######## block 1 ########
==> src/rtl/mem_bus_ctrl.sv <==
// Memory-stage bus controller: one req/ack word transaction per M-stage load/store,
// with a pipeline stall, misalignment and timeout error reporting.
module mem_bus_ctrl #(
    parameter int unsigned TIMEOUT = 16
) (
    input  logic        clk,
    input  logic        reset,
    input  logic [31:0] aluoutm,
    input  logic [31:0] writedatam,
    input  logic        memwritem,
    input  logic        memtoregm,
    output logic [31:0] readdatam,
    output logic        stallm,
    output logic        bus_req,
    output logic        bus_we,
    output logic [31:0] bus_addr,
    output logic [31:0] bus_wdata,
    input  logic        bus_ack,
    input  logic [31:0] bus_rdata,
    output logic        err_pulse,
    output logic [7:0]  err_count
);

    localparam logic [1:0] S_IDLE = 2'd0;
    localparam logic [1:0] S_BUSY = 2'd1;
    localparam logic [1:0] S_DONE = 2'd2;

    localparam logic [7:0] CNT_LAST = 8'(TIMEOUT - 1);

    logic [1:0]  state_q,     state_d;
    logic [7:0]  cnt_q,       cnt_d;
    logic        bus_req_q,   bus_req_d;
    logic        bus_we_q,    bus_we_d;
    logic [31:0] bus_addr_q,  bus_addr_d;
    logic [31:0] bus_wdata_q, bus_wdata_d;
    logic [31:0] rdata_q,     rdata_d;
    logic        err_pulse_q, err_pulse_d;
    logic [7:0]  err_cnt_q,   err_cnt_d;

    logic op;
    logic misaligned;
    logic err_cnt_inc;

    assign op         = memwritem | memtoregm;
    assign misaligned = (aluoutm[1:0] != 2'b00);

    always_comb begin
        state_d     = state_q;
        cnt_d       = cnt_q;
        bus_req_d   = bus_req_q;
        bus_we_d    = bus_we_q;
        bus_addr_d  = bus_addr_q;
        bus_wdata_d = bus_wdata_q;
        rdata_d     = rdata_q;
        err_pulse_d = 1'b0;
        err_cnt_inc = 1'b0;

        case (state_q)
            S_IDLE: begin
                if (op) begin
                    if (misaligned) begin
                        rdata_d     = '0;
                        err_pulse_d = 1'b1;
                        err_cnt_inc = 1'b1;
                        state_d     = S_DONE;
                    end else begin
                        bus_req_d   = 1'b1;
                        bus_we_d    = memwritem;
                        bus_addr_d  = {aluoutm[31:2], 2'b00};
                        bus_wdata_d = writedatam;
                        cnt_d       = '0;
                        state_d     = S_BUSY;
                    end
                end
            end
            S_BUSY: begin
                if (bus_ack) begin
                    bus_req_d = 1'b0;
                    rdata_d   = bus_we_q ? '0 : bus_rdata;
                    state_d   = S_DONE;
                end else if (cnt_q == CNT_LAST) begin
                    bus_req_d   = 1'b0;
                    rdata_d     = '0;
                    err_pulse_d = 1'b1;
                    err_cnt_inc = 1'b1;
                    state_d     = S_DONE;
                end else begin
                    cnt_d = cnt_q + 8'd1;
                end
            end
            S_DONE: begin
                state_d = S_IDLE;
            end
            default: begin
                state_d = S_IDLE;
            end
        endcase

        // Saturate rather than wrap so a long error burst stays visible.
        err_cnt_d = (err_cnt_inc && (err_cnt_q != 8'hFF)) ? err_cnt_q + 8'd1 : err_cnt_q;
    end

    always_ff @(posedge clk) begin
        if (reset) begin
            state_q     <= S_IDLE;
            cnt_q       <= '0;
            bus_req_q   <= 1'b0;
            bus_we_q    <= 1'b0;
            bus_addr_q  <= '0;
            bus_wdata_q <= '0;
            rdata_q     <= '0;
            err_pulse_q <= 1'b0;
            err_cnt_q   <= '0;
        end else begin
            state_q     <= state_d;
            cnt_q       <= cnt_d;
            bus_req_q   <= bus_req_d;
            bus_we_q    <= bus_we_d;
            bus_addr_q  <= bus_addr_d;
            bus_wdata_q <= bus_wdata_d;
            rdata_q     <= rdata_d;
            err_pulse_q <= err_pulse_d;
            err_cnt_q   <= err_cnt_d;
        end
    end

    assign stallm    = ((state_q == S_IDLE) && op) || (state_q == S_BUSY);
    assign bus_req   = bus_req_q;
    assign bus_we    = bus_we_q;
    assign bus_addr  = bus_addr_q;
    assign bus_wdata = bus_wdata_q;
    assign readdatam = rdata_q;
    assign err_pulse = err_pulse_q;
    assign err_count = err_cnt_q;

endmodule

==> config.mk <==
export PLATFORM = sky130hd
export DESIGN_NAME = mem_bus_ctrl
export DESIGN_NICKNAME = d
export VERILOG_FILES = /design/src/rtl/mem_bus_ctrl.sv
export SDC_FILE = /design/constraint.sdc
export NUM_CORES = 1
export LEC_CHECK = 0
export CAP_MARGIN = 10
export CORE_MARGIN = 2
export CORE_UTILIZATION = 40
export CTS_CLUSTER_SIZE = 25
export DETAILED_ROUTE_END_ITERATION = 8
export PLACE_DENSITY = 0.81
export SLEW_MARGIN = 15
export SYNTH_ARGS = -nofsm -noshare
export SYNTH_HDL_FRONTEND = slang
export SYNTH_SLANG_ARGS = --single-unit
==> constraint.sdc <==
create_clock -name clk -period 2.65 [get_ports clk]
set_clock_uncertainty 0.2 [all_clocks]
set_input_delay 0.6625 -clock clk [delete_from_list [all_inputs] [get_ports clk]]
set_output_delay 0.6625 -clock clk [all_outputs]
set_load 0.01 [all_outputs]
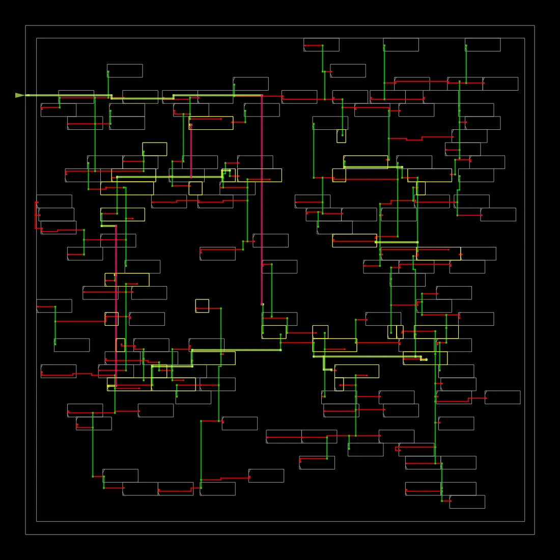
*Clock wiring as the flow saved it, block 1*
TritonCTS buffer count: 17
clock buffer count: 19

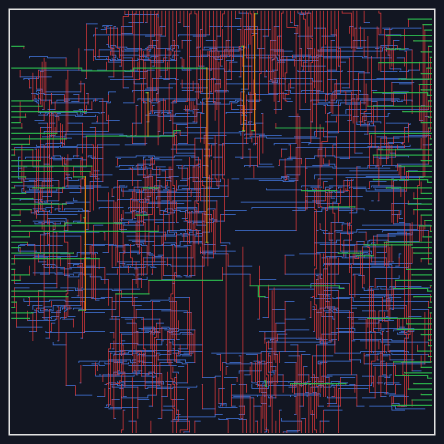
*Wiring by layer, block 1*
(4 px per µm)
[met4] orange | wire length: 138 µm
[met1] blue | wire length: 4,960 µm
[met3] green | wire length: 915 µm
[met2] red | wire length: 6,260 µm
routed length per instance: 14.8 µm
total number of vias: 4,141
Tot GR Track Use: 21.6%
Routed WL: 12,300 µm

==> ci_impl_report.md <==
### Flow metrics

| Metric | Value |
|---|---|
| Hold crit path type | reg2reg |
| Slew HR | about three fifths |
| Clock latency on the worst-skew pair | roughly 0.50 ns |
| Chip width | ~110 µm |
| Commonest cells after routing, fill and taps aside | 204 x clkdlybuf4s50_1, 136 x nand2_1, 115 x dfxtp_1, 71 x a21oi_1, 32 x a22o_1 |
| MI comb cells | about 320 |
| DRC viols | 0 |
| Comb pwr | ~0.0005 W |
| # H-tree levels | 4 |
| First-pass GRT wire length | approximately 19,000 µm |
| Floorplan utilization | between 40 and 50% |
| Vias in the first global route | 4,010 |
| 1st-pass router iterations | 5 |
| Post-synth EDFFs | 0 |
| Main flop type | dfxtp_1 |
| Post-Synth Adder-Cell Area | less than 1% |
| Clock transition at path regs | about 0.05 ns |
| Top delay family on crit path | buffers and inverters |
| Placed instance area | ~6400 µm² |
| Internal | 0.00334 W |
| Max_cap viols | 0 |
| # Cells Yosys | 470 |
| Sequential group power | around 0.0018 W |
| Startpoint type of the worst setup path | input pin |
| Largest net degree at the start of global routing | 34 |
| CTS tree | built |
| Status | complete, no violations |
| Min-delay src | bus_wdata[1] |
| Antenna Nets Post-Route | 0 |
| Worst Path Arrival | ~1.7 ns |
| Port Buffers | approximately 200 |
| Final Cell Area | approximately 7000 µm² |
| Switching pwr | roughly 0.0010 W |
| Bufs w/o clock | around 230 |
| DIE HEIGHT | between 100 and 150 µm |
| P_clk | between 0.002 and 0.0025 W |
| Logic area | between 1500 and 2000 µm² |
| Syn Area/Cell | just under 9 µm² |
==> Yosys cell counts (3+ instances only) <==
| cell type | instances |
|---|---|
| nand3_1 | 8 |
| buf_2 | 11 |
| inv_1 | 5 |
| a21oi_1 | 71 |
| nor3_1 | 3 |
| o31ai_1 | 3 |
| nor2_1 | 6 |
| dfxtp_1 | 115 |
| a2111o_1 | 3 |
| a22o_1 | 32 |
| nand2b_1 | 3 |
| nand2_1 | 137 |
| or3_1 | 3 |
| or2_2 | 4 |
| o2111ai_1 | 4 |
| mux2i_1 | 3 |
| clkbuf_1 | 22 |
==> sequential cells by signal, indices dropped and copies added, names as in the netlist <==
register	count
state_q	2
readdatam	32
bus_addr	30
err_count	8
cnt_q	8
bus_wdata	32
bus_req	1
bus_we	1
err_pulse	1
==> routing by layer <==
layer  global-route usage (%)  vias up  part of all wire, %
met2                     38.2      161                   51
met1                     24.1     1921                   40
met4                     7.24        0                  1.1
met3                     7.60       11                  7.5
li1                         -     2048                    -
met5                        0        -                    0
==> per-stage QoR <==
stage	hold slack, ns	cells	TNS (ns)
after detailed placement	0.245	798	-1.74
after floorplan	0.243	471	0
after CTS	0.253	830	0
after global placement	0.241	798	-0.667
final	0.253	830	0
after global routing	0.270	830	0

######## block 2 ########
**src/rtl/pc_sequencer.sv**
```systemverilog
// Multicycle control sequencer for the single-memory MIPS datapath.
// Walks each instruction through FETCH/DECODE/EXEC/MEM/WB, drives the shared
// memory port and PC/IR/register-file enables, counts retired instructions and
// halts with a sticky error on an illegal opcode or a stalled memory handshake.
module pc_sequencer #(
    parameter int unsigned CNT_W   = 16,
    parameter int unsigned TIMEOUT = 255
) (
    input  logic             clk,
    input  logic             rst,
    input  logic             Start,
    input  logic [5:0]       opcode,
    input  logic             zero,
    input  logic             mem_ready,
    output logic             mem_req,
    output logic             mem_rd,
    output logic             mem_wr,
    output logic             iord,
    output logic             ir_write,
    output logic             pc_write,
    output logic [1:0]       pc_src,
    output logic             reg_write,
    output logic             reg_dst,
    output logic             mem_to_reg,
    output logic [2:0]       state,
    output logic             halted,
    output logic             err,
    output logic [CNT_W-1:0] instr_count
);

    typedef enum logic [2:0] {
        StIdle   = 3'd0,
        StFetch  = 3'd1,
        StDecode = 3'd2,
        StExec   = 3'd3,
        StMem    = 3'd4,
        StWb     = 3'd5,
        StHalt   = 3'd6
    } state_e;

    localparam logic [5:0] OpRtype = 6'h00;
    localparam logic [5:0] OpJ     = 6'h02;
    localparam logic [5:0] OpBeq   = 6'h04;
    localparam logic [5:0] OpAddi  = 6'h08;
    localparam logic [5:0] OpLw    = 6'h23;
    localparam logic [5:0] OpSw    = 6'h2B;
    localparam logic [5:0] OpHalt  = 6'h3F;

    localparam logic [1:0] PcPlus4  = 2'b00;
    localparam logic [1:0] PcBranch = 2'b01;
    localparam logic [1:0] PcJump   = 2'b10;

    // Wide enough to hold TIMEOUT itself, the value reached on the expiring cycle.
    localparam int unsigned     WaitW    = $clog2(TIMEOUT + 1);
    // wait_cnt_q counts earlier waited cycles, so this value marks the TIMEOUT-th one.
    localparam logic [WaitW-1:0] WaitLast = WaitW'(TIMEOUT - 1);

    state_e             state_q, state_d;
    logic [WaitW-1:0]   wait_cnt_q, wait_cnt_d;
    logic [CNT_W-1:0]   instr_count_q, instr_count_d;
    logic               err_q, err_d;

    logic               waiting;
    logic               timeout_hit;
    logic               retire;
    logic               set_err;

    assign state       = state_q;
    assign err         = err_q;
    assign instr_count = instr_count_q;

    // A memory visit is stalling; the expiring cycle still loses to mem_ready.
    assign waiting     = ((state_q == StFetch) || (state_q == StMem)) && !mem_ready;
    assign timeout_hit = waiting && (wait_cnt_q >= WaitLast);

    // Next-state decode and control outputs from the current state and IR opcode.
    always_comb begin
        state_d    = state_q;
        mem_req    = 1'b0;
        mem_rd     = 1'b0;
        mem_wr     = 1'b0;
        iord       = 1'b0;
        ir_write   = 1'b0;
        pc_write   = 1'b0;
        pc_src     = PcPlus4;
        reg_write  = 1'b0;
        reg_dst    = 1'b0;
        mem_to_reg = 1'b0;
        halted     = 1'b0;
        retire     = 1'b0;
        set_err    = 1'b0;

        unique case (state_q)
            StIdle: begin
                if (Start) begin
                    state_d = StFetch;
                end
            end

            StFetch: begin
                mem_req = 1'b1;
                mem_rd  = 1'b1;
                if (mem_ready) begin
                    ir_write = 1'b1;
                    pc_write = 1'b1;
                    pc_src   = PcPlus4;
                    state_d  = StDecode;
                end else if (timeout_hit) begin
                    set_err = 1'b1;
                    state_d = StHalt;
                end
            end

            StDecode: begin
                case (opcode)
                    OpJ: begin
                        pc_write = 1'b1;
                        pc_src   = PcJump;
                        retire   = 1'b1;
                        state_d  = StFetch;
                    end
                    OpHalt: begin
                        retire  = 1'b1;
                        state_d = StHalt;
                    end
                    OpRtype, OpBeq, OpAddi, OpLw, OpSw: begin
                        state_d = StExec;
                    end
                    default: begin
                        set_err = 1'b1;
                        state_d = StHalt;
                    end
                endcase
            end

            StExec: begin
                case (opcode)
                    OpBeq: begin
                        pc_write = zero;
                        pc_src   = PcBranch;
                        retire   = 1'b1;
                        state_d  = StFetch;
                    end
                    OpRtype, OpAddi: begin
                        state_d = StWb;
                    end
                    OpLw, OpSw: begin
                        state_d = StMem;
                    end
                    default: begin
                        // IR should not change after DECODE; treat it as illegal anyway.
                        set_err = 1'b1;
                        state_d = StHalt;
                    end
                endcase
            end

            StMem: begin
                mem_req = 1'b1;
                iord    = 1'b1;
                mem_rd  = (opcode == OpLw);
                mem_wr  = (opcode == OpSw);
                if (mem_ready) begin
                    if (opcode == OpLw) begin
                        state_d = StWb;
                    end else begin
                        retire  = 1'b1;
                        state_d = StFetch;
                    end
                end else if (timeout_hit) begin
                    set_err = 1'b1;
                    state_d = StHalt;
                end
            end

            StWb: begin
                reg_write  = 1'b1;
                reg_dst    = (opcode == OpRtype);
                mem_to_reg = (opcode == OpLw);
                retire     = 1'b1;
                state_d    = StFetch;
            end

            StHalt: begin
                halted = 1'b1;
            end

            default: begin
                state_d = StIdle;
            end
        endcase
    end

    // Bookkeeping next-state: handshake wait counter, sticky error, retire counter.
    always_comb begin
        wait_cnt_d    = waiting ? (wait_cnt_q + WaitW'(1)) : '0;
        err_d         = err_q | set_err;
        instr_count_d = retire ? (instr_count_q + CNT_W'(1)) : instr_count_q;
    end

    // State registers with synchronous reset that overrides every other input.
    always_ff @(posedge clk) begin
        if (rst) begin
            state_q       <= StIdle;
            wait_cnt_q    <= '0;
            instr_count_q <= '0;
            err_q         <= 1'b0;
        end else begin
            state_q       <= state_d;
            wait_cnt_q    <= wait_cnt_d;
            instr_count_q <= instr_count_d;
            err_q         <= err_d;
        end
    end

endmodule

```
**config.mk**
```make
export PLATFORM = sky130hd
export DESIGN_NAME = pc_sequencer
export DESIGN_NICKNAME = d
export VERILOG_FILES = /design/src/rtl/pc_sequencer.sv
export SDC_FILE = /design/constraint.sdc
export NUM_CORES = 1
export LEC_CHECK = 0
export CORE_MARGIN = 4
export CORE_UTILIZATION = 50
export CTS_CLUSTER_SIZE = 40
export DETAILED_ROUTE_END_ITERATION = 8
export GPL_ROUTABILITY_DRIVEN = 0
export HOLD_SLACK_MARGIN = 0.03
export PLACE_DENSITY = 0.91
export SYNTH_ARGS = -nofsm -noshare
export SYNTH_HDL_FRONTEND = slang
export SYNTH_SLANG_ARGS = --single-unit
export TNS_END_PERCENT = 50
```
**constraint.sdc**
```tcl
create_clock -name clk -period 2.5 [get_ports clk]
set_clock_uncertainty 0.05 [all_clocks]
set_input_delay 0.5 -clock clk [delete_from_list [all_inputs] [get_ports clk]]
set_output_delay 0.5 -clock clk [all_outputs]
set_load 0.01 [all_outputs]
```
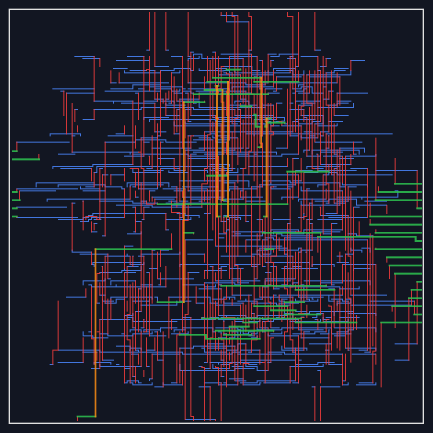
*Wiring by layer, block 2*
(6 px per µm)
[met3] green | wire length: 329 µm
[met1] blue | wire length: 2,270 µm
[met4] orange | wire length: 152 µm
[met2] red | wire length: 2,530 µm
Routed WL: 5280 µm
routed length per instance: 15.3 µm

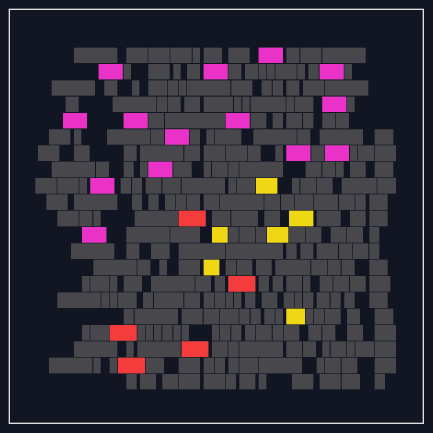
*Gate families picked out, block 2*
(6 px per µm)
[adder and majority cells] red | cells: 5 | most used: ha_1 | where: bottom centre
[multiplexers] magenta | cells: 14 | most used: mux2_1
[AND-OR and OR-AND gates] yellow | cells: 6
Commonest Layout Cell: buf_4
logic share of the area: 49.0%
Post-Layout Cell Count: 345

==> ci_impl_report.md <==
### Flow metrics

| Metric | Value |
|---|---|
| Postcts setup bufs | 1 |
| Ant. Diodes | 0 |
| Worst Path Arrival | between 1.5 and 2 ns |
| Cts repair resizes | 33 |
| Die area | around 4700 µm² |
| Reg-to-reg startpoint | state[2] |
| # rows | 21 |
| Clock latency on the worst-skew pair | 0.28 ns |
| Syn Area/Cell | about 8.1 µm² |
| Clock Sinks | 28 |
| Dominant cell area share | between 30% and 40% |
| Crit path max fanout | 2 |
| Status | complete, no violations |
| Layout cells sized above 1 | between 20 and 25% |
| XOR Share, Synth | 2.85% |
| # H-tree levels | 1 |
| R2R setup slack | between 0.1 and 0.15 ns |
==> layout make-up <==
type                    instances  area share [%]
repair buffers                 76            24.8
well taps                      46            2.21
inverters                       5           0.722
flip-flops and latches         28            21.6
clock buffers                   3            1.59
multi-input cells             187            49.0
==> worst max-delay path, cell delays in order <==
cell and delay [ns]:
dlygate4sd2_1 0.25, or4_4 0.56, nor3_4 0.19, buf_4 0.14
nor2b_2 0.14, buf_2 0.14
==> per-stage QoR <==
stage	TNS (ns)	setup slack [ns]	power, W	area, µm²	hold WS (ns)
final	0	0.0407	0.000894	2600	0.429
after global routing	0	0.00856	0.000930	2600	0.480
after CTS	0	0.0423	0.000888	2580	0.428
after detailed placement	-8.02	-0.599	0.000646	2520	0.406
after global placement	-7.29	-0.488	0.000641	2520	0.394
after floorplan	0	0.159	0.000554	1850	0.380
==> metal layers <==
layer | global-route usage, % | vias up | wire [µm] | share of wire [%]
li1 | - | 967 | - | -
met1 | 29.2 | 944 | 2270 | 43
met2 | 39.2 | 92 | 2530 | 48
met3 | 2.59 | 15 | 329 | 6.2
met4 | 12.4 | 0 | 151 | 2.9
met5 | 0 | - | 0 | 0

######## block 3 ########
--- config.mk ---
export PLATFORM = sky130hd
export DESIGN_NAME = branch_target_buffer_flat
export DESIGN_NICKNAME = d
export VERILOG_FILES = /design/src/rtl/branch_target_buffer_if.sv /design/src/rtl/branch_target_buffer.sv /design/src/flat_wrapper.sv
export SDC_FILE = /design/constraint.sdc
export NUM_CORES = 1
export LEC_CHECK = 0
export CAP_MARGIN = 20
export CORE_AREA = 2 2 251 353
export CTS_CLUSTER_DIAMETER = 30
export DETAILED_ROUTE_END_ITERATION = 10
export DIE_AREA = 0 0 253 355
export HOLD_SLACK_MARGIN = 0.08
export PLACE_DENSITY_LB_ADDON = 0.2
export SETUP_SLACK_MARGIN = 0.1
export SYNTH_ARGS = -nofsm -noshare
export SYNTH_HDL_FRONTEND = slang
export SYNTH_SLANG_ARGS = --single-unit
--- constraint.sdc ---
create_clock -name clk -period 9.12 [get_ports clk]
set_clock_uncertainty 0.15 [all_clocks]
set_input_delay 1.368 -clock clk [delete_from_list [all_inputs] [get_ports clk]]
set_output_delay 1.368 -clock clk [all_outputs]
set_load 0.05 [all_outputs]
--- src/rtl/branch_target_buffer_if.sv ---
// Fetch/EX-side bundle for the branch target buffer.
//   Lookup : pc -> btb_hit, btb_target, btb_is_jal (combinational)
//   Update : upd_en, upd_pc, upd_target, upd_taken, upd_jal (EX resolution)
//   Control: PL_stall blocks array writes, inv_all flushes every entry
// master = pipeline side driving requests, slave = the BTB itself.
interface branch_target_buffer_if;
  logic        PL_stall;
  logic        inv_all;
  logic [31:0] pc;
  logic        btb_hit;
  logic [31:0] btb_target;
  logic        btb_is_jal;
  logic        upd_en;
  logic [31:0] upd_pc;
  logic [31:0] upd_target;
  logic        upd_taken;
  logic        upd_jal;

  modport master (
    output PL_stall, inv_all, pc, upd_en, upd_pc, upd_target, upd_taken, upd_jal,
    input  btb_hit, btb_target, btb_is_jal
  );

  modport slave (
    input  PL_stall, inv_all, pc, upd_en, upd_pc, upd_target, upd_taken, upd_jal,
    output btb_hit, btb_target, btb_is_jal
  );
endinterface

--- src/rtl/branch_target_buffer.sv ---
// Direct-mapped, tagged branch target buffer for the IF stage.
// Zero-latency lookup of pc; trained from EX through the update port with
// per-entry saturating confidence counters steering allocation/eviction.
// Ports:
//   clk   - rising-edge clock
//   rst_n - asynchronous active-low reset (clears valid/conf)
//   bus   - branch_target_buffer_if.slave (lookup, update, stall, inv_all)
module branch_target_buffer #(
  parameter int INDEX_WIDTH = 4,
  parameter int TAG_WIDTH   = 8,
  parameter int CONF_WIDTH  = 2
) (
  input  logic clk,
  input  logic rst_n,
  branch_target_buffer_if.slave bus
);
  localparam int N = 1 << INDEX_WIDTH;
  localparam int TAG_LO = INDEX_WIDTH + 2;
  localparam int TAG_HI = INDEX_WIDTH + TAG_WIDTH + 1;
  localparam logic [CONF_WIDTH-1:0] CMAX = '1;
  localparam logic [CONF_WIDTH-1:0] CONE = CONF_WIDTH'(1);

  // valid/conf are flops so reset and inv_all clear them in one cycle
  logic [N-1:0]                 r_valid;
  logic [N-1:0][CONF_WIDTH-1:0] r_conf;
  // payload storage: sync write, async read, no reset needed
  logic [TAG_WIDTH-1:0]         r_tag    [N];
  logic [31:0]                  r_target [N];
  logic                         r_jal    [N];

  logic [N-1:0]                 w_valid_nxt;
  logic [N-1:0][CONF_WIDTH-1:0] w_conf_nxt;
  logic                         w_data_we;

  // ---------------- lookup ----------------
  logic [INDEX_WIDTH-1:0] w_lk_idx;
  logic [TAG_WIDTH-1:0]   w_lk_tag;
  logic                   w_lk_hit;

  assign w_lk_idx = bus.pc[TAG_LO-1:2];
  assign w_lk_tag = bus.pc[TAG_HI:TAG_LO];
  assign w_lk_hit = r_valid[w_lk_idx] && (r_tag[w_lk_idx] == w_lk_tag);

  assign bus.btb_hit    = w_lk_hit;
  assign bus.btb_target = w_lk_hit ? r_target[w_lk_idx] : 32'h0;
  assign bus.btb_is_jal = w_lk_hit & r_jal[w_lk_idx];

  // ---------------- update ----------------
  logic [INDEX_WIDTH-1:0] w_up_idx;
  logic [TAG_WIDTH-1:0]   w_up_tag;
  logic                   w_up_go;
  logic                   w_up_v;
  logic [CONF_WIDTH-1:0]  w_up_c;
  logic                   w_up_hit;

  assign w_up_idx = bus.upd_pc[TAG_LO-1:2];
  assign w_up_tag = bus.upd_pc[TAG_HI:TAG_LO];
  assign w_up_go  = bus.upd_en & ~bus.PL_stall & ~bus.inv_all;
  assign w_up_v   = r_valid[w_up_idx];
  assign w_up_c   = r_conf[w_up_idx];
  assign w_up_hit = w_up_v && (r_tag[w_up_idx] == w_up_tag);

  // pc[1:0] and address bits above the tag are deliberately ignored
  logic w_unused;
  assign w_unused = &{1'b0, bus.pc[1:0], bus.pc[31:TAG_HI+1],
                      bus.upd_pc[1:0], bus.upd_pc[31:TAG_HI+1]};

  always_comb begin
    w_valid_nxt = r_valid;
    w_conf_nxt  = r_conf;
    w_data_we   = 1'b0;
    if (bus.inv_all) begin
      // flush wins over any update, stalled or not
      w_valid_nxt = '0;
      w_conf_nxt  = '0;
    end else if (w_up_go) begin
      if (w_up_hit) begin
        if (bus.upd_taken) begin
          w_data_we = 1'b1;
          if (w_up_c != CMAX) w_conf_nxt[w_up_idx] = w_up_c + CONE;
        end else if (w_up_c != '0) begin
          w_conf_nxt[w_up_idx] = w_up_c - CONE;
        end else begin
          w_valid_nxt[w_up_idx] = 1'b0;
        end
      end else if (bus.upd_taken) begin
        if (!w_up_v || w_up_c == '0) begin
          // allocate; jal targets are certain, so start them saturated
          w_data_we              = 1'b1;
          w_valid_nxt[w_up_idx] = 1'b1;
          w_conf_nxt[w_up_idx]  = bus.upd_jal ? CMAX : CONE;
        end else begin
          // incumbent loses confidence each time a conflicting branch is taken
          w_conf_nxt[w_up_idx] = w_up_c - CONE;
        end
      end
    end
  end

  always_ff @(posedge clk or negedge rst_n) begin
    if (!rst_n) begin
      r_valid <= '0;
      r_conf  <= '0;
    end else begin
      r_valid <= w_valid_nxt;
      r_conf  <= w_conf_nxt;
    end
  end

  always_ff @(posedge clk) begin
    if (w_data_we) begin
      r_tag[w_up_idx]    <= w_up_tag;
      r_target[w_up_idx] <= bus.upd_target;
      r_jal[w_up_idx]    <= bus.upd_jal;
    end
  end
endmodule

--- src/flat_wrapper.sv ---
// flat-port wrapper written by rule: the top's interface ports become plain ports
module branch_target_buffer_flat 
#(
  parameter int INDEX_WIDTH = 4,
  parameter int TAG_WIDTH   = 8,
  parameter int CONF_WIDTH  = 2
)
  (clk, rst_n, bus_PL_stall, bus_inv_all, bus_pc, bus_upd_en, bus_upd_pc, bus_upd_target, bus_upd_taken, bus_upd_jal, bus_btb_hit, bus_btb_target, bus_btb_is_jal);
  branch_target_buffer_if bus_i ();
  input  logic clk;
  input  logic rst_n;
  input wire logic [$bits(bus_i.PL_stall)-1:0] bus_PL_stall;
  input wire logic [$bits(bus_i.inv_all)-1:0] bus_inv_all;
  input wire logic [$bits(bus_i.pc)-1:0] bus_pc;
  input wire logic [$bits(bus_i.upd_en)-1:0] bus_upd_en;
  input wire logic [$bits(bus_i.upd_pc)-1:0] bus_upd_pc;
  input wire logic [$bits(bus_i.upd_target)-1:0] bus_upd_target;
  input wire logic [$bits(bus_i.upd_taken)-1:0] bus_upd_taken;
  input wire logic [$bits(bus_i.upd_jal)-1:0] bus_upd_jal;
  output wire logic [$bits(bus_i.btb_hit)-1:0] bus_btb_hit;
  output wire logic [$bits(bus_i.btb_target)-1:0] bus_btb_target;
  output wire logic [$bits(bus_i.btb_is_jal)-1:0] bus_btb_is_jal;
  assign bus_i.PL_stall = bus_PL_stall;
  assign bus_i.inv_all = bus_inv_all;
  assign bus_i.pc = bus_pc;
  assign bus_i.upd_en = bus_upd_en;
  assign bus_i.upd_pc = bus_upd_pc;
  assign bus_i.upd_target = bus_upd_target;
  assign bus_i.upd_taken = bus_upd_taken;
  assign bus_i.upd_jal = bus_upd_jal;
  assign bus_btb_hit = bus_i.btb_hit;
  assign bus_btb_target = bus_i.btb_target;
  assign bus_btb_is_jal = bus_i.btb_is_jal;
  branch_target_buffer #(.INDEX_WIDTH(INDEX_WIDTH), .TAG_WIDTH(TAG_WIDTH), .CONF_WIDTH(CONF_WIDTH)) u_core (.clk(clk), .rst_n(rst_n), .bus(bus_i));
endmodule
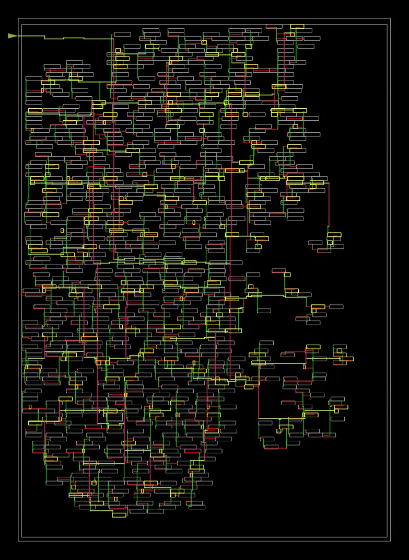
*Clock wiring as the flow saved it, block 3*
Flops: 704
Clock Sinks: 704
clock buffer count: 129
P_clk: 0.00423 W

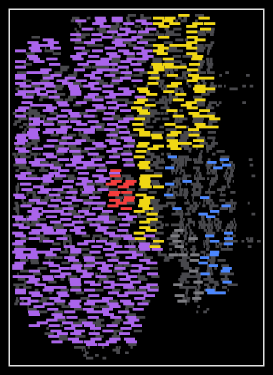
*Where the registers sit, block 3*
(1 px per µm) Other sequential cells in the stronger grey, the rest of the logic in the fainter grey.
[u_core.r_conf] blue | flops: 32
[u_core.r_jal] red | flops: 16 | where: centre
[u_core.r_tag] yellow | flops: 128
[u_core.r_target] purple | flops: 512
not coloured: 16
Reg area: 20,900 µm²
flop share of the area: 57.5%
sequential group power: 0.00355 W
post-layout util: 42.0%

==> ci_impl_report.md <==
### Flow metrics

| Metric | Value |
|---|---|
| Worst Path Arrival | between 5 and 6 ns |
| Sum Neg Setup Slack | 0 ns |
| Routed length per instance | approximately 28 µm |
| TritonCTS buffer count | between 100 and 150 |
| CTS root buffer | clkbuf_16 |
| DP Wirelength | approximately 44,000 µm |
| Placed cell count | around 2,700 |
| Area growth syn-to-layout | 20.6% |
| Largest net degree at the start of global routing | approximately 76 |
| ClkCell Share | 10.4% |
| Critical path's largest stage delay | 0.84 ns |
| Comb pwr | 0.000389 W |
| Logic inverters | 8 |
| Synth Seq Share | between 60% and 70% |
| R2R setup slack | between 4 and 5 ns |
| Reg2Reg Depth | 8 |
| Aoi share | around 4.5% |
| Yosys top cell by instances | edfxtp_1 |
| Synthesized cell area | roughly 30,000 µm² |
| Postcts setup bufs | 0 |
| Final hold vios | 0 |
| Clock buffer depth | 3 |
| Routing usage on met2 | ~30% |
| Port Buffers | 96 |
| Status | complete, no violations |
[worst max path at each step]
| stage | start | to | slack (ns) | cells past startpoint |
|---|---|---|---|---|
| floorplan | bus_upd_pc[2] | u_core.r_jal[6] | 2.14 | 14 |
| global placement | bus_pc[2] | bus_btb_target[5] | 1.85 | 9 |
| detailed placement | bus_pc[2] | bus_btb_target[31] | 1.87 | 9 |
| CTS | bus_pc[2] | bus_btb_target[31] | 1.87 | 9 |
| global route | bus_pc[2] | bus_btb_target[31] | 1.73 | 9 |
| finish | bus_pc[2] | bus_btb_target[5] | 2.03 | 9 |
[state kept, by name, indices dropped and copies added, names as in the netlist]
register / flops
u_core.r_conf: 32
u_core.r_jal: 16
u_core.r_tag: 128
u_core.r_target: 512
u_core.r_valid: 16
[stage by stage]
stage	area [µm²]	hold WS [ns]
after detailed placement	32500	0.369
after global placement	32400	0.359
final	36300	0.380
after global routing	36300	0.398
after floorplan	30100	0.346
after CTS	36300	0.381

######## block 4 ########
--- config.mk ---
export PLATFORM = sky130hd
export DESIGN_NAME = array_multiplier_8bit
export DESIGN_NICKNAME = d
export VERILOG_FILES = /design/src/rtl/mult_pkg.sv /design/src/rtl/full_adder_cell.sv /design/src/rtl/array_multiplier_8bit.sv
export SDC_FILE = /design/constraint.sdc
export NUM_CORES = 1
export LEC_CHECK = 0
export CAP_MARGIN = 20
export CORE_ASPECT_RATIO = 0.5
export CORE_UTILIZATION = 54
export CTS_CLUSTER_DIAMETER = 120
export CTS_CLUSTER_SIZE = 24
export DETAILED_ROUTE_END_ITERATION = 12
export HOLD_SLACK_MARGIN = 0.03
export PLACE_DENSITY = 0.92
export SKIP_CTS_REPAIR_TIMING = 1
export SYNTH_ARGS = -nofsm -noshare
export SYNTH_HDL_FRONTEND = slang
export SYNTH_SLANG_ARGS = --single-unit
--- constraint.sdc ---
create_clock -name clk -period 14.3 [get_ports clk]
set_input_delay 2.86 -clock clk [delete_from_list [all_inputs] [get_ports clk]]
set_output_delay 2.86 -clock clk [all_outputs]
set_load 0.1 [all_outputs]
--- src/rtl/mult_pkg.sv ---
// rtl/mult_pkg.sv - shared widths and operand/product types for the array multiplier
package mult_pkg;

  localparam int WIDTH  = 8;
  localparam int PWIDTH = 2 * WIDTH;

  typedef logic [WIDTH-1:0]  operand_t;
  typedef logic [PWIDTH-1:0] product_t;

endpackage

--- src/rtl/full_adder_cell.sv ---
// rtl/full_adder_cell.sv - one-bit full adder; tie cin low to use it as a half adder
module full_adder_cell (
  input  logic a,
  input  logic b,
  input  logic cin,
  output logic sum,
  output logic cout
);

  assign sum  = a ^ b ^ cin;
  assign cout = (a & b) | (a & cin) | (b & cin);

endmodule

--- src/rtl/array_multiplier_8bit.sv ---
// rtl/array_multiplier_8bit.sv - unsigned AND/full-adder array multiplier with a registered product
module array_multiplier_8bit
  import mult_pkg::*;
(
  input  logic     clk,
  input  logic     rst,
  input  operand_t A,
  input  operand_t B,
  input  logic     in_valid,
  output product_t P,
  output logic     out_valid
);

  operand_t       pp       [WIDTH];
  // row_sum[i] is the running sum after row i, aligned so bit 0 has weight 2^i
  logic [WIDTH:0] row_sum  [WIDTH];
  product_t       product;

  genvar gi, gj;

  generate
    for (gi = 0; gi < WIDTH; gi++) begin : g_pp
      assign pp[gi] = A & {WIDTH{B[gi]}};
    end
  endgenerate

  assign row_sum[0] = {1'b0, pp[0]};

  generate
    for (gi = 1; gi < WIDTH; gi++) begin : g_row
      logic [WIDTH:0]   carry;
      logic [WIDTH-1:0] sum_bits;

      assign carry[0] = 1'b0;

      for (gj = 0; gj < WIDTH; gj++) begin : g_cell
        full_adder_cell u_fa (
          .a    (pp[gi][gj]),
          .b    (row_sum[gi-1][gj+1]),
          .cin  (carry[gj]),
          .sum  (sum_bits[gj]),
          .cout (carry[gj+1])
        );
      end

      assign row_sum[gi] = {carry[WIDTH], sum_bits};
    end
  endgenerate

  generate
    for (gi = 0; gi < WIDTH - 1; gi++) begin : g_low_bits
      assign product[gi] = row_sum[gi][0];
    end
  endgenerate

  // The last row supplies bit WIDTH-1 and every upper bit including the final carry.
  assign product[PWIDTH-1:WIDTH-1] = row_sum[WIDTH-1];

  always_ff @(posedge clk) begin
    if (rst) begin
      P         <= '0;
      out_valid <= 1'b0;
    end else begin
      out_valid <= in_valid;
      if (in_valid) begin
        P <= product;
      end
    end
  end

endmodule

==> ci_impl_report.md <==
### Flow metrics

| Metric | Value |
|---|---|
| #FFs+latches synth | 17 |
| Largest net degree at the start of global routing | 19 |
| Final hold vios | 0 |
| Gate Count Post-Synth | ~200 |
| Commonest cells after routing, fill and taps aside | 48 x fa_1, 44 x and2_1, 35 x clkdlybuf4s50_1, 26 x inv_1, 19 x nand2_1 |
| Total grt overflow | 0 |
| Fill cells | between 200 and 300 |
| Max reg flops | 16 |
| CTS tree | built |
| Worst Path Arrival | between 10 and 15 ns |
| Most frequent cells after synthesis | 48 x fa_1, 44 x and2_1, 26 x inv_1 |
| Crit path kind | in2reg |
| Clock transition at path regs | ~0.07 ns |
| Startpoint type of the worst setup path | input pin |
| CP endpoint kind | flip-flop |
| Status | complete, no violations |
| Fmax | 75.7 MHz |
| Register share of total power | approximately an eighth |
| Yosys top cell by instances | fa_1 |
| Final min period | 13.21 ns |
| DP Wirelength | 3670 µm |
| Max-slew violation count | 0 |
| CTS root buffer | clkbuf_8 |
| Initial antenna violation count | 0 |
| Sw frac | between 50% and 60% |
| Synthesized cell area | 2130 µm² |
| Worst path slowest cell | clkdlybuf4s50_1 |
| Fin crit share | slightly above 90% |
| Synth async-reset ratio | 0% |
| Sum Neg Setup Slack | 0 ns |
## through the flow
step	util (%)	area [µm²]	hold slack (ns)	total power, W
6_report	70.6	2540	0.496	0.000537
5_1_grt	70.6	2540	0.528	0.000594
4_1_cts	70.6	2540	0.501	0.000541
3_5_place_dp	69.3	2500	0.486	0.000475
3_3_place_gp	69.3	2500	0.465	0.000450
2_1_floorplan	-	2130	0.938	0.000382
## cells by family after synthesis
kind of cell	count (synthesis)	share of synthesized area, %
simple gates	81	20.0
mux	15	7.05
compound gates	1	0.412
flops	17	16.0
fa+ha+maj	56	49.9
buf+inv	31	6.70
## final timing paths
check,from,to,slack (ns),depth (start not counted)
worst max-delay path,B[1],P[14],1.09,28
worst min-delay path,P[5],P[5],0.50,2
worst max register to register,P[9],P[9],13.57,2
worst min register to register,P[5],P[5],0.50,2
## routing by layer
layer	wire length, µm	track usage [%]
met2	2540	49.2
met3	276	5.94
met1	1850	31.1
met5	0	0
met4	225	16.8
## final cells by class
type | instances | area share [%]
inverters | 26 | 3.84
well taps | 51 | 2.51
clock inverters | 1 | 0.197
flip-flops and latches | 17 | 13.4
repair buffers | 35 | 13.8
clock buffers | 3 | 1.62
multi-input cells | 153 | 64.7
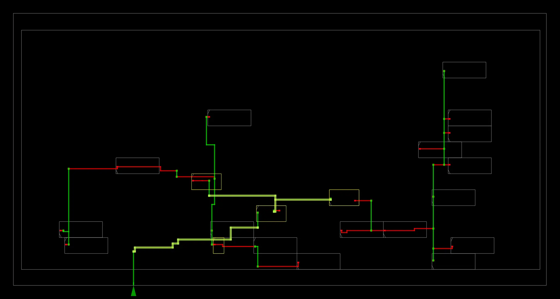
*Clock wiring as the flow saved it, block 4*
Clock Sinks: 17
Flops: 17
TritonCTS buffer count: 3
clock latency on the worst-skew pair: 0.25 ns

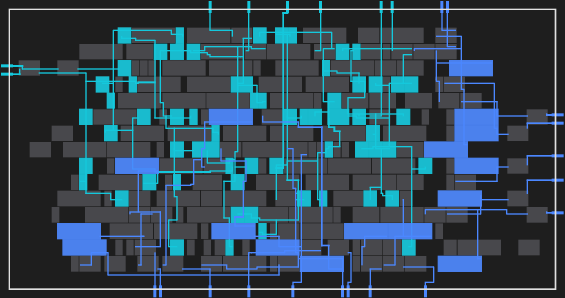
*Port wiring, block 4*
(6 px per µm)
[P] blue | bits: 16 | direction: output | edge: 9 bottom, 5 right, 2 top | end cells: 16 | wire: 519 µm
[A] cyan | bits: 8 | direction: input | edge: 6 top, 2 left | end cells: 64 | wire: 628 µm


######## block 5 ########
`config.mk`:
```
export PLATFORM = sky130hd
export DESIGN_NAME = gray_pipe_scheduler
export DESIGN_NICKNAME = d
export VERILOG_FILES = /design/src/rtl/gray_sched_pkg.sv /design/src/rtl/gray_sched_fifo.sv /design/src/rtl/gray_pipe_scheduler.sv
export SDC_FILE = /design/constraint.sdc
export NUM_CORES = 1
export LEC_CHECK = 0
export CELL_PAD_IN_SITES_DETAIL_PLACEMENT = 2
export CELL_PAD_IN_SITES_GLOBAL_PLACEMENT = 2
export CORE_UTILIZATION = 35
export DETAILED_ROUTE_END_ITERATION = 12
export PLACE_DENSITY_LB_ADDON = 0.1
export RECOVER_POWER = 25
export SLEW_MARGIN = 10
export SYNTH_ARGS = -nofsm -noshare
export SYNTH_HDL_FRONTEND = slang
export SYNTH_HIERARCHICAL = 1
export SYNTH_SLANG_ARGS = --single-unit
```
`constraint.sdc`:
```
create_clock -name clk -period 3 [get_ports clk]
set_input_delay 0.3 -clock clk [delete_from_list [all_inputs] [get_ports clk]]
set_output_delay 0.3 -clock clk [all_outputs]
set_load 0.02 [all_outputs]
```
`src/rtl/gray_sched_pkg.sv`:
```
// gray_pipe_scheduler shared types and constants.
// Optional packet lock is enabled with GRAY_SCHED_PKT_LOCK_EN.
package gray_sched_pkg;
  localparam int RGB_W  = 24;
  localparam int GRAY_W = 8;

  localparam logic SRC0 = 1'b0;
  localparam logic SRC1 = 1'b1;

  typedef struct packed {
    logic valid;
    logic src;
    logic last;
  } tag_t;

  typedef struct packed {
    logic [GRAY_W-1:0] gray;
    logic              src;
    logic              last;
  } fifo_entry_t;
endpackage

```
`src/rtl/gray_sched_fifo.sv`:
```
// First-word-fall-through FIFO for pipe results.
// Power-of-two depth; write while full is legal if a read happens.
module gray_sched_fifo #(
  parameter  int W     = 10,
  parameter  int DEPTH = 8,
  localparam int AW    = $clog2(DEPTH),
  localparam int CW    = AW + 1
) (
  input  logic          clk,
  input  logic          rst,
  input  logic          wr_en,
  input  logic [W-1:0]  wr_data,
  input  logic          rd_en,
  output logic [W-1:0]  rd_data,
  output logic          full,
  output logic          empty,
  output logic [CW-1:0] count
);
  logic [W-1:0]  mem [DEPTH];
  logic [AW-1:0] wr_ptr;
  logic [AW-1:0] rd_ptr;
  logic          do_wr;
  logic          do_rd;

  assign full    = (count == CW'(DEPTH));
  assign empty   = (count == '0);
  assign do_rd   = rd_en & ~empty;
  assign do_wr   = wr_en & (~full | do_rd);
  assign rd_data = mem[rd_ptr];

  // storage array, no reset needed
  always_ff @(posedge clk) begin
    if (do_wr) mem[wr_ptr] <= wr_data;
  end

  // pointers wrap naturally at the power-of-two depth
  always_ff @(posedge clk or posedge rst) begin
    if (rst) begin
      wr_ptr <= '0;
      rd_ptr <= '0;
      count  <= '0;
    end else begin
      if (do_wr) wr_ptr <= wr_ptr + AW'(1);
      if (do_rd) rd_ptr <= rd_ptr + AW'(1);
      case ({do_wr, do_rd})
        2'b10:   count <= count + CW'(1);
        2'b01:   count <= count - CW'(1);
        default: count <= count;
      endcase
    end
  end
endmodule

```
`src/rtl/gray_pipe_scheduler.sv`:
```
// Two-source scheduler around a fixed-latency grayscale pipe.
// Define GRAY_SCHED_PKT_LOCK_EN to lock grants per packet.
import gray_sched_pkg::*;

module gray_pipe_scheduler #(
  parameter int PIPE_LAT   = 4,
  parameter int FIFO_DEPTH = 8
) (
  input  logic              clk,
  input  logic              rst,
  input  logic              s0_valid,
  output logic              s0_ready,
  input  logic [RGB_W-1:0]  s0_rgb,
  input  logic              s0_last,
  input  logic              s1_valid,
  output logic              s1_ready,
  input  logic [RGB_W-1:0]  s1_rgb,
  input  logic              s1_last,
  output logic              pipe_valid_in,
  output logic [7:0]        pipe_r,
  output logic [7:0]        pipe_g,
  output logic [7:0]        pipe_b,
  input  logic              pipe_valid_out,
  input  logic [GRAY_W-1:0] pipe_gray,
  output logic              m_valid,
  input  logic              m_ready,
  output logic [GRAY_W-1:0] m_gray,
  output logic              m_src,
  output logic              m_last,
  output logic              err
);
  localparam int OW = $clog2(FIFO_DEPTH + 1);
  localparam int CW = $clog2(FIFO_DEPTH) + 1;

  logic [OW-1:0]    occ;
  logic             credit_ok;
  logic             pop;
  logic             rr_ptr;
  logic             cand_ok;
  logic             cand_src;
  logic             grant;
  logic             grant_last;
  logic [RGB_W-1:0] grant_rgb;
  logic             src_q;
  logic             last_q;
  tag_t             tag_sr [PIPE_LAT];
  tag_t             tag_in;
  tag_t             tag_out;
  fifo_entry_t      wr_ent;
  fifo_entry_t      rd_ent;
  logic             f_empty;
  logic             f_full;
  logic [CW-1:0]    f_count;
  logic             unused_fifo;
`ifdef GRAY_SCHED_PKT_LOCK_EN
  logic             lock_q;
  logic             lock_src_q;
`endif

  assign credit_ok = (occ < OW'(FIFO_DEPTH));
  assign pop       = m_valid & m_ready;

  // pick the candidate source: pointer first, then the other
  always_comb begin
    cand_ok  = 1'b0;
    cand_src = rr_ptr;
`ifdef GRAY_SCHED_PKT_LOCK_EN
    if (lock_q) begin
      cand_src = lock_src_q;
      cand_ok  = lock_src_q ? s1_valid : s0_valid;
    end else
`endif
    if (rr_ptr ? s1_valid : s0_valid) begin
      cand_ok  = 1'b1;
      cand_src = rr_ptr;
    end else if (rr_ptr ? s0_valid : s1_valid) begin
      cand_ok  = 1'b1;
      cand_src = ~rr_ptr;
    end
  end

  assign grant      = credit_ok & cand_ok;
  assign s0_ready   = grant & (cand_src == SRC0);
  assign s1_ready   = grant & (cand_src == SRC1);
  assign grant_rgb  = cand_src ? s1_rgb : s0_rgb;
  assign grant_last = cand_src ? s1_last : s0_last;

  // round-robin pointer (and packet lock) advance on every grant
  always_ff @(posedge clk or posedge rst) begin
    if (rst) begin
      rr_ptr <= SRC0;
`ifdef GRAY_SCHED_PKT_LOCK_EN
      lock_q     <= 1'b0;
      lock_src_q <= SRC0;
`endif
    end else if (grant) begin
      rr_ptr <= ~cand_src;
`ifdef GRAY_SCHED_PKT_LOCK_EN
      lock_q     <= ~grant_last;
      lock_src_q <= cand_src;
`endif
    end
  end

  // register the granted pixel onto the pipe inputs
  always_ff @(posedge clk or posedge rst) begin
    if (rst) begin
      pipe_valid_in <= 1'b0;
      pipe_r        <= '0;
      pipe_g        <= '0;
      pipe_b        <= '0;
      src_q         <= 1'b0;
      last_q        <= 1'b0;
    end else begin
      pipe_valid_in <= grant;
      if (grant) begin
        pipe_r <= grant_rgb[23:16];
        pipe_g <= grant_rgb[15:8];
        pipe_b <= grant_rgb[7:0];
        src_q  <= cand_src;
        last_q <= grant_last;
      end
    end
  end

  assign tag_in  = '{valid: pipe_valid_in, src: src_q, last: last_q};
  assign tag_out = tag_sr[PIPE_LAT-1];

  // tags travel beside the pipe so they emerge with pipe_gray
  always_ff @(posedge clk or posedge rst) begin
    if (rst) begin
      for (int i = 0; i < PIPE_LAT; i++) tag_sr[i] <= '0;
    end else begin
      tag_sr[0] <= tag_in;
      for (int i = 1; i < PIPE_LAT; i++) tag_sr[i] <= tag_sr[i-1];
    end
  end

  // occupancy = in flight + buffered; bounds issue to FIFO space
  always_ff @(posedge clk or posedge rst) begin
    if (rst) begin
      occ <= '0;
    end else begin
      case ({grant, pop})
        2'b10:   occ <= occ + OW'(1);
        2'b01:   occ <= occ - OW'(1);
        default: occ <= occ;
      endcase
    end
  end

  // sticky flag when a tag emerges without pipe output
  always_ff @(posedge clk or posedge rst) begin
    if (rst) err <= 1'b0;
    else if (tag_out.valid & ~pipe_valid_out) err <= 1'b1;
  end

  assign wr_ent = '{gray: pipe_gray, src: tag_out.src, last: tag_out.last};

  gray_sched_fifo #(
    .W     ($bits(fifo_entry_t)),
    .DEPTH (FIFO_DEPTH)
  ) u_fifo (
    .clk     (clk),
    .rst     (rst),
    .wr_en   (tag_out.valid),
    .wr_data (wr_ent),
    .rd_en   (m_ready),
    .rd_data (rd_ent),
    .full    (f_full),
    .empty   (f_empty),
    .count   (f_count)
  );

  assign unused_fifo = &{1'b0, f_full, f_count};

  assign m_valid = ~f_empty;
  assign m_gray  = f_empty ? '0 : rd_ent.gray;
  assign m_src   = f_empty ? 1'b0 : rd_ent.src;
  assign m_last  = f_empty ? 1'b0 : rd_ent.last;
endmodule

```
==> ci_impl_report.md <==
### Flow metrics

| Metric | Value |
|---|---|
| Worst path cell trace | buf_12 -> mux4_2 -> mux2_2 -> nor2b_1 -> clkdlybuf4s50_1 |
| Worst Path Arrival | between 2 and 3 ns |
| Final hold vios | 0 |
| Max-slew violation count | 0 |
| Leak Pwr | 2.90 nW |
| Endpoints failing setup | 0 |
| Fill cells | ~1,500 |
| Chip width | around 130 µm |
| Hold Slack | roughly 0.35 ns |
| Final Cell Area | roughly 7400 µm² |
| Syn Area/Cell | roughly 17 µm² |
| 1st-pass router iterations | 6 |
| Total number of vias | 3,329 |
| Gate Count Post-Synth | about 330 |
| Placed cell count | roughly 650 |
| Gate power share | a little under two fifths |
| Hold crit path type | reg2reg |
| Layout cells sized above 1 | about a fifth |
| Nets@finish | 525 |
| Antenna Nets Post-Route | 0 |
| DRC viols | 0 |
| Sum Neg Setup Slack | 0 ns |
| Routed WL | between 10,000 and 15,000 µm |
| Internal | ~0.0054 W |
| Status | complete, no violations |
| CP endpoint kind | primary output |
| Max_cap viols | 0 |
| Post-route met1 wirelength | roughly 5200 µm |
| Synth warn | 6 |
| Ant. Diodes | 0 |
| DP Wirelength | about 8600 µm |
| Crit path required time | approximately 2.7 ns |
| Critical path's largest stage delay | 0.56 ns |
| DP Worst Slack | roughly 0.32 ns |
| Clock transition at path regs | around 0.050 ns |
| Top delay family on crit path | multiplexers |
| Synthesized cell area | 5510 µm² |
| I/O Pins | about 100 |
| Worst Tran Pin Value | between 0.9 and 1 ns |
| # rows | approximately 45 |
| Wire length on met2 | ~6800 µm |
## cell type report
type	instances	area, µm²	area share (%)
clock buffers	22	474	6.40
flip-flops and latches	135	3780	51.0
clock inverters	10	125	1.69
multi-input cells	143	1470	19.9
inverters	38	143	1.93
repair buffers	118	1150	15.6
well taps	211	264	3.56
## worst paths after layout
| check | startpoint | endpoint | slack (ns) | cells past startpoint |
|---|---|---|---|---|
| max in group asynchronous | rst | pipe_r[7] | 1.81 | 2 |
| min | tag_sr[9] | tag_sr[6] | 0.35 | 0 |
| max | u_fifo/rd_ptr[0] | m_last | 0.17 | 5 |
| min reg2reg | tag_sr[9] | tag_sr[6] | 0.35 | 0 |
| min in group asynchronous | rst | u_fifo/wr_ptr[2] | 0.37 | 2 |
| max reg2reg | u_fifo/count[0] | u_fifo/count[3] | 0.30 | 9 |
## sequential cells by signal, indices dropped and copies added, names as in the netlist
register and count:
pipe_valid_in 1, rr_ptr 1, pipe_g 8, u_fifo/count 4, last_q 1, err 1
u_fifo/wr_ptr 3, u_fifo/mem 80, pipe_b 8, tag_sr 9, pipe_r 8, u_fifo/rd_ptr 3
src_q 1, occ 4, tag_out 3
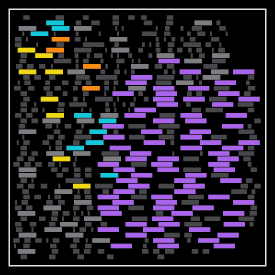
*Where the registers sit, block 5*
(2 px per µm) Other sequential cells in the stronger grey, the rest of the logic in the fainter grey.
[pipe_r] yellow | flops: 8
[occ] orange | flops: 4 | where: upper left
[u_fifo/mem] purple | flops: 80
[tag_sr] cyan | flops: 9
not coloured: 34
post-layout util: 48.4%
Reg area: 3780 µm²
flop share of the area: 51.0%
sequential group power: 0.00287 W

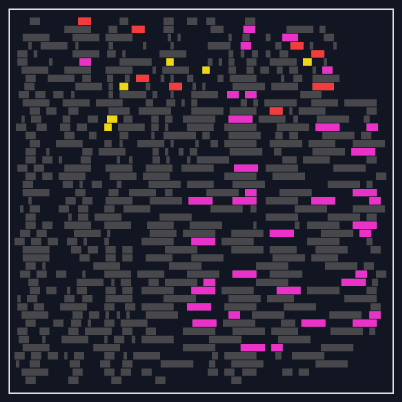
*Gate families picked out, block 5*
(3 px per µm)
[AND-OR and OR-AND gates] yellow | cells: 6
[multiplexers] magenta | cells: 36 | most used: mux4_2
[adder and majority cells] red | cells: 8 | most used: ha_1
logic share of the area: 19.9%
Post-Layout Cell Count: 677
Commonest Layout Cell: clkdlybuf4s50_1


######## block 6 ########
<file path="src/rtl/pulse_param_rx.sv">
// UART (8N1) command receiver that loads the pulse generator's timing parameters
// from checksummed 7-byte write frames: A5, addr, d0..d3, chk.
module pulse_param_rx #(
    parameter int CLKS_PER_BIT = 104,
    parameter int TIMEOUT      = 12000
) (
    input  logic        clk,
    input  logic        resetn,
    input  logic        rxd,
    output logic [31:0] per,
    output logic [15:0] p1wid,
    output logic [15:0] del,
    output logic [15:0] p2wid,
    output logic [15:0] p1wid2,
    output logic [15:0] del2,
    output logic [15:0] p2wid2,
    output logic [15:0] p1st2,
    output logic [7:0]  nut_w,
    output logic [15:0] nut_d,
    output logic [6:0]  pr_att,
    output logic        cp,
    output logic        bl,
    output logic        upd,
    output logic        err
);

    localparam int HALF = CLKS_PER_BIT / 2;
    localparam int CW   = $clog2(CLKS_PER_BIT + 1);
    localparam int TW   = $clog2(TIMEOUT + 1);
    localparam logic [7:0] SYNC_BYTE = 8'hA5;
    localparam logic [7:0] MAX_ADDR  = 8'h0C;

    typedef enum logic [1:0] {RX_IDLE, RX_START, RX_DATA, RX_STOP} rx_state_t;
    typedef enum logic [2:0] {P_SYNC, P_ADDR, P_D0, P_D1, P_D2, P_D3, P_CHK} p_state_t;

    // ---------------- input synchronizer ----------------
    logic rx_meta_reg, rx_sync_reg, rx_prev_reg;

    always_ff @(posedge clk or negedge resetn) begin
        if (!resetn) begin
            rx_meta_reg <= 1'b1;
            rx_sync_reg <= 1'b1;
            rx_prev_reg <= 1'b1;
        end else begin
            rx_meta_reg <= rxd;
            rx_sync_reg <= rx_meta_reg;
            rx_prev_reg <= rx_sync_reg;
        end
    end

    // ---------------- UART byte receiver ----------------
    rx_state_t      rx_state_reg;
    logic [CW-1:0]  bit_cnt_reg;
    logic [2:0]     bit_idx_reg;
    logic [7:0]     shift_reg;
    logic [7:0]     byte_reg;
    logic           byte_valid_reg;
    logic           bit_tick;
    logic           half_tick;
    logic           stop_fail;

    assign bit_tick  = (bit_cnt_reg == CW'(CLKS_PER_BIT - 1));
    assign half_tick = (bit_cnt_reg == CW'(HALF - 1));
    // Framing error is seen by the parser on the stop-sample edge itself.
    assign stop_fail = (rx_state_reg == RX_STOP) && bit_tick && !rx_sync_reg;

    always_ff @(posedge clk or negedge resetn) begin
        if (!resetn) begin
            rx_state_reg   <= RX_IDLE;
            bit_cnt_reg    <= '0;
            bit_idx_reg    <= '0;
            shift_reg      <= '0;
            byte_reg       <= '0;
            byte_valid_reg <= 1'b0;
        end else begin
            byte_valid_reg <= 1'b0;
            case (rx_state_reg)
                RX_IDLE: begin
                    bit_cnt_reg <= '0;
                    if (rx_prev_reg && !rx_sync_reg)
                        rx_state_reg <= RX_START;
                end
                RX_START: begin
                    if (half_tick) begin
                        bit_cnt_reg  <= '0;
                        bit_idx_reg  <= '0;
                        rx_state_reg <= rx_sync_reg ? RX_IDLE : RX_DATA;
                    end else begin
                        bit_cnt_reg <= bit_cnt_reg + CW'(1);
                    end
                end
                RX_DATA: begin
                    if (bit_tick) begin
                        bit_cnt_reg <= '0;
                        shift_reg   <= {rx_sync_reg, shift_reg[7:1]};
                        if (bit_idx_reg == 3'd7)
                            rx_state_reg <= RX_STOP;
                        else
                            bit_idx_reg <= bit_idx_reg + 3'd1;
                    end else begin
                        bit_cnt_reg <= bit_cnt_reg + CW'(1);
                    end
                end
                RX_STOP: begin
                    if (bit_tick) begin
                        bit_cnt_reg  <= '0;
                        rx_state_reg <= RX_IDLE;
                        if (rx_sync_reg) begin
                            byte_reg       <= shift_reg;
                            byte_valid_reg <= 1'b1;
                        end
                    end else begin
                        bit_cnt_reg <= bit_cnt_reg + CW'(1);
                    end
                end
                default: rx_state_reg <= RX_IDLE;
            endcase
        end
    end

    // ---------------- frame parser ----------------
    p_state_t       p_state_reg;
    logic [7:0]     addr_reg;
    logic [31:0]    data_reg;
    logic [7:0]     xor_reg;
    logic [TW-1:0]  idle_cnt_reg;
    logic           upd_reg;
    logic           err_reg;
    logic           chk_ok;
    logic           wr_fire;
    logic           timeout_hit;

    assign chk_ok      = (byte_reg == xor_reg) && (addr_reg <= MAX_ADDR);
    assign wr_fire     = byte_valid_reg && (p_state_reg == P_CHK) && chk_ok;
    assign timeout_hit = (p_state_reg != P_SYNC) && (idle_cnt_reg == TW'(TIMEOUT - 1));

    always_ff @(posedge clk or negedge resetn) begin
        if (!resetn) begin
            p_state_reg  <= P_SYNC;
            addr_reg     <= '0;
            data_reg     <= '0;
            xor_reg      <= '0;
            idle_cnt_reg <= '0;
            upd_reg      <= 1'b0;
            err_reg      <= 1'b0;
        end else begin
            upd_reg <= 1'b0;
            err_reg <= 1'b0;
            if (stop_fail) begin
                p_state_reg  <= P_SYNC;
                idle_cnt_reg <= '0;
                err_reg      <= 1'b1;
            end else if (byte_valid_reg) begin
                idle_cnt_reg <= '0;
                case (p_state_reg)
                    P_SYNC: if (byte_reg == SYNC_BYTE) p_state_reg <= P_ADDR;
                    P_ADDR: begin
                        addr_reg    <= byte_reg;
                        xor_reg     <= byte_reg;
                        p_state_reg <= P_D0;
                    end
                    P_D0: begin
                        data_reg[7:0] <= byte_reg;
                        xor_reg       <= xor_reg ^ byte_reg;
                        p_state_reg   <= P_D1;
                    end
                    P_D1: begin
                        data_reg[15:8] <= byte_reg;
                        xor_reg        <= xor_reg ^ byte_reg;
                        p_state_reg    <= P_D2;
                    end
                    P_D2: begin
                        data_reg[23:16] <= byte_reg;
                        xor_reg         <= xor_reg ^ byte_reg;
                        p_state_reg     <= P_D3;
                    end
                    P_D3: begin
                        data_reg[31:24] <= byte_reg;
                        xor_reg         <= xor_reg ^ byte_reg;
                        p_state_reg     <= P_CHK;
                    end
                    P_CHK: begin
                        if (chk_ok) upd_reg <= 1'b1;
                        else        err_reg <= 1'b1;
                        p_state_reg <= P_SYNC;
                    end
                    default: p_state_reg <= P_SYNC;
                endcase
            end else if (p_state_reg != P_SYNC) begin
                // Stalled partial frame: abandon it once the line stays quiet too long.
                if (timeout_hit) begin
                    p_state_reg  <= P_SYNC;
                    idle_cnt_reg <= '0;
                    err_reg      <= 1'b1;
                end else begin
                    idle_cnt_reg <= idle_cnt_reg + TW'(1);
                end
            end
        end
    end

    // ---------------- parameter register bank ----------------
    logic [12:0]      wr_sel;
    logic [6:0][15:0] t16_q;
    logic [31:0]      per_reg;
    logic [7:0]       nut_w_reg;
    logic [15:0]      nut_d_reg;
    logic [6:0]       pr_att_reg;
    logic             cp_reg;
    logic             bl_reg;

    generate
        for (genvar gi = 0; gi < 13; gi++) begin : g_dec
            assign wr_sel[gi] = wr_fire && (addr_reg == 8'(gi));
        end
        // Addresses 0x01..0x07 are the seven 16-bit timing registers.
        for (genvar gi = 0; gi < 7; gi++) begin : g_t16
            logic [15:0] val_reg;
            always_ff @(posedge clk or negedge resetn) begin
                if (!resetn)
                    val_reg <= '0;
                else if (wr_sel[gi + 1])
                    val_reg <= data_reg[15:0];
            end
            assign t16_q[gi] = val_reg;
        end
    endgenerate

    always_ff @(posedge clk or negedge resetn) begin
        if (!resetn) begin
            per_reg    <= 32'd10000;
            nut_w_reg  <= '0;
            nut_d_reg  <= '0;
            pr_att_reg <= '0;
            cp_reg     <= 1'b0;
            bl_reg     <= 1'b0;
        end else begin
            if (wr_sel[0])  per_reg    <= data_reg;
            if (wr_sel[8])  nut_w_reg  <= data_reg[7:0];
            if (wr_sel[9])  nut_d_reg  <= data_reg[15:0];
            if (wr_sel[10]) pr_att_reg <= data_reg[6:0];
            if (wr_sel[11]) cp_reg     <= data_reg[0];
            if (wr_sel[12]) bl_reg     <= data_reg[0];
        end
    end

    assign per    = per_reg;
    assign p1wid  = t16_q[0];
    assign del    = t16_q[1];
    assign p2wid  = t16_q[2];
    assign p1wid2 = t16_q[3];
    assign del2   = t16_q[4];
    assign p2wid2 = t16_q[5];
    assign p1st2  = t16_q[6];
    assign nut_w  = nut_w_reg;
    assign nut_d  = nut_d_reg;
    assign pr_att = pr_att_reg;
    assign cp     = cp_reg;
    assign bl     = bl_reg;
    assign upd    = upd_reg;
    assign err    = err_reg;

endmodule

</file>
<file path="config.mk">
export PLATFORM = sky130hd
export DESIGN_NAME = pulse_param_rx
export DESIGN_NICKNAME = d
export VERILOG_FILES = /design/src/rtl/pulse_param_rx.sv
export SDC_FILE = /design/constraint.sdc
export NUM_CORES = 1
export LEC_CHECK = 0
export ABC_AREA = 1
export CORE_ASPECT_RATIO = 0.7
export CORE_UTILIZATION = 35
export DETAILED_ROUTE_END_ITERATION = 10
export GPL_TIMING_DRIVEN = 0
export PLACE_DENSITY_LB_ADDON = 0.2
export RECOVER_POWER = 100
export SYNTH_ARGS = -nofsm -noshare
export SYNTH_HDL_FRONTEND = slang
export SYNTH_SLANG_ARGS = --single-unit
</file>
<file path="constraint.sdc">
create_clock -name clk -period 2 [get_ports clk]
set_input_delay 0.4 -clock clk [delete_from_list [all_inputs] [get_ports clk]]
set_output_delay 0.4 -clock clk [all_outputs]
set_load 0.1 [all_outputs]
</file>
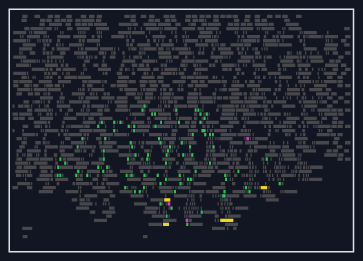
*Gate families picked out, block 6*
(1.5 px per µm)
[adder and majority cells] yellow | cells: 4 | most used: ha_1 | where: bottom centre
[AND and OR gates] magenta | cells: 3
[inverting AOI/OAI gates] green | cells: 91 | most used: o21ai_0

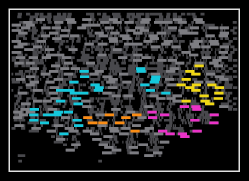
*Where the registers sit, block 6*
(1 px per µm) Other sequential cells in the stronger grey, the rest of the logic in the fainter grey.
[data_reg] cyan | flops: 32
[byte_reg] orange | flops: 8
[p2wid] yellow | flops: 16 | where: middle right
[idle_cnt_reg] magenta | flops: 14
sequential group power: 0.00572 W
Reg area: 6920 µm²
post-layout util: 47.4%

-- through the flow --
step	cells	hold WS (ns)	setup WS (ns)	power [W]	utilization, %
floorplan	1392	0.104	0.344	0.00605	-
global placement	2045	0.348	-11.71	0.00623	42.8
detailed placement	2047	0.348	-0.174	0.00625	42.9
CTS	2102	0.234	0.00558	0.0116	46.3
global route	2127	0.366	-0.0359	0.0119	47.4
finish	2127	0.362	0.0440	0.0115	47.4
-- layout by cell type (no fill, tap or decap), types with 9 or more instances in the layout --
cell / Yosys / routed
clkbuf_16: 0 / 29
nand4_4: 10 / 10
clkdlybuf4s15_2: 0 / 173
buf_2: 18 / 18
buf_4: 18 / 37
nor2_1: 44 / 41
o21ai_0: 80 / 79
dfrtp_1: 268 / 265
inv_1: 53 / 53
nor3_4: 7 / 9
a21oi_1: 10 / 10
nand2_1: 539 / 534
nand3_1: 28 / 27
clkbuf_1: 23 / 26
nor3_1: 11 / 11
nand2_2: 7 / 10
buf_6: 26 / 37
nand4_1: 188 / 188
-- routing by layer --
layer	wire, µm	GRT usage (%)
met5	0	0
met4	510	3.14
met3	2690	4.55
met2	15900	29.9
met1	19400	33.3
==> ci_impl_report.md <==
### Flow metrics

| Metric | Value |
|---|---|
| P_clk | 0.00534 W |
| RSZ-0062 raised after global routing | true |
| 1st-pass router iterations | 5 |
| Clock Power Share | a little under half |
| Internal | 0.00888 W |
| Initial drt markers | a little over 1,000 |
| Routed length per instance | 18.1 µm |
| Clock latency on the worst-skew pair | approximately 0.56 ns |
| TritonCTS buffer count | 28 |
| Placed instance area | about 15,000 µm² |
| CTS root buffer | clkbuf_16 |
| Logic share of the area | between 20 and 30% |
| # H-tree levels | 1 |
| Chip width | approximately 230 µm |
| And+or+nand+nor area frac | approximately 33% |
| # rows | roughly 57 |
| Cell count along the critical path | 1 |
| Nets@finish | 1,642 |
| Aoi share | between 3 and 4% |
| Biggest consumer | sequential cells |
| Sum Neg Setup Slack | 0 ns |
| Crit path max fanout | 2 |
| Register share of total power | 49.7% |
| Non-clock buffering overhead | about a fifth |
| Crit path required time | around 1.6 ns |
| Worst path slowest cell | clkdlybuf4s15_2 |
| Status | complete, no violations |
| Fmax | 511 MHz |
| Clock transition at path regs | 0.06 ns |

######## block 7 ########
### Where the registers sit, block 7

(1 px per µm) Other sequential cells in the stronger grey, the rest of the logic in the fainter grey.
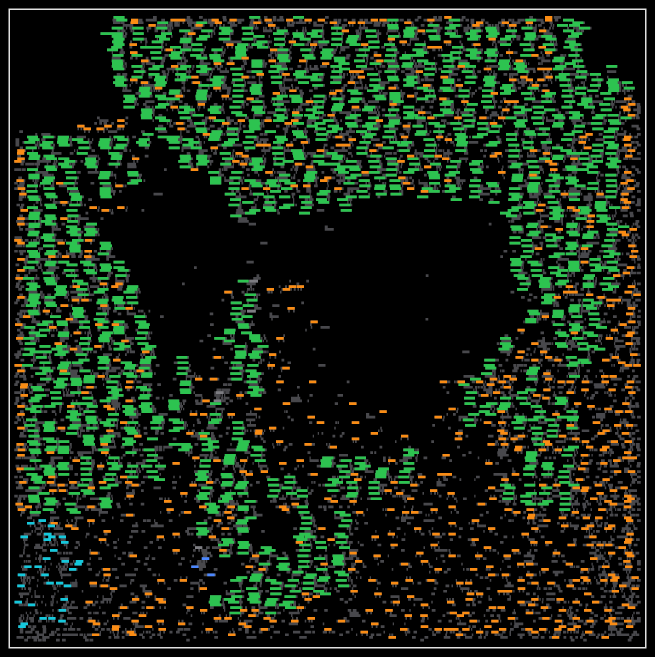
### Clock wiring as the flow saved it, block 7

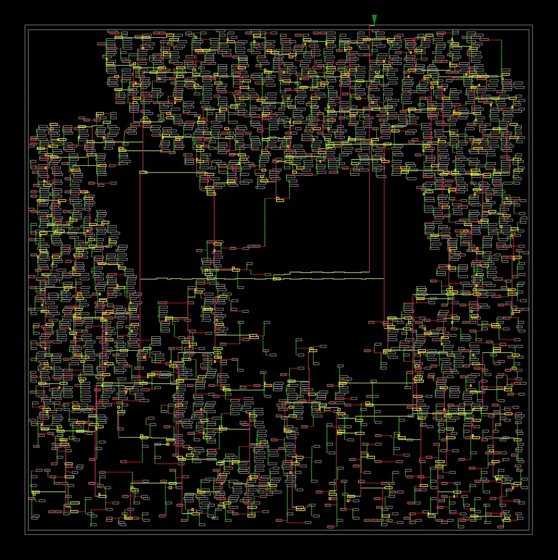
### src/rtl/coverfloat_vector_packer.sv
// Pairs in-order operation requests with their responses and emits one packed cover vector per pair.
// Requests wait in a small FIFO until their response arrives, and the output register is valid/ready backpressured.
module coverfloat_vector_packer #(
  parameter int OP_W   = 32,
  parameter int RM_W   = 8,
  parameter int OPND_W = 128,
  parameter int FMT_W  = 8,
  parameter int EXC_W  = 8,
  parameter int INTX_W = 32,
  parameter int INTM_W = 192,
  parameter int DEPTH  = 4,
  localparam int CV_W  = OP_W + RM_W + 4*OPND_W + 2*FMT_W + EXC_W + 1 + INTX_W + INTM_W,
  localparam int CNT_W = $clog2(DEPTH) + 1
) (
  input  logic              clk,
  input  logic              rst_n,
  input  logic              req_valid,
  output logic              req_ready,
  input  logic [OP_W-1:0]   req_op,
  input  logic [RM_W-1:0]   req_rm,
  input  logic [OPND_W-1:0] req_a,
  input  logic [OPND_W-1:0] req_b,
  input  logic [OPND_W-1:0] req_c,
  input  logic [FMT_W-1:0]  req_operandFmt,
  input  logic              rsp_valid,
  output logic              rsp_ready,
  input  logic [OPND_W-1:0] rsp_result,
  input  logic [FMT_W-1:0]  rsp_resultFmt,
  input  logic [EXC_W-1:0]  rsp_exceptionBits,
  input  logic              rsp_intermS,
  input  logic [INTX_W-1:0] rsp_intermX,
  input  logic [INTM_W-1:0] rsp_intermM,
  output logic              cv_valid,
  input  logic              cv_ready,
  output logic [CV_W-1:0]   cv_data,
  output logic [CNT_W-1:0]  pending_cnt,
  output logic [31:0]       vec_count
);

  localparam int PTR_W = $clog2(DEPTH);
  localparam int REQ_W = OP_W + RM_W + 3*OPND_W + FMT_W;

  logic [REQ_W-1:0] mem_r [DEPTH];
  logic [PTR_W-1:0] wr_ptr_r;
  logic [PTR_W-1:0] rd_ptr_r;
  logic [CNT_W-1:0] cnt_r;
  logic             cv_valid_r;
  logic [CV_W-1:0]  cv_data_r;
  logic [31:0]      vec_count_r;
  logic             push_s;
  logic             pop_s;

  // A full FIFO never accepts, even when it pops in the same cycle; the output slot must be free or draining to pop.
  assign req_ready   = rst_n && (cnt_r != CNT_W'(DEPTH));
  assign rsp_ready   = rst_n && (cnt_r != {CNT_W{1'b0}}) && (!cv_valid_r || cv_ready);
  assign push_s      = req_valid && req_ready;
  assign pop_s       = rsp_valid && rsp_ready;
  assign cv_valid    = cv_valid_r;
  assign cv_data     = cv_data_r;
  assign pending_cnt = cnt_r;
  assign vec_count   = vec_count_r;

  // Request storage; contents need no reset because the pointers gate every read.
  always_ff @(posedge clk) begin
    if (push_s) begin
      mem_r[wr_ptr_r] <= {req_op, req_rm, req_a, req_b, req_c, req_operandFmt};
    end
  end

  // Pointers, occupancy, output vector register and emitted-vector counter.
  always_ff @(posedge clk) begin
    if (!rst_n) begin
      wr_ptr_r    <= {PTR_W{1'b0}};
      rd_ptr_r    <= {PTR_W{1'b0}};
      cnt_r       <= {CNT_W{1'b0}};
      cv_valid_r  <= 1'b0;
      cv_data_r   <= {CV_W{1'b0}};
      vec_count_r <= 32'd0;
    end else begin
      if (push_s) begin
        wr_ptr_r <= wr_ptr_r + PTR_W'(1);
      end
      if (pop_s) begin
        rd_ptr_r <= rd_ptr_r + PTR_W'(1);
      end
      case ({push_s, pop_s})
        2'b10:   cnt_r <= cnt_r + CNT_W'(1);
        2'b01:   cnt_r <= cnt_r - CNT_W'(1);
        default: cnt_r <= cnt_r;
      endcase
      if (pop_s) begin
        cv_valid_r <= 1'b1;
        cv_data_r  <= {mem_r[rd_ptr_r], rsp_result, rsp_resultFmt, rsp_exceptionBits,
                       rsp_intermS, rsp_intermX, rsp_intermM};
      end else if (cv_ready) begin
        cv_valid_r <= 1'b0;
      end
      if (cv_valid_r && cv_ready) begin
        vec_count_r <= vec_count_r + 32'd1;
      end
    end
  end

endmodule

### config.mk
export PLATFORM = sky130hd
export DESIGN_NAME = coverfloat_vector_packer
export DESIGN_NICKNAME = d
export VERILOG_FILES = /design/src/rtl/coverfloat_vector_packer.sv
export SDC_FILE = /design/constraint.sdc
export NUM_CORES = 2
export LEC_CHECK = 0
export ABC_AREA = 1
export CAP_MARGIN = 10
export CORE_AREA = 4 4 631 633
export DETAILED_ROUTE_END_ITERATION = 10
export DIE_AREA = 0 0 635 637
export PLACE_DENSITY = 0.47
export SLEW_MARGIN = 10
export SYNTH_ARGS = -nofsm -noshare
export SYNTH_HDL_FRONTEND = slang
export SYNTH_SLANG_ARGS = --single-unit
### constraint.sdc
create_clock -name clk -period 27.6 [get_ports clk]
set_clock_uncertainty 0.2 [all_clocks]
set_input_delay 5.52 -clock clk [delete_from_list [all_inputs] [get_ports clk]]
set_output_delay 5.52 -clock clk [all_outputs]
set_load 0.1 [all_outputs]
==> ci_impl_report.md <==
### Flow metrics

| Metric | Value |
|---|---|
| Status | complete, no violations |
| #FFs+latches synth | roughly 2,600 |
| Wire length on met2 | roughly 210,000 µm |
| Main area contributors | edfxtp_1 56%, dfxtp_1 18%, nor2_1 10% |
| Slew HR | between 10 and 15% |
| Clock buffer depth | 4 |
| Total grt overflow | 0 |
| CTS tree | built |
| Initial antenna violation count | just under 300 |
| Biggest consumer | sequential cells |
| Core footprint | between 300,000 and 400,000 µm² |
| RSZ-0062 raised after global routing | false |
| Endpoints failing setup | 0 |
| Nets@finish | roughly 10,000 |
| Hold Path Cell Cnt | 2 |
| CP Capture Point | req_ready |
| First-pass GRT wire length | 600,000 µm |
| Global placement routability congestion | 0.963 |
| Gate Count Post-Synth | 7,970 |
| Comb pwr | 0.00145 W |
| Initial drt markers | about 6,000 |
| CTS root buffer | clkbuf_16 |
| Sum Neg Setup Slack | 0 ns |
| Crit path launch | rst_n |
| Uppermost layer routed | met5 |
| Cts repair resizes | 0 |
| Met3 routed WL | 29,800 µm |
| Max-slew violation count | 0 |
| Largest net degree at the start of global routing | between 150 and 200 |
| Fmax | about 73 MHz |
| Most frequent cells after synthesis | 2,543 x nor2_1, 1,728 x edfxtp_1, 1,560 x o21ai_0 |
| Final Cell Area | ~120,000 µm² |
| PD cells | between 80 and 90 nW/µm² |
| # rows | approximately 230 |
| Cell count along the critical path | 4 |
| Fin crit share | just under 50% |
| Port Buffers | around 1,600 |
| Endpoint, Worst Hold | cv_data[171] |
| Post-CTS Hold Fix Bufs | 0 |
| Worst path cell trace | buf_8 -> inv_2 -> a31oi_1 -> clkdlybuf4s50_1 |
| Worst path buffer plus inverter count | 3 |
| Register share of total power | a little over two fifths |
| Post-synth EDFFs | 1,728 |
| Crit path required time | around 22 ns |
Notes on 'Where the registers sit' of block 7 above:
[pending_cnt] blue | flops: 3
[cv_data] orange | flops: 801 | where: spread over the die
[mem_r] green | flops: 1,728 | where: spread over the die
[vec_count] cyan | flops: 32 | where: lower left
not coloured: 5
flop share of the area: 55.3%
post-layout util: 31.7%
Reg area: 68,700 µm²

Notes on 'Clock wiring as the flow saved it' of block 7 above:
clock latency on the worst-skew pair: 0.92 ns
P_clk: 0.00423 W
Flops: 2,569
TritonCTS buffer count: 310

[flip-flops by register name (all words and copies together), names as in the netlist]
signal       cells
mem_r         1728
cv_data        801
vec_count       32
pending_cnt      3
rd_ptr_r         2
wr_ptr_r         2
cv_valid         1
[logic make-up after synthesis]
group	Yosys count
simple gates	2653
flops	2569
compound gates	2140
buf+inv	598
fa+ha+maj	7
xor+xnor	3
[cell type report]
type / instances / area share [%]
Antenna cell: 90 / 0.181
Clock buffer: 413 / 6.94
Clock inverter: 163 / 1.59
Inverter: 41 / 0.149
Multi-Input combinational cell: 4803 / 17.2
Sequential cell: 2569 / 55.3
Tap cell: 5220 / 5.25
Timing Repair Buffer: 1739 / 13.4
[metrics by stage]
stage / power (W) / hold slack (ns) / setup slack [ns] / std cells / utilization [%]
after floorplan: 0.00534 / 0.290 / 0.453 / 7970 / -
after global placement: 0.00587 / 0.279 / 13.89 / 14400 / 29.0
after detailed placement: 0.00588 / 0.281 / 13.88 / 14400 / 29.0
after CTS: 0.0101 / 0.299 / 13.88 / 14900 / 31.7
after global routing: 0.0103 / 0.307 / 13.83 / 15000 / 31.7
final: 0.0100 / 0.296 / 13.87 / 15000 / 31.7

######## block 8 ########
File: src/rtl/clb_slice.sv
// clb_slice: N-element K-input LUT slice with carry chain, per-element FF and bit-serial config loader
module clb_slice #(
  parameter int K = 4,
  parameter int N = 2
) (
  input  logic         clk,
  input  logic         reset,
  input  logic         cfg_valid,
  input  logic         cfg_data,
  output logic         cfg_ready,
  input  logic         cfg_restart,
  output logic         cfg_done,
  input  logic         ce,
  input  logic [N*K-1:0] in,
  input  logic         carry_in,
  output logic [N-1:0] out,
  output logic         carry_out
);
  localparam int L = 2**K;
  localparam int CW = L + 5;
  localparam int CFG_W = N*CW;
  localparam int CNT_W = $clog2(CFG_W + 1);
  typedef enum logic [1:0] {UNCFG, LOAD, RUN} state_t;
  state_t state;
  logic [CFG_W-1:0] sr, cfg, nsr;
  logic [CNT_W-1:0] cnt;
  logic [N-1:0] ff, p, d, o;
  logic [N:0] c;
  logic [1:0] cs;
  logic run, accept, last;
  assign run = state == RUN;
  assign cfg_ready = !run;
  assign cfg_done = run;
  assign accept = cfg_valid & cfg_ready;
  assign nsr = {sr[CFG_W-2:0], cfg_data};
  assign last = cnt == CNT_W'(CFG_W - 1);
  assign cs = cfg[L+4:L+3];
  always_ff @(posedge clk or negedge reset)
    if (!reset) begin
      state <= UNCFG;
      cnt <= '0;
      sr <= '0;
      cfg <= '0;
      ff <= '0;
    end else if (run) begin
      if (cfg_restart) begin
        state <= LOAD;
        cnt <= '0;
      end else if (ce) ff <= d;
    end else if (cfg_restart) begin
      cnt <= '0;
      sr <= '0;
    end else if (accept) begin
      sr <= nsr;
      cnt <= last ? '0 : cnt + 1'b1;
      state <= last ? RUN : LOAD;
      if (last) begin
        cfg <= nsr;
        for (int i = 0; i < N; i++) ff[i] <= nsr[i*CW+L+2];
      end
    end
  always_comb begin
    c = '0;
    p = '0;
    d = '0;
    o = '0;
    c[0] = cs == 2'b00 ? carry_in : cs[1];
    for (int i = 0; i < N; i++) begin
      p[i] = cfg[i*CW + int'(in[i*K +: K])];
      c[i+1] = p[i] ? c[i] : in[i*K];
      d[i] = cfg[i*CW+L+1] ? p[i] ^ c[i] : p[i];
      o[i] = cfg[i*CW+L] ? ff[i] : d[i];
    end
  end
  assign out = run ? o : '0;
  assign carry_out = run & c[N];
endmodule

File: config.mk
export PLATFORM = sky130hd
export DESIGN_NAME = clb_slice
export DESIGN_NICKNAME = d
export VERILOG_FILES = /design/src/rtl/clb_slice.sv
export SDC_FILE = /design/constraint.sdc
export NUM_CORES = 1
export LEC_CHECK = 0
export CAP_MARGIN = 0
export CORE_ASPECT_RATIO = 1.1
export CORE_MARGIN = 2
export CORE_UTILIZATION = 40
export DETAILED_ROUTE_END_ITERATION = 8
export PLACE_DENSITY = 0.61
export SLEW_MARGIN = 25
export SYNTH_ARGS = -nofsm -noshare
export SYNTH_HDL_FRONTEND = slang
export SYNTH_SLANG_ARGS = --single-unit
File: constraint.sdc
create_clock -name clk -period 9.9 [get_ports clk]
set_input_delay 1.98 -clock clk [delete_from_list [all_inputs] [get_ports clk]]
set_output_delay 1.98 -clock clk [all_outputs]
set_load 0.01 [all_outputs]
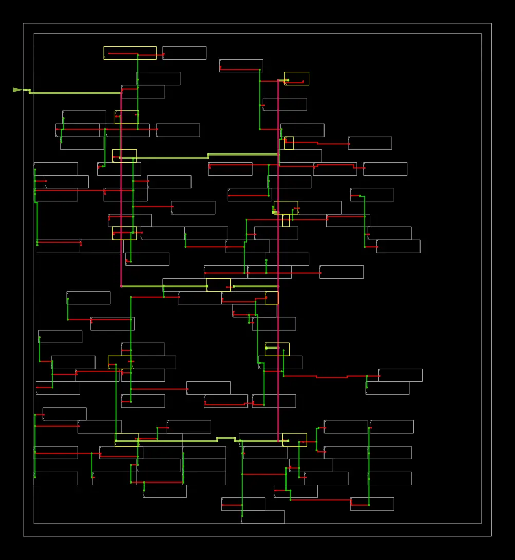
*Clock wiring as the flow saved it, block 8*
clock buffer count: 11
Clock Skews: 0.0119 ns
P_clk: 0.000241 W
Flops: 89
TritonCTS buffer count: 9

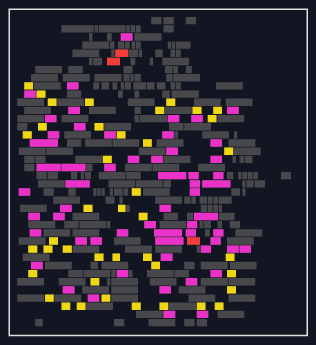
*Gate families picked out, block 8*
(3 px per µm)
[AND-OR and OR-AND gates] yellow | cells: 41 | most used: a22o_1 | where: spread over the die
[multiplexers] magenta | cells: 58 | most used: mux2_2
[adder and majority cells] red | cells: 3 | most used: ha_1
Post-Layout Cell Count: 438
logic share of the area: 36.9%
Commonest Layout Cell: dfrtp_1

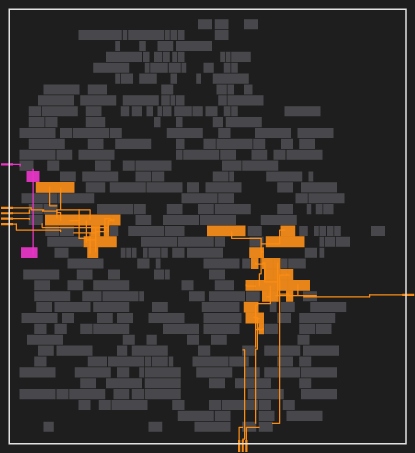
*Port wiring, block 8*
(4 px per µm)
[in] orange | bits: 8 | direction: input | edge: 4 left, 3 bottom, 1 right | end cells: 28 | wire: 352 µm
[cfg_data] magenta | bits: 1 | direction: input | edge: left | end cells: 2 | wire: 24.0 µm
Port Buffers: 19
I/O Pins: 20

==> cells by family after synthesis <==
kind of cell / synth area share, %
adders and majority gates: 0.949
buffers and inverters: 2.56
muxes: 19.3
DFF: 56.3
AOI/OAI and AO/OA: 13.6
xor gates and xnor gates: 0.665
and+or+nand+nor: 6.61
==> sequential cells by signal (all words and copies together) (netlist names) <==
register and cells:
sr 39, ff 2, cfg 40, state 2, cnt 6
==> cells in the final DEF, fill, tap and decap left out, drive strengths merged, types with 2 or more instances in the layout <==
cell type      instances
dfrtp                 89
nor2b                  4
a22oi                  2
buf                    5
inv                    5
mux2                  40
a21oi                  9
clkbuf                11
nand2                 10
nand2b                 4
a211oi                 3
clkdlybuf4s50         18
nor2                  16
nand4b                 2
xor2                   3
mux2i                  9
o21ai                 10
ha                     3
mux4                   9
a22o                  39
nand3                  5
nor3                   5
==> layout make-up <==
class	count	area, µm²
fill	866	5310
tap	120	150
clock inverter	3	42.5
sequential	89	2230
timing repair buffer	23	218
multi-input combinational	187	1640
inverter	5	18.8
clock buffer	11	141
==> metal layers <==
metal	part of all wire, %	wire (µm)	GRT usage [%]
met1	48	3640	20.8
met2	47	3620	23.4
met3	2.9	224	3.43
met4	1.9	146	6.95
met5	0	0	0
==> ci_impl_report.md <==
### Flow metrics

| Metric | Value |
|---|---|
| Synth area leader | dfrtp_1 |
| Dominant cell area share | approximately 56% |
| CTS tree | built |
| RSZ-0062 raised after global routing | false |
| Final hold vios | 0 |
| Synthesized cell area | slightly below 4000 µm² |
| Crit path max fanout | 10 |
| CTS root buffer | clkbuf_8 |
| CP Capture Point | out[1] |
| Status | complete, no violations |
| Tool Warnings | 27 |
| Ant. Diodes | 0 |
| RR Endpoint | cfg[2] |
| # Cells Yosys | about 300 |
| Fin crit share | roughly 76% |
| Top delay family on crit path | buffers and inverters |
| Tot GR Track Use | between 10% and 20% |
| DP Wirelength | just over 5000 µm |
| DRC viols | 0 |
| Gate Count Post-Synth | around 300 |
| Clock Power Share | a little over a third |
| Area growth syn-to-layout | 12.2% |
| #FFs+latches synth | approximately 90 |
| Post-layout util | 45.5% |
| Final worst slack | 2.42 ns |
| Yosys top cell by instances | dfrtp_1 |
| Worst path cell trace | clkdlybuf4s50_1 -> ha_1 -> mux2i_1 -> mux4_2 -> a311oi_2 -> a211oi_2 -> or4_1 -> nand3_1 -> clkdlybuf4s50_1 |
| Synth cell types | 39 |
| Largest net degree at the start of global routing | roughly 62 |
| Total grt overflow | 0 |
| Postcts setup bufs | 0 |
| Leak Pwr | roughly 2.1 nW |
| Synth async-reset ratio | 100% |
| Max-slew violation count | 0 |
| Sum Neg Setup Slack | 0 ns |
| Crit path kind | in2out |
| Placed cell count | roughly 420 |

######## block 9 ########
### Wiring by layer, block 9

(4 px per µm)
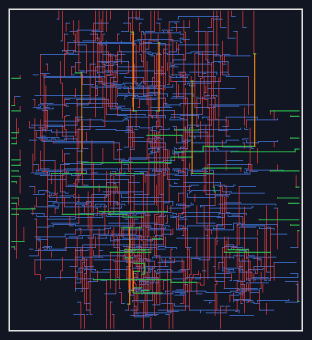
### Gate families picked out, block 9

(4 px per µm)
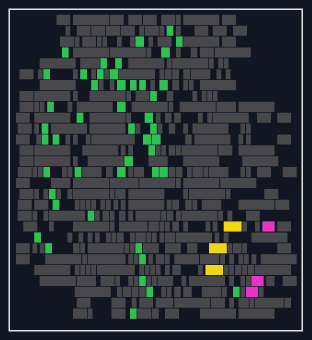
File: config.mk
export PLATFORM = sky130hd
export DESIGN_NAME = cordic_op_sequencer
export DESIGN_NICKNAME = d
export VERILOG_FILES = /design/src/rtl/cordic_op_sequencer.sv
export SDC_FILE = /design/constraint.sdc
export NUM_CORES = 1
export LEC_CHECK = 0
export ABC_AREA = 1
export CORE_ASPECT_RATIO = 1.1
export CORE_MARGIN = 1
export CORE_UTILIZATION = 50
export DETAILED_ROUTE_END_ITERATION = 10
export PLACE_DENSITY = 0.82
export SKIP_LAST_GASP = 1
export SYNTH_ARGS = -nofsm -noshare
export SYNTH_HDL_FRONTEND = slang
export SYNTH_SLANG_ARGS = --single-unit
File: constraint.sdc
create_clock -name clk -period 1.8 [get_ports clk]
set_input_delay 0.18 -clock clk [delete_from_list [all_inputs] [get_ports clk]]
set_output_delay 0.18 -clock clk [all_outputs]
set_load 0.005 [all_outputs]
File: src/rtl/cordic_op_sequencer.sv
// Serialises one CORDIC command (func, op1, op2) onto Top's shared sw_in bus with st strobes.
// Optional SKIP_SINGLE_OP_EN: single-operand functions skip the OP2 phase.
module cordic_op_sequencer #(
  parameter int unsigned      DW          = 16,
  parameter int unsigned      FW          = 4,
  parameter int unsigned      HOLD        = 70,
  parameter logic [2**FW-1:0] TWO_OP_MASK = 16'h0083
) (
  input  logic          clk,
  input  logic          rst_n,
  input  logic          cmd_valid,
  output logic          cmd_ready,
  input  logic [FW-1:0] cmd_func,
  input  logic [DW-1:0] cmd_op1,
  input  logic [DW-1:0] cmd_op2,
  input  logic          abort,
  output logic          st,
  output logic [DW-1:0] sw_in,
  output logic          busy,
  output logic          done
);

  localparam int unsigned    CW       = $clog2(HOLD + 1);
  localparam logic [CW-1:0] HoldLast = CW'(HOLD);
  localparam logic [CW-1:0] HoldPrev = CW'(HOLD - 1);

  typedef enum logic [2:0] {
    StIdle,
    StFunc,
    StOp1,
    StOp2,
    StGo,
    StResult
  } state_e;

  state_e        state_q;
  logic [CW-1:0] cnt_q;
  logic          st_q;
  logic          done_q;
  logic [DW-1:0] sw_in_q;
  logic [DW-1:0] op1_q;
  logic [DW-1:0] op2_q;

`ifdef SKIP_SINGLE_OP_EN
  logic two_op_q;
`else
  // Operand count only matters when OP2 can be skipped.
  logic unused_two_op;
  assign unused_two_op = TWO_OP_MASK[cmd_func];
`endif

  always_ff @(posedge clk or negedge rst_n) begin
    if (!rst_n) begin
      state_q  <= StIdle;
      cnt_q    <= '0;
      st_q     <= 1'b0;
      done_q   <= 1'b0;
      sw_in_q  <= '0;
      op1_q    <= '0;
      op2_q    <= '0;
`ifdef SKIP_SINGLE_OP_EN
      two_op_q <= 1'b0;
`endif
    end else begin
      st_q   <= 1'b0;
      done_q <= 1'b0;
      if (state_q == StIdle) begin
        cnt_q <= '0;
        if (cmd_valid) begin
          state_q  <= StFunc;
          op1_q    <= cmd_op1;
          op2_q    <= cmd_op2;
          sw_in_q  <= DW'(cmd_func);
`ifdef SKIP_SINGLE_OP_EN
          two_op_q <= TWO_OP_MASK[cmd_func];
`endif
        end
      end else if (abort) begin
        // Abort wins over phase completion; sw_in deliberately keeps its value.
        state_q <= StIdle;
        cnt_q   <= '0;
      end else if (cnt_q == HoldLast) begin
        cnt_q <= '0;
        case (state_q)
          StFunc: begin
            state_q <= StOp1;
            sw_in_q <= op1_q;
          end
          StOp1: begin
`ifdef SKIP_SINGLE_OP_EN
            if (two_op_q) begin
              state_q <= StOp2;
              sw_in_q <= op2_q;
            end else begin
              state_q <= StGo;
            end
`else
            state_q <= StOp2;
            sw_in_q <= op2_q;
`endif
          end
          StOp2:    state_q <= StGo;
          StGo:     state_q <= StResult;
          StResult: begin
            state_q <= StIdle;
            done_q  <= 1'b1;
          end
          default:  state_q <= StIdle;
        endcase
      end else begin
        cnt_q <= cnt_q + 1'b1;
        // Registered strobe lands exactly on the phase's last cycle.
        st_q  <= (cnt_q == HoldPrev);
      end
    end
  end

  assign cmd_ready = (state_q == StIdle);
  assign busy      = (state_q != StIdle);
  assign st        = st_q;
  assign done      = done_q;
  assign sw_in     = sw_in_q;

endmodule

==> ci_impl_report.md <==
### Flow metrics

| Metric | Value |
|---|---|
| Largest net degree at the start of global routing | between 60 and 70 |
| Yosys top cell by instances | nand2_1 |
| Synth async-reset ratio | 100% |
| Gate Count Post-Synth | 329 |
| Reg-to-reg startpoint | state_q[0] |
| Top class by area | flip-flops and latches |
| Non-clock buffering overhead | between 15 and 20% |
| Crit path required time | 1.62 ns |
| PD cells | around 1600 nW/µm² |
| Sw frac | 37.5% |
| Comb pwr | 0.00250 W |
| Final worst slack | about 0.16 ns |
| Clock Sinks | 60 |
| CP endpoint kind | primary output |
| Switching pwr | between 0.002 and 0.0025 W |
| Synth Net Count | around 370 |
| Status | complete, no violations |
| Startpoint type of the worst setup path | flip-flop |
| TritonCTS buffer count | 9 |
| Max-slew violation count | 0 |
| Tool Warnings | 28 |
| Reg area | approximately 1500 µm² |
| Chip width | approximately 73 µm |
| Worst Tran Pin Value | ~0.53 ns |
| 1st-pass router iterations | 6 |
| Gate power share | 42.5% |
About 'Wiring by layer' of block 9:
[met2] red | wire length: 2,720 µm
[met1] blue | wire length: 2,630 µm
[met4] orange | wire length: 132 µm
[met3] green | wire length: 323 µm
routed length per instance: 12.2 µm
Routed WL: 5800 µm
total number of vias: 2,323
Tot GR Track Use: 22.2%

About 'Gate families picked out' of block 9:
[inverting AOI/OAI gates] green | cells: 46 | most used: o21ai_0
[adder and majority cells] yellow | cells: 3 | most used: ha_1
[XOR/XNOR gates] magenta | cells: 3 | most used: xor2_1
logic share of the area: 27.7%
Post-Layout Cell Count: 476
Commonest Layout Cell: nand2_1

## per-layer routing
metal  part of all wire, %  global-route usage [%]
met3                   5.6                    5.56
met1                    45                    30.4
met4                   2.3                    12.2
met2                    47                    32.0
met5                     0                       0
## logic make-up (layout without fill, tap and decap cells)
group | count (synthesis) | after routing | share of synthesized area, %
AND/OR/NAND/NOR | 159 | 159 | 25.4
XOR/XNOR | 3 | 3 | 0.951
AND-OR/OR-AND | 46 | 46 | 8.87
buffers and inverters | 58 | 130 | 9.10
flip-flops | 60 | 60 | 54.3
adder cells (fa/ha/maj) | 3 | 3 | 1.36
## critical path, stage by stage, from the launching register on
cell	delay, ns
dfrtp_1	0.46
inv_4	0.07
nand2_4	0.10
clkdlybuf4s50_1	0.50
## timing repair
action	in CTS	in global routing
gates resized	2	4
pin swaps	1	1
setup endpoints to repair	2	1
hold endpoints to repair	60	0
setup buffers	2	0
gates cloned	0	0
hold buffers	1	0
## stage by stage
stage	instance area, µm²	cells
after floorplan	2760	329
after global placement	3430	457
after detailed placement	3430	457
after CTS	3670	476
after global routing	3680	476
final	3680	476
## sequential cells by signal, summed over array words and instances (netlist names)
signal and flops:
done 1, cnt_q 7, op1_q 16, st 1, op2_q 16, sw_in 16
state_q 3

######## block 10 ########
### Gate families picked out, block 10

(6 px per µm)
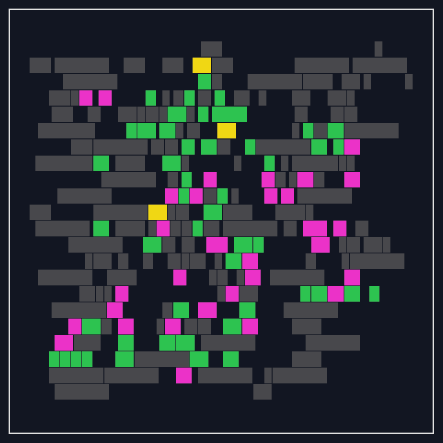
### Wiring by layer, block 10

(6 px per µm)
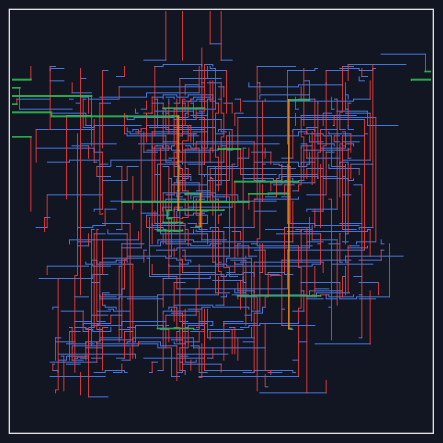
===== src/rtl/rst_sequencer_pkg.sv =====
// Shared types and defaults for the reset sequencer.
package rst_sequencer_pkg;

  typedef enum logic [2:0] {
    StWaitLock   = 3'd0,
    StLockStable = 3'd1,
    StDdrReset   = 3'd2,
    StWaitCalib  = 3'd3,
    StRun        = 3'd4,
    StFail       = 3'd5
  } seq_state_e;

  localparam int unsigned LockCyclesDefault   = 1024;
  localparam int unsigned DdrRstCyclesDefault = 256;
  localparam int unsigned CalibTimeoutDefault = 1048576;
  localparam int unsigned MaxRetryDefault     = 3;

  function automatic int unsigned max3(input int unsigned a, input int unsigned b,
                                       input int unsigned c);
    int unsigned m;
    m = (a > b) ? a : b;
    return (m > c) ? m : c;
  endfunction

endpackage


===== src/rtl/sync_2ff.sv =====
// Two-flop synchronizer for asynchronous level inputs; resets to zero.
module sync_2ff #(
  parameter int unsigned WIDTH = 1
) (
  input  logic             clk,
  input  logic             rst,
  input  logic [WIDTH-1:0] d,
  output logic [WIDTH-1:0] q
);

  logic [WIDTH-1:0] meta_q;

  always_ff @(posedge clk or posedge rst) begin
    if (rst) begin
      meta_q <= '0;
      q      <= '0;
    end else begin
      meta_q <= d;
      q      <= meta_q;
    end
  end

endmodule


===== src/rtl/rst_sequencer.sv =====
// PLL-lock / DDR-calibration reset sequencer with registered reset outputs.
// Define RST_SEQUENCER_RETRY_EN to retry DDR reset after calibration timeouts.
module rst_sequencer
  import rst_sequencer_pkg::*;
#(
  parameter int unsigned LOCK_CYCLES    = LockCyclesDefault,
  parameter int unsigned DDR_RST_CYCLES = DdrRstCyclesDefault,
  parameter int unsigned CALIB_TIMEOUT  = CalibTimeoutDefault,
  parameter int unsigned MAX_RETRY      = MaxRetryDefault
) (
  input  logic       clk,
  input  logic       rst,
  input  logic       pll_lock,
  input  logic       calib_done,
  output logic       ddr_rst,
  output logic       user_rst,
  output logic [2:0] seq_state,
  output logic [1:0] retry_cnt,
  output logic       fail
);

  localparam int unsigned MaxCycles = max3(LOCK_CYCLES, DDR_RST_CYCLES, CALIB_TIMEOUT);
  localparam int unsigned CntW      = (MaxCycles > 1) ? $clog2(MaxCycles) : 1;

  localparam logic [CntW-1:0] LockLast  = CntW'(LOCK_CYCLES - 1);
  localparam logic [CntW-1:0] DdrLast   = CntW'(DDR_RST_CYCLES - 1);
  localparam logic [CntW-1:0] CalibLast = CntW'(CALIB_TIMEOUT - 1);

`ifdef RST_SEQUENCER_RETRY_EN
  localparam logic RetryEn = 1'b1;
`else
  localparam logic RetryEn = 1'b0;
`endif

  logic [1:0] sync_q;
  logic       lock_s;
  logic       calib_s;

  sync_2ff #(
    .WIDTH(2)
  ) u_sync (
    .clk(clk),
    .rst(rst),
    .d  ({pll_lock, calib_done}),
    .q  (sync_q)
  );

  assign lock_s  = sync_q[1];
  assign calib_s = sync_q[0];

  seq_state_e      state_q, state_d;
  logic [CntW-1:0] cnt_q, cnt_d;
  logic [1:0]      retry_q, retry_d;

  always_comb begin
    state_d = state_q;
    cnt_d   = cnt_q;
    retry_d = retry_q;
    unique case (state_q)
      StWaitLock: if (lock_s) state_d = StLockStable;
      StLockStable: begin
        if (cnt_q == LockLast) state_d = StDdrReset;
        else cnt_d = cnt_q + 1'b1;
      end
      StDdrReset: begin
        if (cnt_q == DdrLast) state_d = StWaitCalib;
        else cnt_d = cnt_q + 1'b1;
      end
      StWaitCalib: begin
        if (calib_s) begin
          state_d = StRun;
        end else if (cnt_q == CalibLast) begin
          if (RetryEn && (32'(retry_q) < MAX_RETRY)) begin
            state_d = StDdrReset;
            retry_d = retry_q + 2'd1;
          end else begin
            state_d = StFail;
          end
        end else begin
          cnt_d = cnt_q + 1'b1;
        end
      end
      StRun: if (!calib_s) state_d = StDdrReset;
      StFail: state_d = StFail;
      default: state_d = StWaitLock;
    endcase
    // Lock loss overrides any same-cycle calibration or timeout decision.
    if (!lock_s && (state_q != StWaitLock) && (state_q != StFail)) begin
      state_d = StWaitLock;
      retry_d = retry_q;
    end
    if (state_d != state_q) cnt_d = '0;
  end

  always_ff @(posedge clk or posedge rst) begin
    if (rst) begin
      state_q  <= StWaitLock;
      cnt_q    <= '0;
      retry_q  <= '0;
      ddr_rst  <= 1'b1;
      user_rst <= 1'b1;
      fail     <= 1'b0;
    end else begin
      state_q  <= state_d;
      cnt_q    <= cnt_d;
      retry_q  <= retry_d;
      ddr_rst  <= (state_d == StWaitLock) || (state_d == StLockStable) ||
                  (state_d == StDdrReset) || (state_d == StFail);
      user_rst <= (state_d != StRun);
      fail     <= (state_d == StFail);
    end
  end

  assign seq_state = state_q;
  assign retry_cnt = retry_q;

endmodule


===== config.mk =====
export PLATFORM = sky130hd
export DESIGN_NAME = rst_sequencer
export DESIGN_NICKNAME = d
export VERILOG_FILES = /design/src/rtl/rst_sequencer_pkg.sv /design/src/rtl/sync_2ff.sv /design/src/rtl/rst_sequencer.sv
export SDC_FILE = /design/constraint.sdc
export NUM_CORES = 1
export LEC_CHECK = 0
export CAP_MARGIN = 25
export CORE_MARGIN = 3
export CORE_UTILIZATION = 45
export DETAILED_ROUTE_END_ITERATION = 8
export SYNTH_ARGS = -nofsm -noshare
export SYNTH_HDL_FRONTEND = slang
export SYNTH_SLANG_ARGS = --single-unit

===== constraint.sdc =====
create_clock -name clk -period 7.1 [get_ports clk]
set_clock_uncertainty 0.15 [all_clocks]
set_input_delay 1.065 -clock clk [delete_from_list [all_inputs] [get_ports clk]]
set_output_delay 1.065 -clock clk [all_outputs]
set_load 0.02 [all_outputs]

==> ci_impl_report.md <==
### Flow metrics

| Metric | Value |
|---|---|
| Status | complete, no violations |
| Cts repair resizes | 0 |
| CTS root buffer | clkbuf_8 |
| Synthesized cell area | ~1900 µm² |
| Worst Tran Pin Value | around 1.0 ns |
| Ant. Diodes | 0 |
| Dominant cell area share | roughly 38% |
| Reg2Reg Depth | 6 |
| Hold Path Cell Cnt | 0 |
| Critical path's largest stage delay | around 0.71 ns |
| Placed cell count | between 200 and 300 |
| Nets@finish | between 200 and 250 |
| Sequential group power | between 0.00015 and 0.0002 W |
| Max-slew violation count | 0 |
| Synth cell types | 48 |
| Gate power share | 26.4% |
| RR Endpoint | cnt_q[3] |
| Met3 GRT Util | under 10% |
| Crit path max fanout | 19 |
| Postcts setup bufs | 0 |
Notes on 'Gate families picked out' of block 10 above:
[AND-OR and OR-AND gates] yellow | cells: 3 | most used: a211o_1
[AND and OR gates] magenta | cells: 31 | most used: or4_1
[inverting AOI/OAI gates] green | cells: 48 | most used: a21oi_1
Commonest Layout Cell: dfrtp_1
logic share of the area: 48.9%
Post-Layout Cell Count: 260

Notes on 'Wiring by layer' of block 10 above:
[met1] blue | wire length: 1,960 µm
[met4] orange | wire length: 59.2 µm
[met3] green | wire length: 147 µm
[met2] red | wire length: 2,060 µm
routed length per instance: 16.2 µm
total number of vias: 1,592
Routed WL: 4220 µm
Tot GR Track Use: 18.6%

==> how the worst max path moves through the flow <==
stage | from | to | slack (ns) | cells after the start
after global routing | cnt_q[0] | cnt_q[8] | 4.03 | 7
after detailed placement | cnt_q[18] | cnt_q[6] | 4.34 | 6
after CTS | seq_state[0] | seq_state[0] | 4.21 | 1
after global placement | cnt_q[18] | cnt_q[3] | 4.39 | 6
after floorplan | seq_state[0] | cnt_q[1] | 4.71 | 8
final | seq_state[0] | seq_state[0] | 4.21 | 1
==> stage by stage <==
stage                     setup slack [ns]  hold WS, ns  cell area [µm²]
final                                 4.21        0.197             2060
after global routing                  4.03        0.205             2060
after CTS                             4.21        0.202             2060
after detailed placement              4.34        0.189             1950
after global placement                4.39        0.182             1950
after floorplan                       4.71        0.181             1870
==> layout make-up <==
| class | instances | area, µm² | share of cell area [%] |
|---|---|---|---|
| multi-input cells | 158 | 1010 | 48.9 |
| flip-flops and latches | 30 | 753 | 36.6 |
| repair buffers | 12 | 113 | 5.47 |
| clock buffers | 8 | 110 | 5.35 |
| well taps | 48 | 60.1 | 2.92 |
| inverters | 4 | 15.0 | 0.730 |

######## block 11 ########
### Clock wiring as the flow saved it, block 11

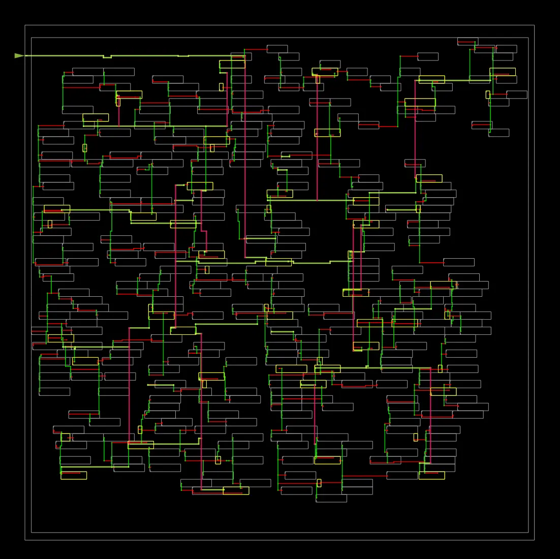
### Port wiring, block 11

(2 px per µm)
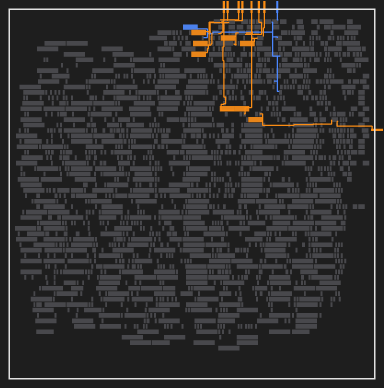
<file path="src/rtl/bus_responder.sv">
// bus_responder: wait-stated CPU bus slave with RAM, output port, status, opcode counter and vectors.
module bus_responder #(
  parameter int          WAIT_CYCLES = 1,
  parameter logic [15:0] RESET_VEC   = 16'hF000,
  parameter logic [15:0] IRQ_VEC     = 16'hF000
) (
  input  logic        i_clk,
  input  logic        i_rst,
  input  logic [15:0] i_address,
  input  logic        i_rw,
  input  logic        i_sync,
  input  logic [7:0]  i_cpu_dout,
  output logic [7:0]  o_cpu_din,
  output logic        o_rdy,
  output logic [7:0]  o_port_out,
  output logic [15:0] o_insn_count
);
  localparam logic [2:0] CNT_INIT = 3'(WAIT_CYCLES - 1);
  logic [7:0]  r_ram [32];
  logic        r_rdy;
  logic [2:0]  r_cnt;
  logic [7:0]  r_din;
  logic [7:0]  r_port;
  logic [15:0] r_insn_count;
  logic        w_wr;
  logic        w_fetch;
  logic        w_ram_sel;
  logic [15:0] w_vec;
  logic [7:0]  w_vec_byte;
  logic [7:0]  w_rd_data;
  assign w_wr       = r_rdy & ~i_rw;
  assign w_fetch    = r_rdy & i_rw & i_sync;
  assign w_ram_sel  = i_address[15:5] == 11'd0;
  // $FFFC/$FFFD is the reset vector; $FFFA/$FFFB and $FFFE/$FFFF both return IRQ_VEC
  assign w_vec      = (i_address[2:1] == 2'b10) ? RESET_VEC : IRQ_VEC;
  assign w_vec_byte = i_address[0] ? w_vec[15:8] : w_vec[7:0];
  assign w_rd_data  = w_ram_sel               ? r_ram[i_address[4:0]] :
                      i_address == 16'hD000   ? r_port :
                      i_address == 16'hD001   ? {7'b0, r_rdy} :
                      i_address == 16'hD002   ? r_insn_count[7:0] :
                      i_address == 16'hD003   ? r_insn_count[15:8] :
                      i_address >= 16'hFFFA   ? w_vec_byte : 8'hEA;
  always_ff @(posedge i_clk) begin
    if (i_rst) begin
      r_rdy        <= 1'b0;
      r_cnt        <= CNT_INIT;
      r_din        <= 8'h00;
      r_port       <= 8'h00;
      r_insn_count <= 16'h0000;
      for (int i = 0; i < 32; i++) r_ram[i] <= 8'h00;
    end else begin
      if (r_rdy) begin
        r_rdy <= 1'b0;
        r_cnt <= CNT_INIT;
      end else if (r_cnt == 3'd0) r_rdy <= 1'b1;
      else r_cnt <= r_cnt - 3'd1;
      if (i_rw) r_din <= w_rd_data;
      if (w_wr && w_ram_sel) r_ram[i_address[4:0]] <= i_cpu_dout;
      if (w_wr && i_address == 16'hD000) r_port <= i_cpu_dout;
      if (w_wr && i_address == 16'hD002) r_insn_count <= 16'h0000;
      else if (w_fetch) r_insn_count <= r_insn_count + 16'd1;
    end
  end
  assign o_cpu_din    = r_din;
  assign o_rdy        = r_rdy;
  assign o_port_out   = r_port;
  assign o_insn_count = r_insn_count;
endmodule

</file>
<file path="config.mk">
export PLATFORM = sky130hd
export DESIGN_NAME = bus_responder
export DESIGN_NICKNAME = d
export VERILOG_FILES = /design/src/rtl/bus_responder.sv
export SDC_FILE = /design/constraint.sdc
export NUM_CORES = 1
export LEC_CHECK = 0
export ABC_AREA = 1
export CAP_MARGIN = 0
export CORE_AREA = 2 2 180 182
export DETAILED_ROUTE_END_ITERATION = 8
export DIE_AREA = 0 0 182 184
export PLACE_DENSITY = 0.63
export SYNTH_ARGS = -nofsm -noshare
export SYNTH_HDL_FRONTEND = slang
export SYNTH_SLANG_ARGS = --single-unit
export TNS_END_PERCENT = 50
</file>
<file path="constraint.sdc">
create_clock -name i_clk -period 7.1 [get_ports i_clk]
set_input_delay 1.775 -clock i_clk [delete_from_list [all_inputs] [get_ports i_clk]]
set_output_delay 1.775 -clock i_clk [all_outputs]
set_load 0.02 [all_outputs]
</file>
==> ci_impl_report.md <==
### Flow metrics

| Metric | Value |
|---|---|
| Endpoints failing setup | 0 |
| Most frequent cells after synthesis | 564 x nand2_1, 343 x nor2_1, 256 x edfxtp_1 |
| Gate power share | 7.0% |
| Worst path slowest cell | nor2_4 |
| Biggest consumer | sequential cells |
| Final Cell Area | around 16,000 µm² |
| Main flop type | edfxtp_1 |
| CTS tree | built |
| Nets@finish | 1,617 |
| Fmax | 212 MHz |
| Status | complete, no violations |
| Dominant cell area share | 55.0% |
| Largest net degree at the start of global routing | ~55 |
| I/O Pins | 61 |
| Ant. Diodes | 0 |
| Leak Pwr | about 6.5 nW |
| Cts repair resizes | 0 |
| Synth Seq Share | 60.2% |
| Sequential group power | 0.00193 W |
| Placed instance area | 14,900 µm² |
| Clock buffer depth | 3 |
| Vias in the first global route | ~10,000 |
| #FFs+latches synth | just under 300 |
| CP endpoint kind | flip-flop |
| # Cells Yosys | roughly 1,600 |
| XOR Share, Synth | 0.439% |
| Post-Synth Adder-Cell Area | 0.269% |
| Total number of vias | ~11,000 |
| Core footprint | ~31,000 µm² |
## Picture notes: 'Clock wiring as the flow saved it' of block 11
clock latency on the worst-skew pair: 0.51 ns
Flops: 292
Clock Skews: 0.0178 ns
TritonCTS buffer count: 34

## Picture notes: 'Port wiring' of block 11
[o_rdy] blue | bits: 1 | direction: output | edge: top | end cells: 1 | wire: 93.8 µm
[o_cpu_din] orange | bits: 8 | direction: output | edge: 7 top, 1 right | end cells: 8 | wire: 320 µm

==> worst max-delay path, delay by kind of cell <==
| family | cells | cell delay [ns] |
|---|---|---|
| buffers and inverters | 3 | 1.29 |
| AND/OR/NAND/NOR | 4 | 1.79 |
==> registers in the layout, summed over array words and instances, names as in the netlist <==
signal and count:
r_ram 256, o_rdy 1, r_cnt 3, o_cpu_din 8
o_insn_count 16, o_port_out 8
==> final cells by class <==
class                      count  area [µm²]
sequential                   292        8410
clock inverter                14         114
multi-input combinational   1131        5030
fill                        2895       15500
clock buffer                  47         963
tap                          402         503
timing repair buffer          77         723
inverter                      50         189
==> final timing paths <==
kind         slack [ns]           end
max                2.38  r_ram[11][1]
min                0.48      r_cnt[0]
max reg2reg        4.08  r_ram[11][1]
min reg2reg        0.48      r_cnt[0]
==> metal layers <==
metal	vias to the layer above	track usage (%)	part of all wire, %
li1	5147	-	-
met2	366	38.3	49
met1	5130	29.1	43
met3	61	3.23	6.4
met5	-	0	0
met4	0	6.65	2.2

######## block 12 ########
### Where the registers sit, block 12

(1 px per µm) Other sequential cells in the stronger grey, the rest of the logic in the fainter grey.
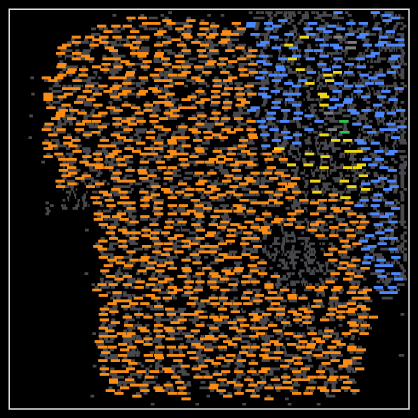
### Clock wiring as the flow saved it, block 12

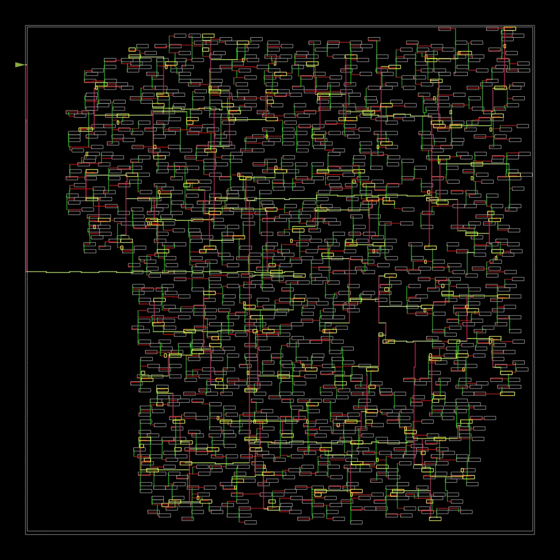
**config.mk**
```make
export PLATFORM = sky130hd
export DESIGN_NAME = fetch_pc_gen
export DESIGN_NICKNAME = d
export VERILOG_FILES = /design/src/rtl/fetch_pkg.sv /design/src/rtl/fetch_btb.sv /design/src/rtl/fetch_pc_gen.sv
export SDC_FILE = /design/constraint.sdc
export NUM_CORES = 2
export LEC_CHECK = 0
export CAP_MARGIN = 20
export CORE_UTILIZATION = 35
export DETAILED_ROUTE_END_ITERATION = 10
export PLACE_DENSITY = 0.51
export RECOVER_POWER = 50
export SLEW_MARGIN = 20
export SYNTH_ARGS = -nofsm -noshare
export SYNTH_HDL_FRONTEND = slang
export SYNTH_SLANG_ARGS = --single-unit
```
**constraint.sdc**
```tcl
create_clock -name clk -period 10.42 [get_ports clk]
set_clock_uncertainty 0.2 [all_clocks]
set_input_delay 3.126 -clock clk [delete_from_list [all_inputs] [get_ports clk]]
set_output_delay 3.126 -clock clk [all_outputs]
set_load 0.05 [all_outputs]
```
**src/rtl/fetch_pkg.sv**
```systemverilog
// fetch_pkg: shared types and constants for the fetch next-PC generator.
package fetch_pkg;
  localparam int INSTR_BYTES = 4;
  typedef struct packed {
    logic [31:0] pc;
    logic        pred_taken;
    logic [31:0] pred_target;
    logic [31:0] instr;
    logic        data_valid;
    logic        kill;
  } fetch_entry_t;
  typedef struct packed {
    logic        valid;
    logic [31:0] tag;
    logic [31:0] target;
  } btb_entry_t;
endpackage

```
**src/rtl/fetch_btb.sv**
```systemverilog
// fetch_btb: direct-mapped BTB with a combinational lookup and a registered update port.
module fetch_btb
  import fetch_pkg::*;
#(
  parameter int BTB_ENTRIES = 16
) (
  input  logic        clk,
  input  logic        rst_n,
  input  logic [31:0] lookup_pc,
  output logic        hit,
  output logic [31:0] target,
  input  logic        upd_valid,
  input  logic [31:0] upd_pc,
  input  logic [31:0] upd_target
);
  localparam int IW = $clog2(BTB_ENTRIES);
  btb_entry_t mem [BTB_ENTRIES];
  logic [IW-1:0] lk_idx;
  logic [IW-1:0] up_idx;
  assign lk_idx = lookup_pc[IW+1:2];
  assign up_idx = upd_pc[IW+1:2];
  // Tags keep the full upper PC zero-extended so the struct stays parameter-free.
  assign hit    = mem[lk_idx].valid && (mem[lk_idx].tag == (lookup_pc >> (IW + 2)));
  assign target = mem[lk_idx].target;
  always_ff @(posedge clk or negedge rst_n) begin
    if (!rst_n) begin
      for (int i = 0; i < BTB_ENTRIES; i++) mem[i] <= '0;
    end else if (upd_valid) begin
      mem[up_idx] <= '{valid: 1'b1, tag: upd_pc >> (IW + 2), target: upd_target};
    end
  end
endmodule

```
**src/rtl/fetch_pc_gen.sv**
```systemverilog
// fetch_pc_gen: next-PC selection, in-order imem requests and a pending-fetch FIFO feeding decode.
module fetch_pc_gen
  import fetch_pkg::*;
#(
  parameter logic [31:0] RESET_PC        = 32'h0000_0000,
  parameter int          BTB_ENTRIES     = 16,
  parameter int          MAX_OUTSTANDING = 2
) (
  input  logic        clk,
  input  logic        rst_n,
  input  logic        ex_redirect_valid,
  input  logic [31:0] ex_redirect_pc,
  input  logic        ex_btb_update_valid,
  input  logic [31:0] ex_btb_update_pc,
  input  logic [31:0] ex_btb_update_target,
  output logic [31:0] bht_addr,
  input  logic        bht_taken,
  output logic        imem_req_valid,
  input  logic        imem_req_ready,
  output logic [31:0] imem_req_addr,
  input  logic        imem_resp_valid,
  input  logic [31:0] imem_resp_data,
  output logic        if_valid,
  input  logic        if_ready,
  output logic [31:0] if_pc,
  output logic [31:0] if_instr,
  output logic        if_pred_taken,
  output logic [31:0] if_pred_target
);
  localparam int LW = $clog2(MAX_OUTSTANDING);
  fetch_entry_t q [MAX_OUTSTANDING];
  fetch_entry_t h;
  logic [31:0] pc_q;
  logic [31:0] btb_target;
  logic [31:0] pred_target;
  logic [LW-1:0] head;
  logic [LW-1:0] tail;
  logic [LW-1:0] rptr;
  logic [LW:0] count;
  logic [LW:0] pending;
  logic btb_hit;
  logic pred_taken;
  logic full;
  logic req_hs;
  logic resp_ok;
  logic head_occ;
  logic drop;
  logic deq;

  fetch_btb #(.BTB_ENTRIES(BTB_ENTRIES)) u_btb (
    .clk       (clk),
    .rst_n     (rst_n),
    .lookup_pc (pc_q),
    .hit       (btb_hit),
    .target    (btb_target),
    .upd_valid (ex_btb_update_valid),
    .upd_pc    (ex_btb_update_pc),
    .upd_target(ex_btb_update_target)
  );

  assign pred_taken     = btb_hit && bht_taken;
  assign pred_target    = pred_taken ? btb_target : '0;
  assign full           = count == (LW + 1)'(MAX_OUTSTANDING);
  assign imem_req_valid = rst_n && !full && !ex_redirect_valid;
  assign req_hs         = imem_req_valid && imem_req_ready;
  assign imem_req_addr  = pc_q;
  assign bht_addr       = pc_q;
  assign resp_ok        = imem_resp_valid && (pending != '0);
  assign h              = q[head];
  assign head_occ       = count != '0;
  assign if_valid       = head_occ && h.data_valid && !h.kill;
  assign drop           = head_occ && h.data_valid && h.kill;
  assign deq            = (if_valid && if_ready) || drop;
  assign if_pc          = h.pc;
  assign if_instr       = h.instr;
  assign if_pred_taken  = h.pred_taken;
  assign if_pred_target = h.pred_target;

  always_ff @(posedge clk or negedge rst_n) begin
    if (!rst_n) begin
      pc_q    <= RESET_PC;
      head    <= '0;
      tail    <= '0;
      rptr    <= '0;
      count   <= '0;
      pending <= '0;
      for (int i = 0; i < MAX_OUTSTANDING; i++) q[i] <= '0;
    end else begin
      pc_q <= ex_redirect_valid ? ex_redirect_pc :
              req_hs ? (pred_taken ? btb_target : pc_q + 32'(INSTR_BYTES)) : pc_q;
      // Killing free slots too is harmless: a redirect never enqueues, and enqueue rewrites kill.
      for (int i = 0; i < MAX_OUTSTANDING; i++) begin
        if (req_hs && tail == LW'(i))
          q[i] <= '{pc: pc_q, pred_taken: pred_taken, pred_target: pred_target,
                    instr: '0, data_valid: 1'b0, kill: 1'b0};
        if (resp_ok && rptr == LW'(i)) begin
          q[i].instr      <= imem_resp_data;
          q[i].data_valid <= 1'b1;
        end
        if (ex_redirect_valid) q[i].kill <= 1'b1;
      end
      head    <= head + LW'(deq);
      tail    <= tail + LW'(req_hs);
      rptr    <= rptr + LW'(resp_ok);
      count   <= count + (LW + 1)'(req_hs) - (LW + 1)'(deq);
      pending <= pending + (LW + 1)'(req_hs) - (LW + 1)'(resp_ok);
    end
  end

  resp_has_pending: assert property (@(posedge clk) disable iff (!rst_n)
    imem_resp_valid |-> pending != '0)
    else $error("imem response with no outstanding fetch");
endmodule

```
==> ci_impl_report.md <==
### Flow metrics

| Metric | Value |
|---|---|
| Antenna Nets Post-Route | 0 |
| Failing checks | max-capacitance violations, max-slew violations |
| Status | finished, violations left |
| Met3 routed WL | 7660 µm |
| Fill cells | 14,500 |
| Gate Count Post-Synth | roughly 3,800 |
| # Cells Yosys | 3,750 |
| Chip width | between 300 and 400 µm |
| Crit path required time | 7.09 ns |
| Post-route met1 wirelength | between 70,000 and 80,000 µm |
| Uppermost layer routed | met5 |
| Nets@finish | between 4,000 and 5,000 |
| I/O Pins | around 300 |
| Startpoint type of the worst setup path | input pin |
| Endpoint, Worst Hold | u_btb.mem[324] |
| Max_cap viols | 23 |
| Crit path kind | in2out |
| Max-slew violation count | between 1,000 and 1,500 |
| Worst path buffer plus inverter count | 4 |
| RR Endpoint | bht_addr[22] |
| Vias in the first global route | 34,000 |
| Reg2Reg Depth | 12 |
About 'Where the registers sit' of block 12:
[pending] green | flops: 2
[bht_addr] yellow | flops: 32
[q] blue | flops: 198
[u_btb.mem] orange | flops: 944
sequential group power: 0.00638 W
Reg area: 29,600 µm²

About 'Clock wiring as the flow saved it' of block 12:
Flops: 1,181
clock latency on the worst-skew pair: 0.77 ns
Clock Sinks: 1,181

## final cells by class
class                           instances  area, µm²  area share (%)
Antenna cell                            8       20.0          0.0314
Clock buffer                          205       3980            6.25
Clock inverter                         20        146           0.230
Inverter                               44        170           0.267
Multi-Input combinational cell       2167      23700            37.2
Sequential cell                      1181      29600            46.4
Tap cell                             2058       2570            4.04
Timing Repair Buffer                  369       3520            5.53
## worst register-to-register path, delay by kind of cell, from the launching register on
family,cells,cell delay [ns]
and+or+nand+nor,2,0.47
DFF,1,0.93
buffers and inverters,4,1.75
xor gates and xnor gates,1,0.22
muxes,2,0.74
AOI/OAI and AO/OA,3,1.31
## report_power, final
group | leakage (nW) | internal [W] | total, W | switching (W)
Clock | 2.03 | 0.00264 | 0.00453 | 0.00189
Combinational | 10.2 | 0.00226 | 0.00468 | 0.00242
Sequential | 14.5 | 0.00571 | 0.00638 | 0.000670
## registers in the layout, summed over array words and instances (netlist names)
signal / cells
rptr: 1
pending: 2
bht_addr: 32
count: 2
head: 1
tail: 1
u_btb.mem: 944
q: 198


==> layout pictures side by side <==
Clock wiring as the flow saved it.
image #1
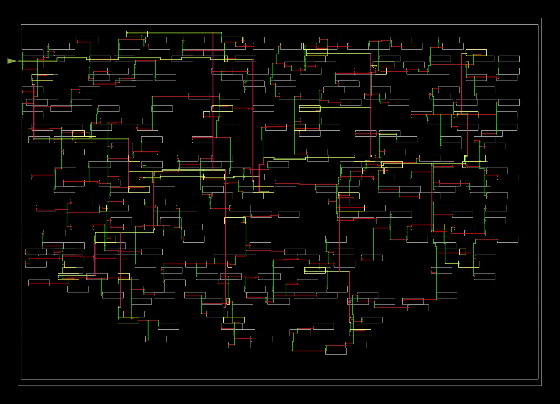
image #2
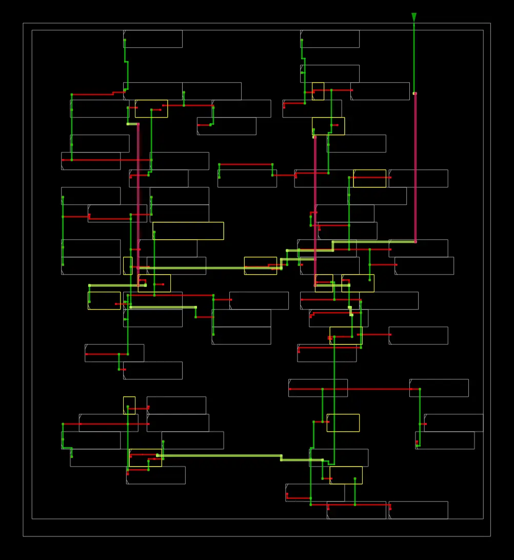
image #3
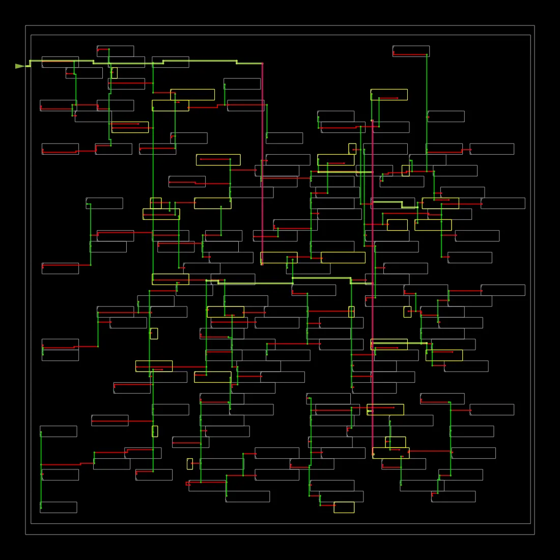
image #4
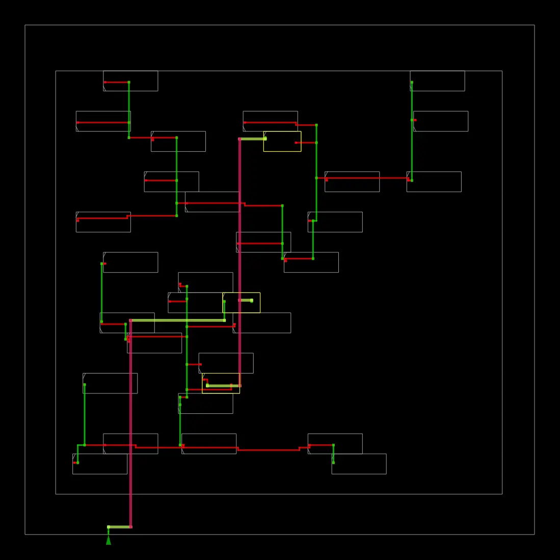
image #4 -> block 2
image #2 -> block 9
image #3 -> block 5
image #1 -> block 6
The one with the most clock buffers is image #1.
The one with the most sequential cells is image #1.


==> notes/layouts.md <==
Pictures saved along the way, in no particular order.

Wiring by layer.
Plate I
(1.5 px per µm)
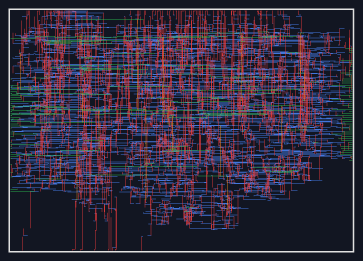
Plate II
(1 px per µm)
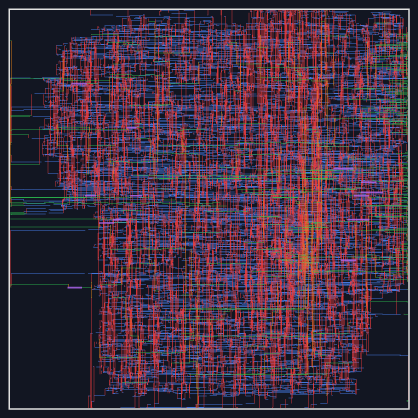
Plate III
(3 px per µm)
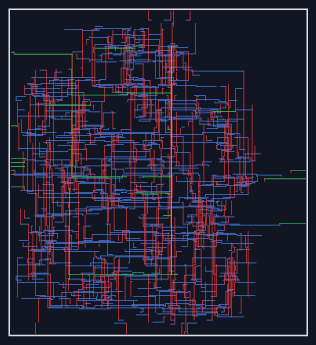
Plate IV
(6 px per µm)
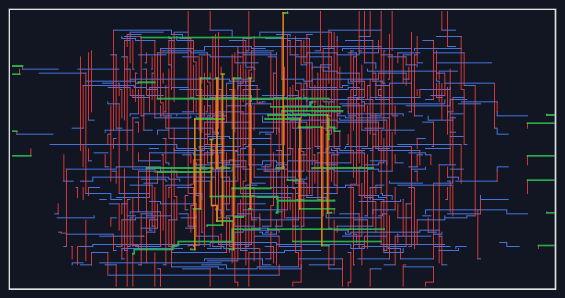
Plate V
(2 px per µm)
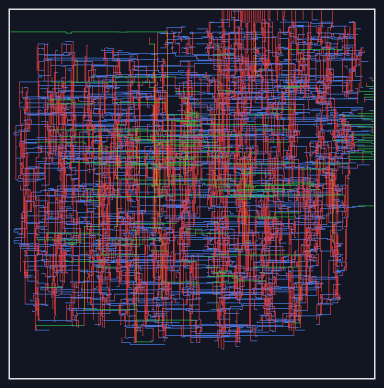
Plate VI
(3 px per µm)
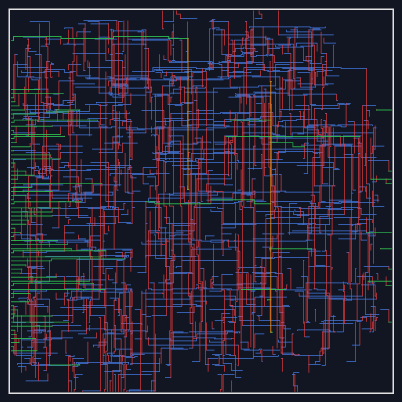
The one with the largest die is Plate II.
The one with the most wire is Plate II.
| from | picture |
|---|---|
| block 12 | Plate II |
| block 4 | Plate IV |
| block 11 | Plate V |
| block 5 | Plate VI |
| block 8 | Plate III |
| block 6 | Plate I |

Key to Plate V:
[met1] blue | wire length: 15,700 µm
[met2] red | wire length: 18,000 µm
[met3] green | wire length: 2,360 µm
[met4] orange | wire length: 825 µm

Power figures rest on the tool's default switching activity, not on a simulated workload.
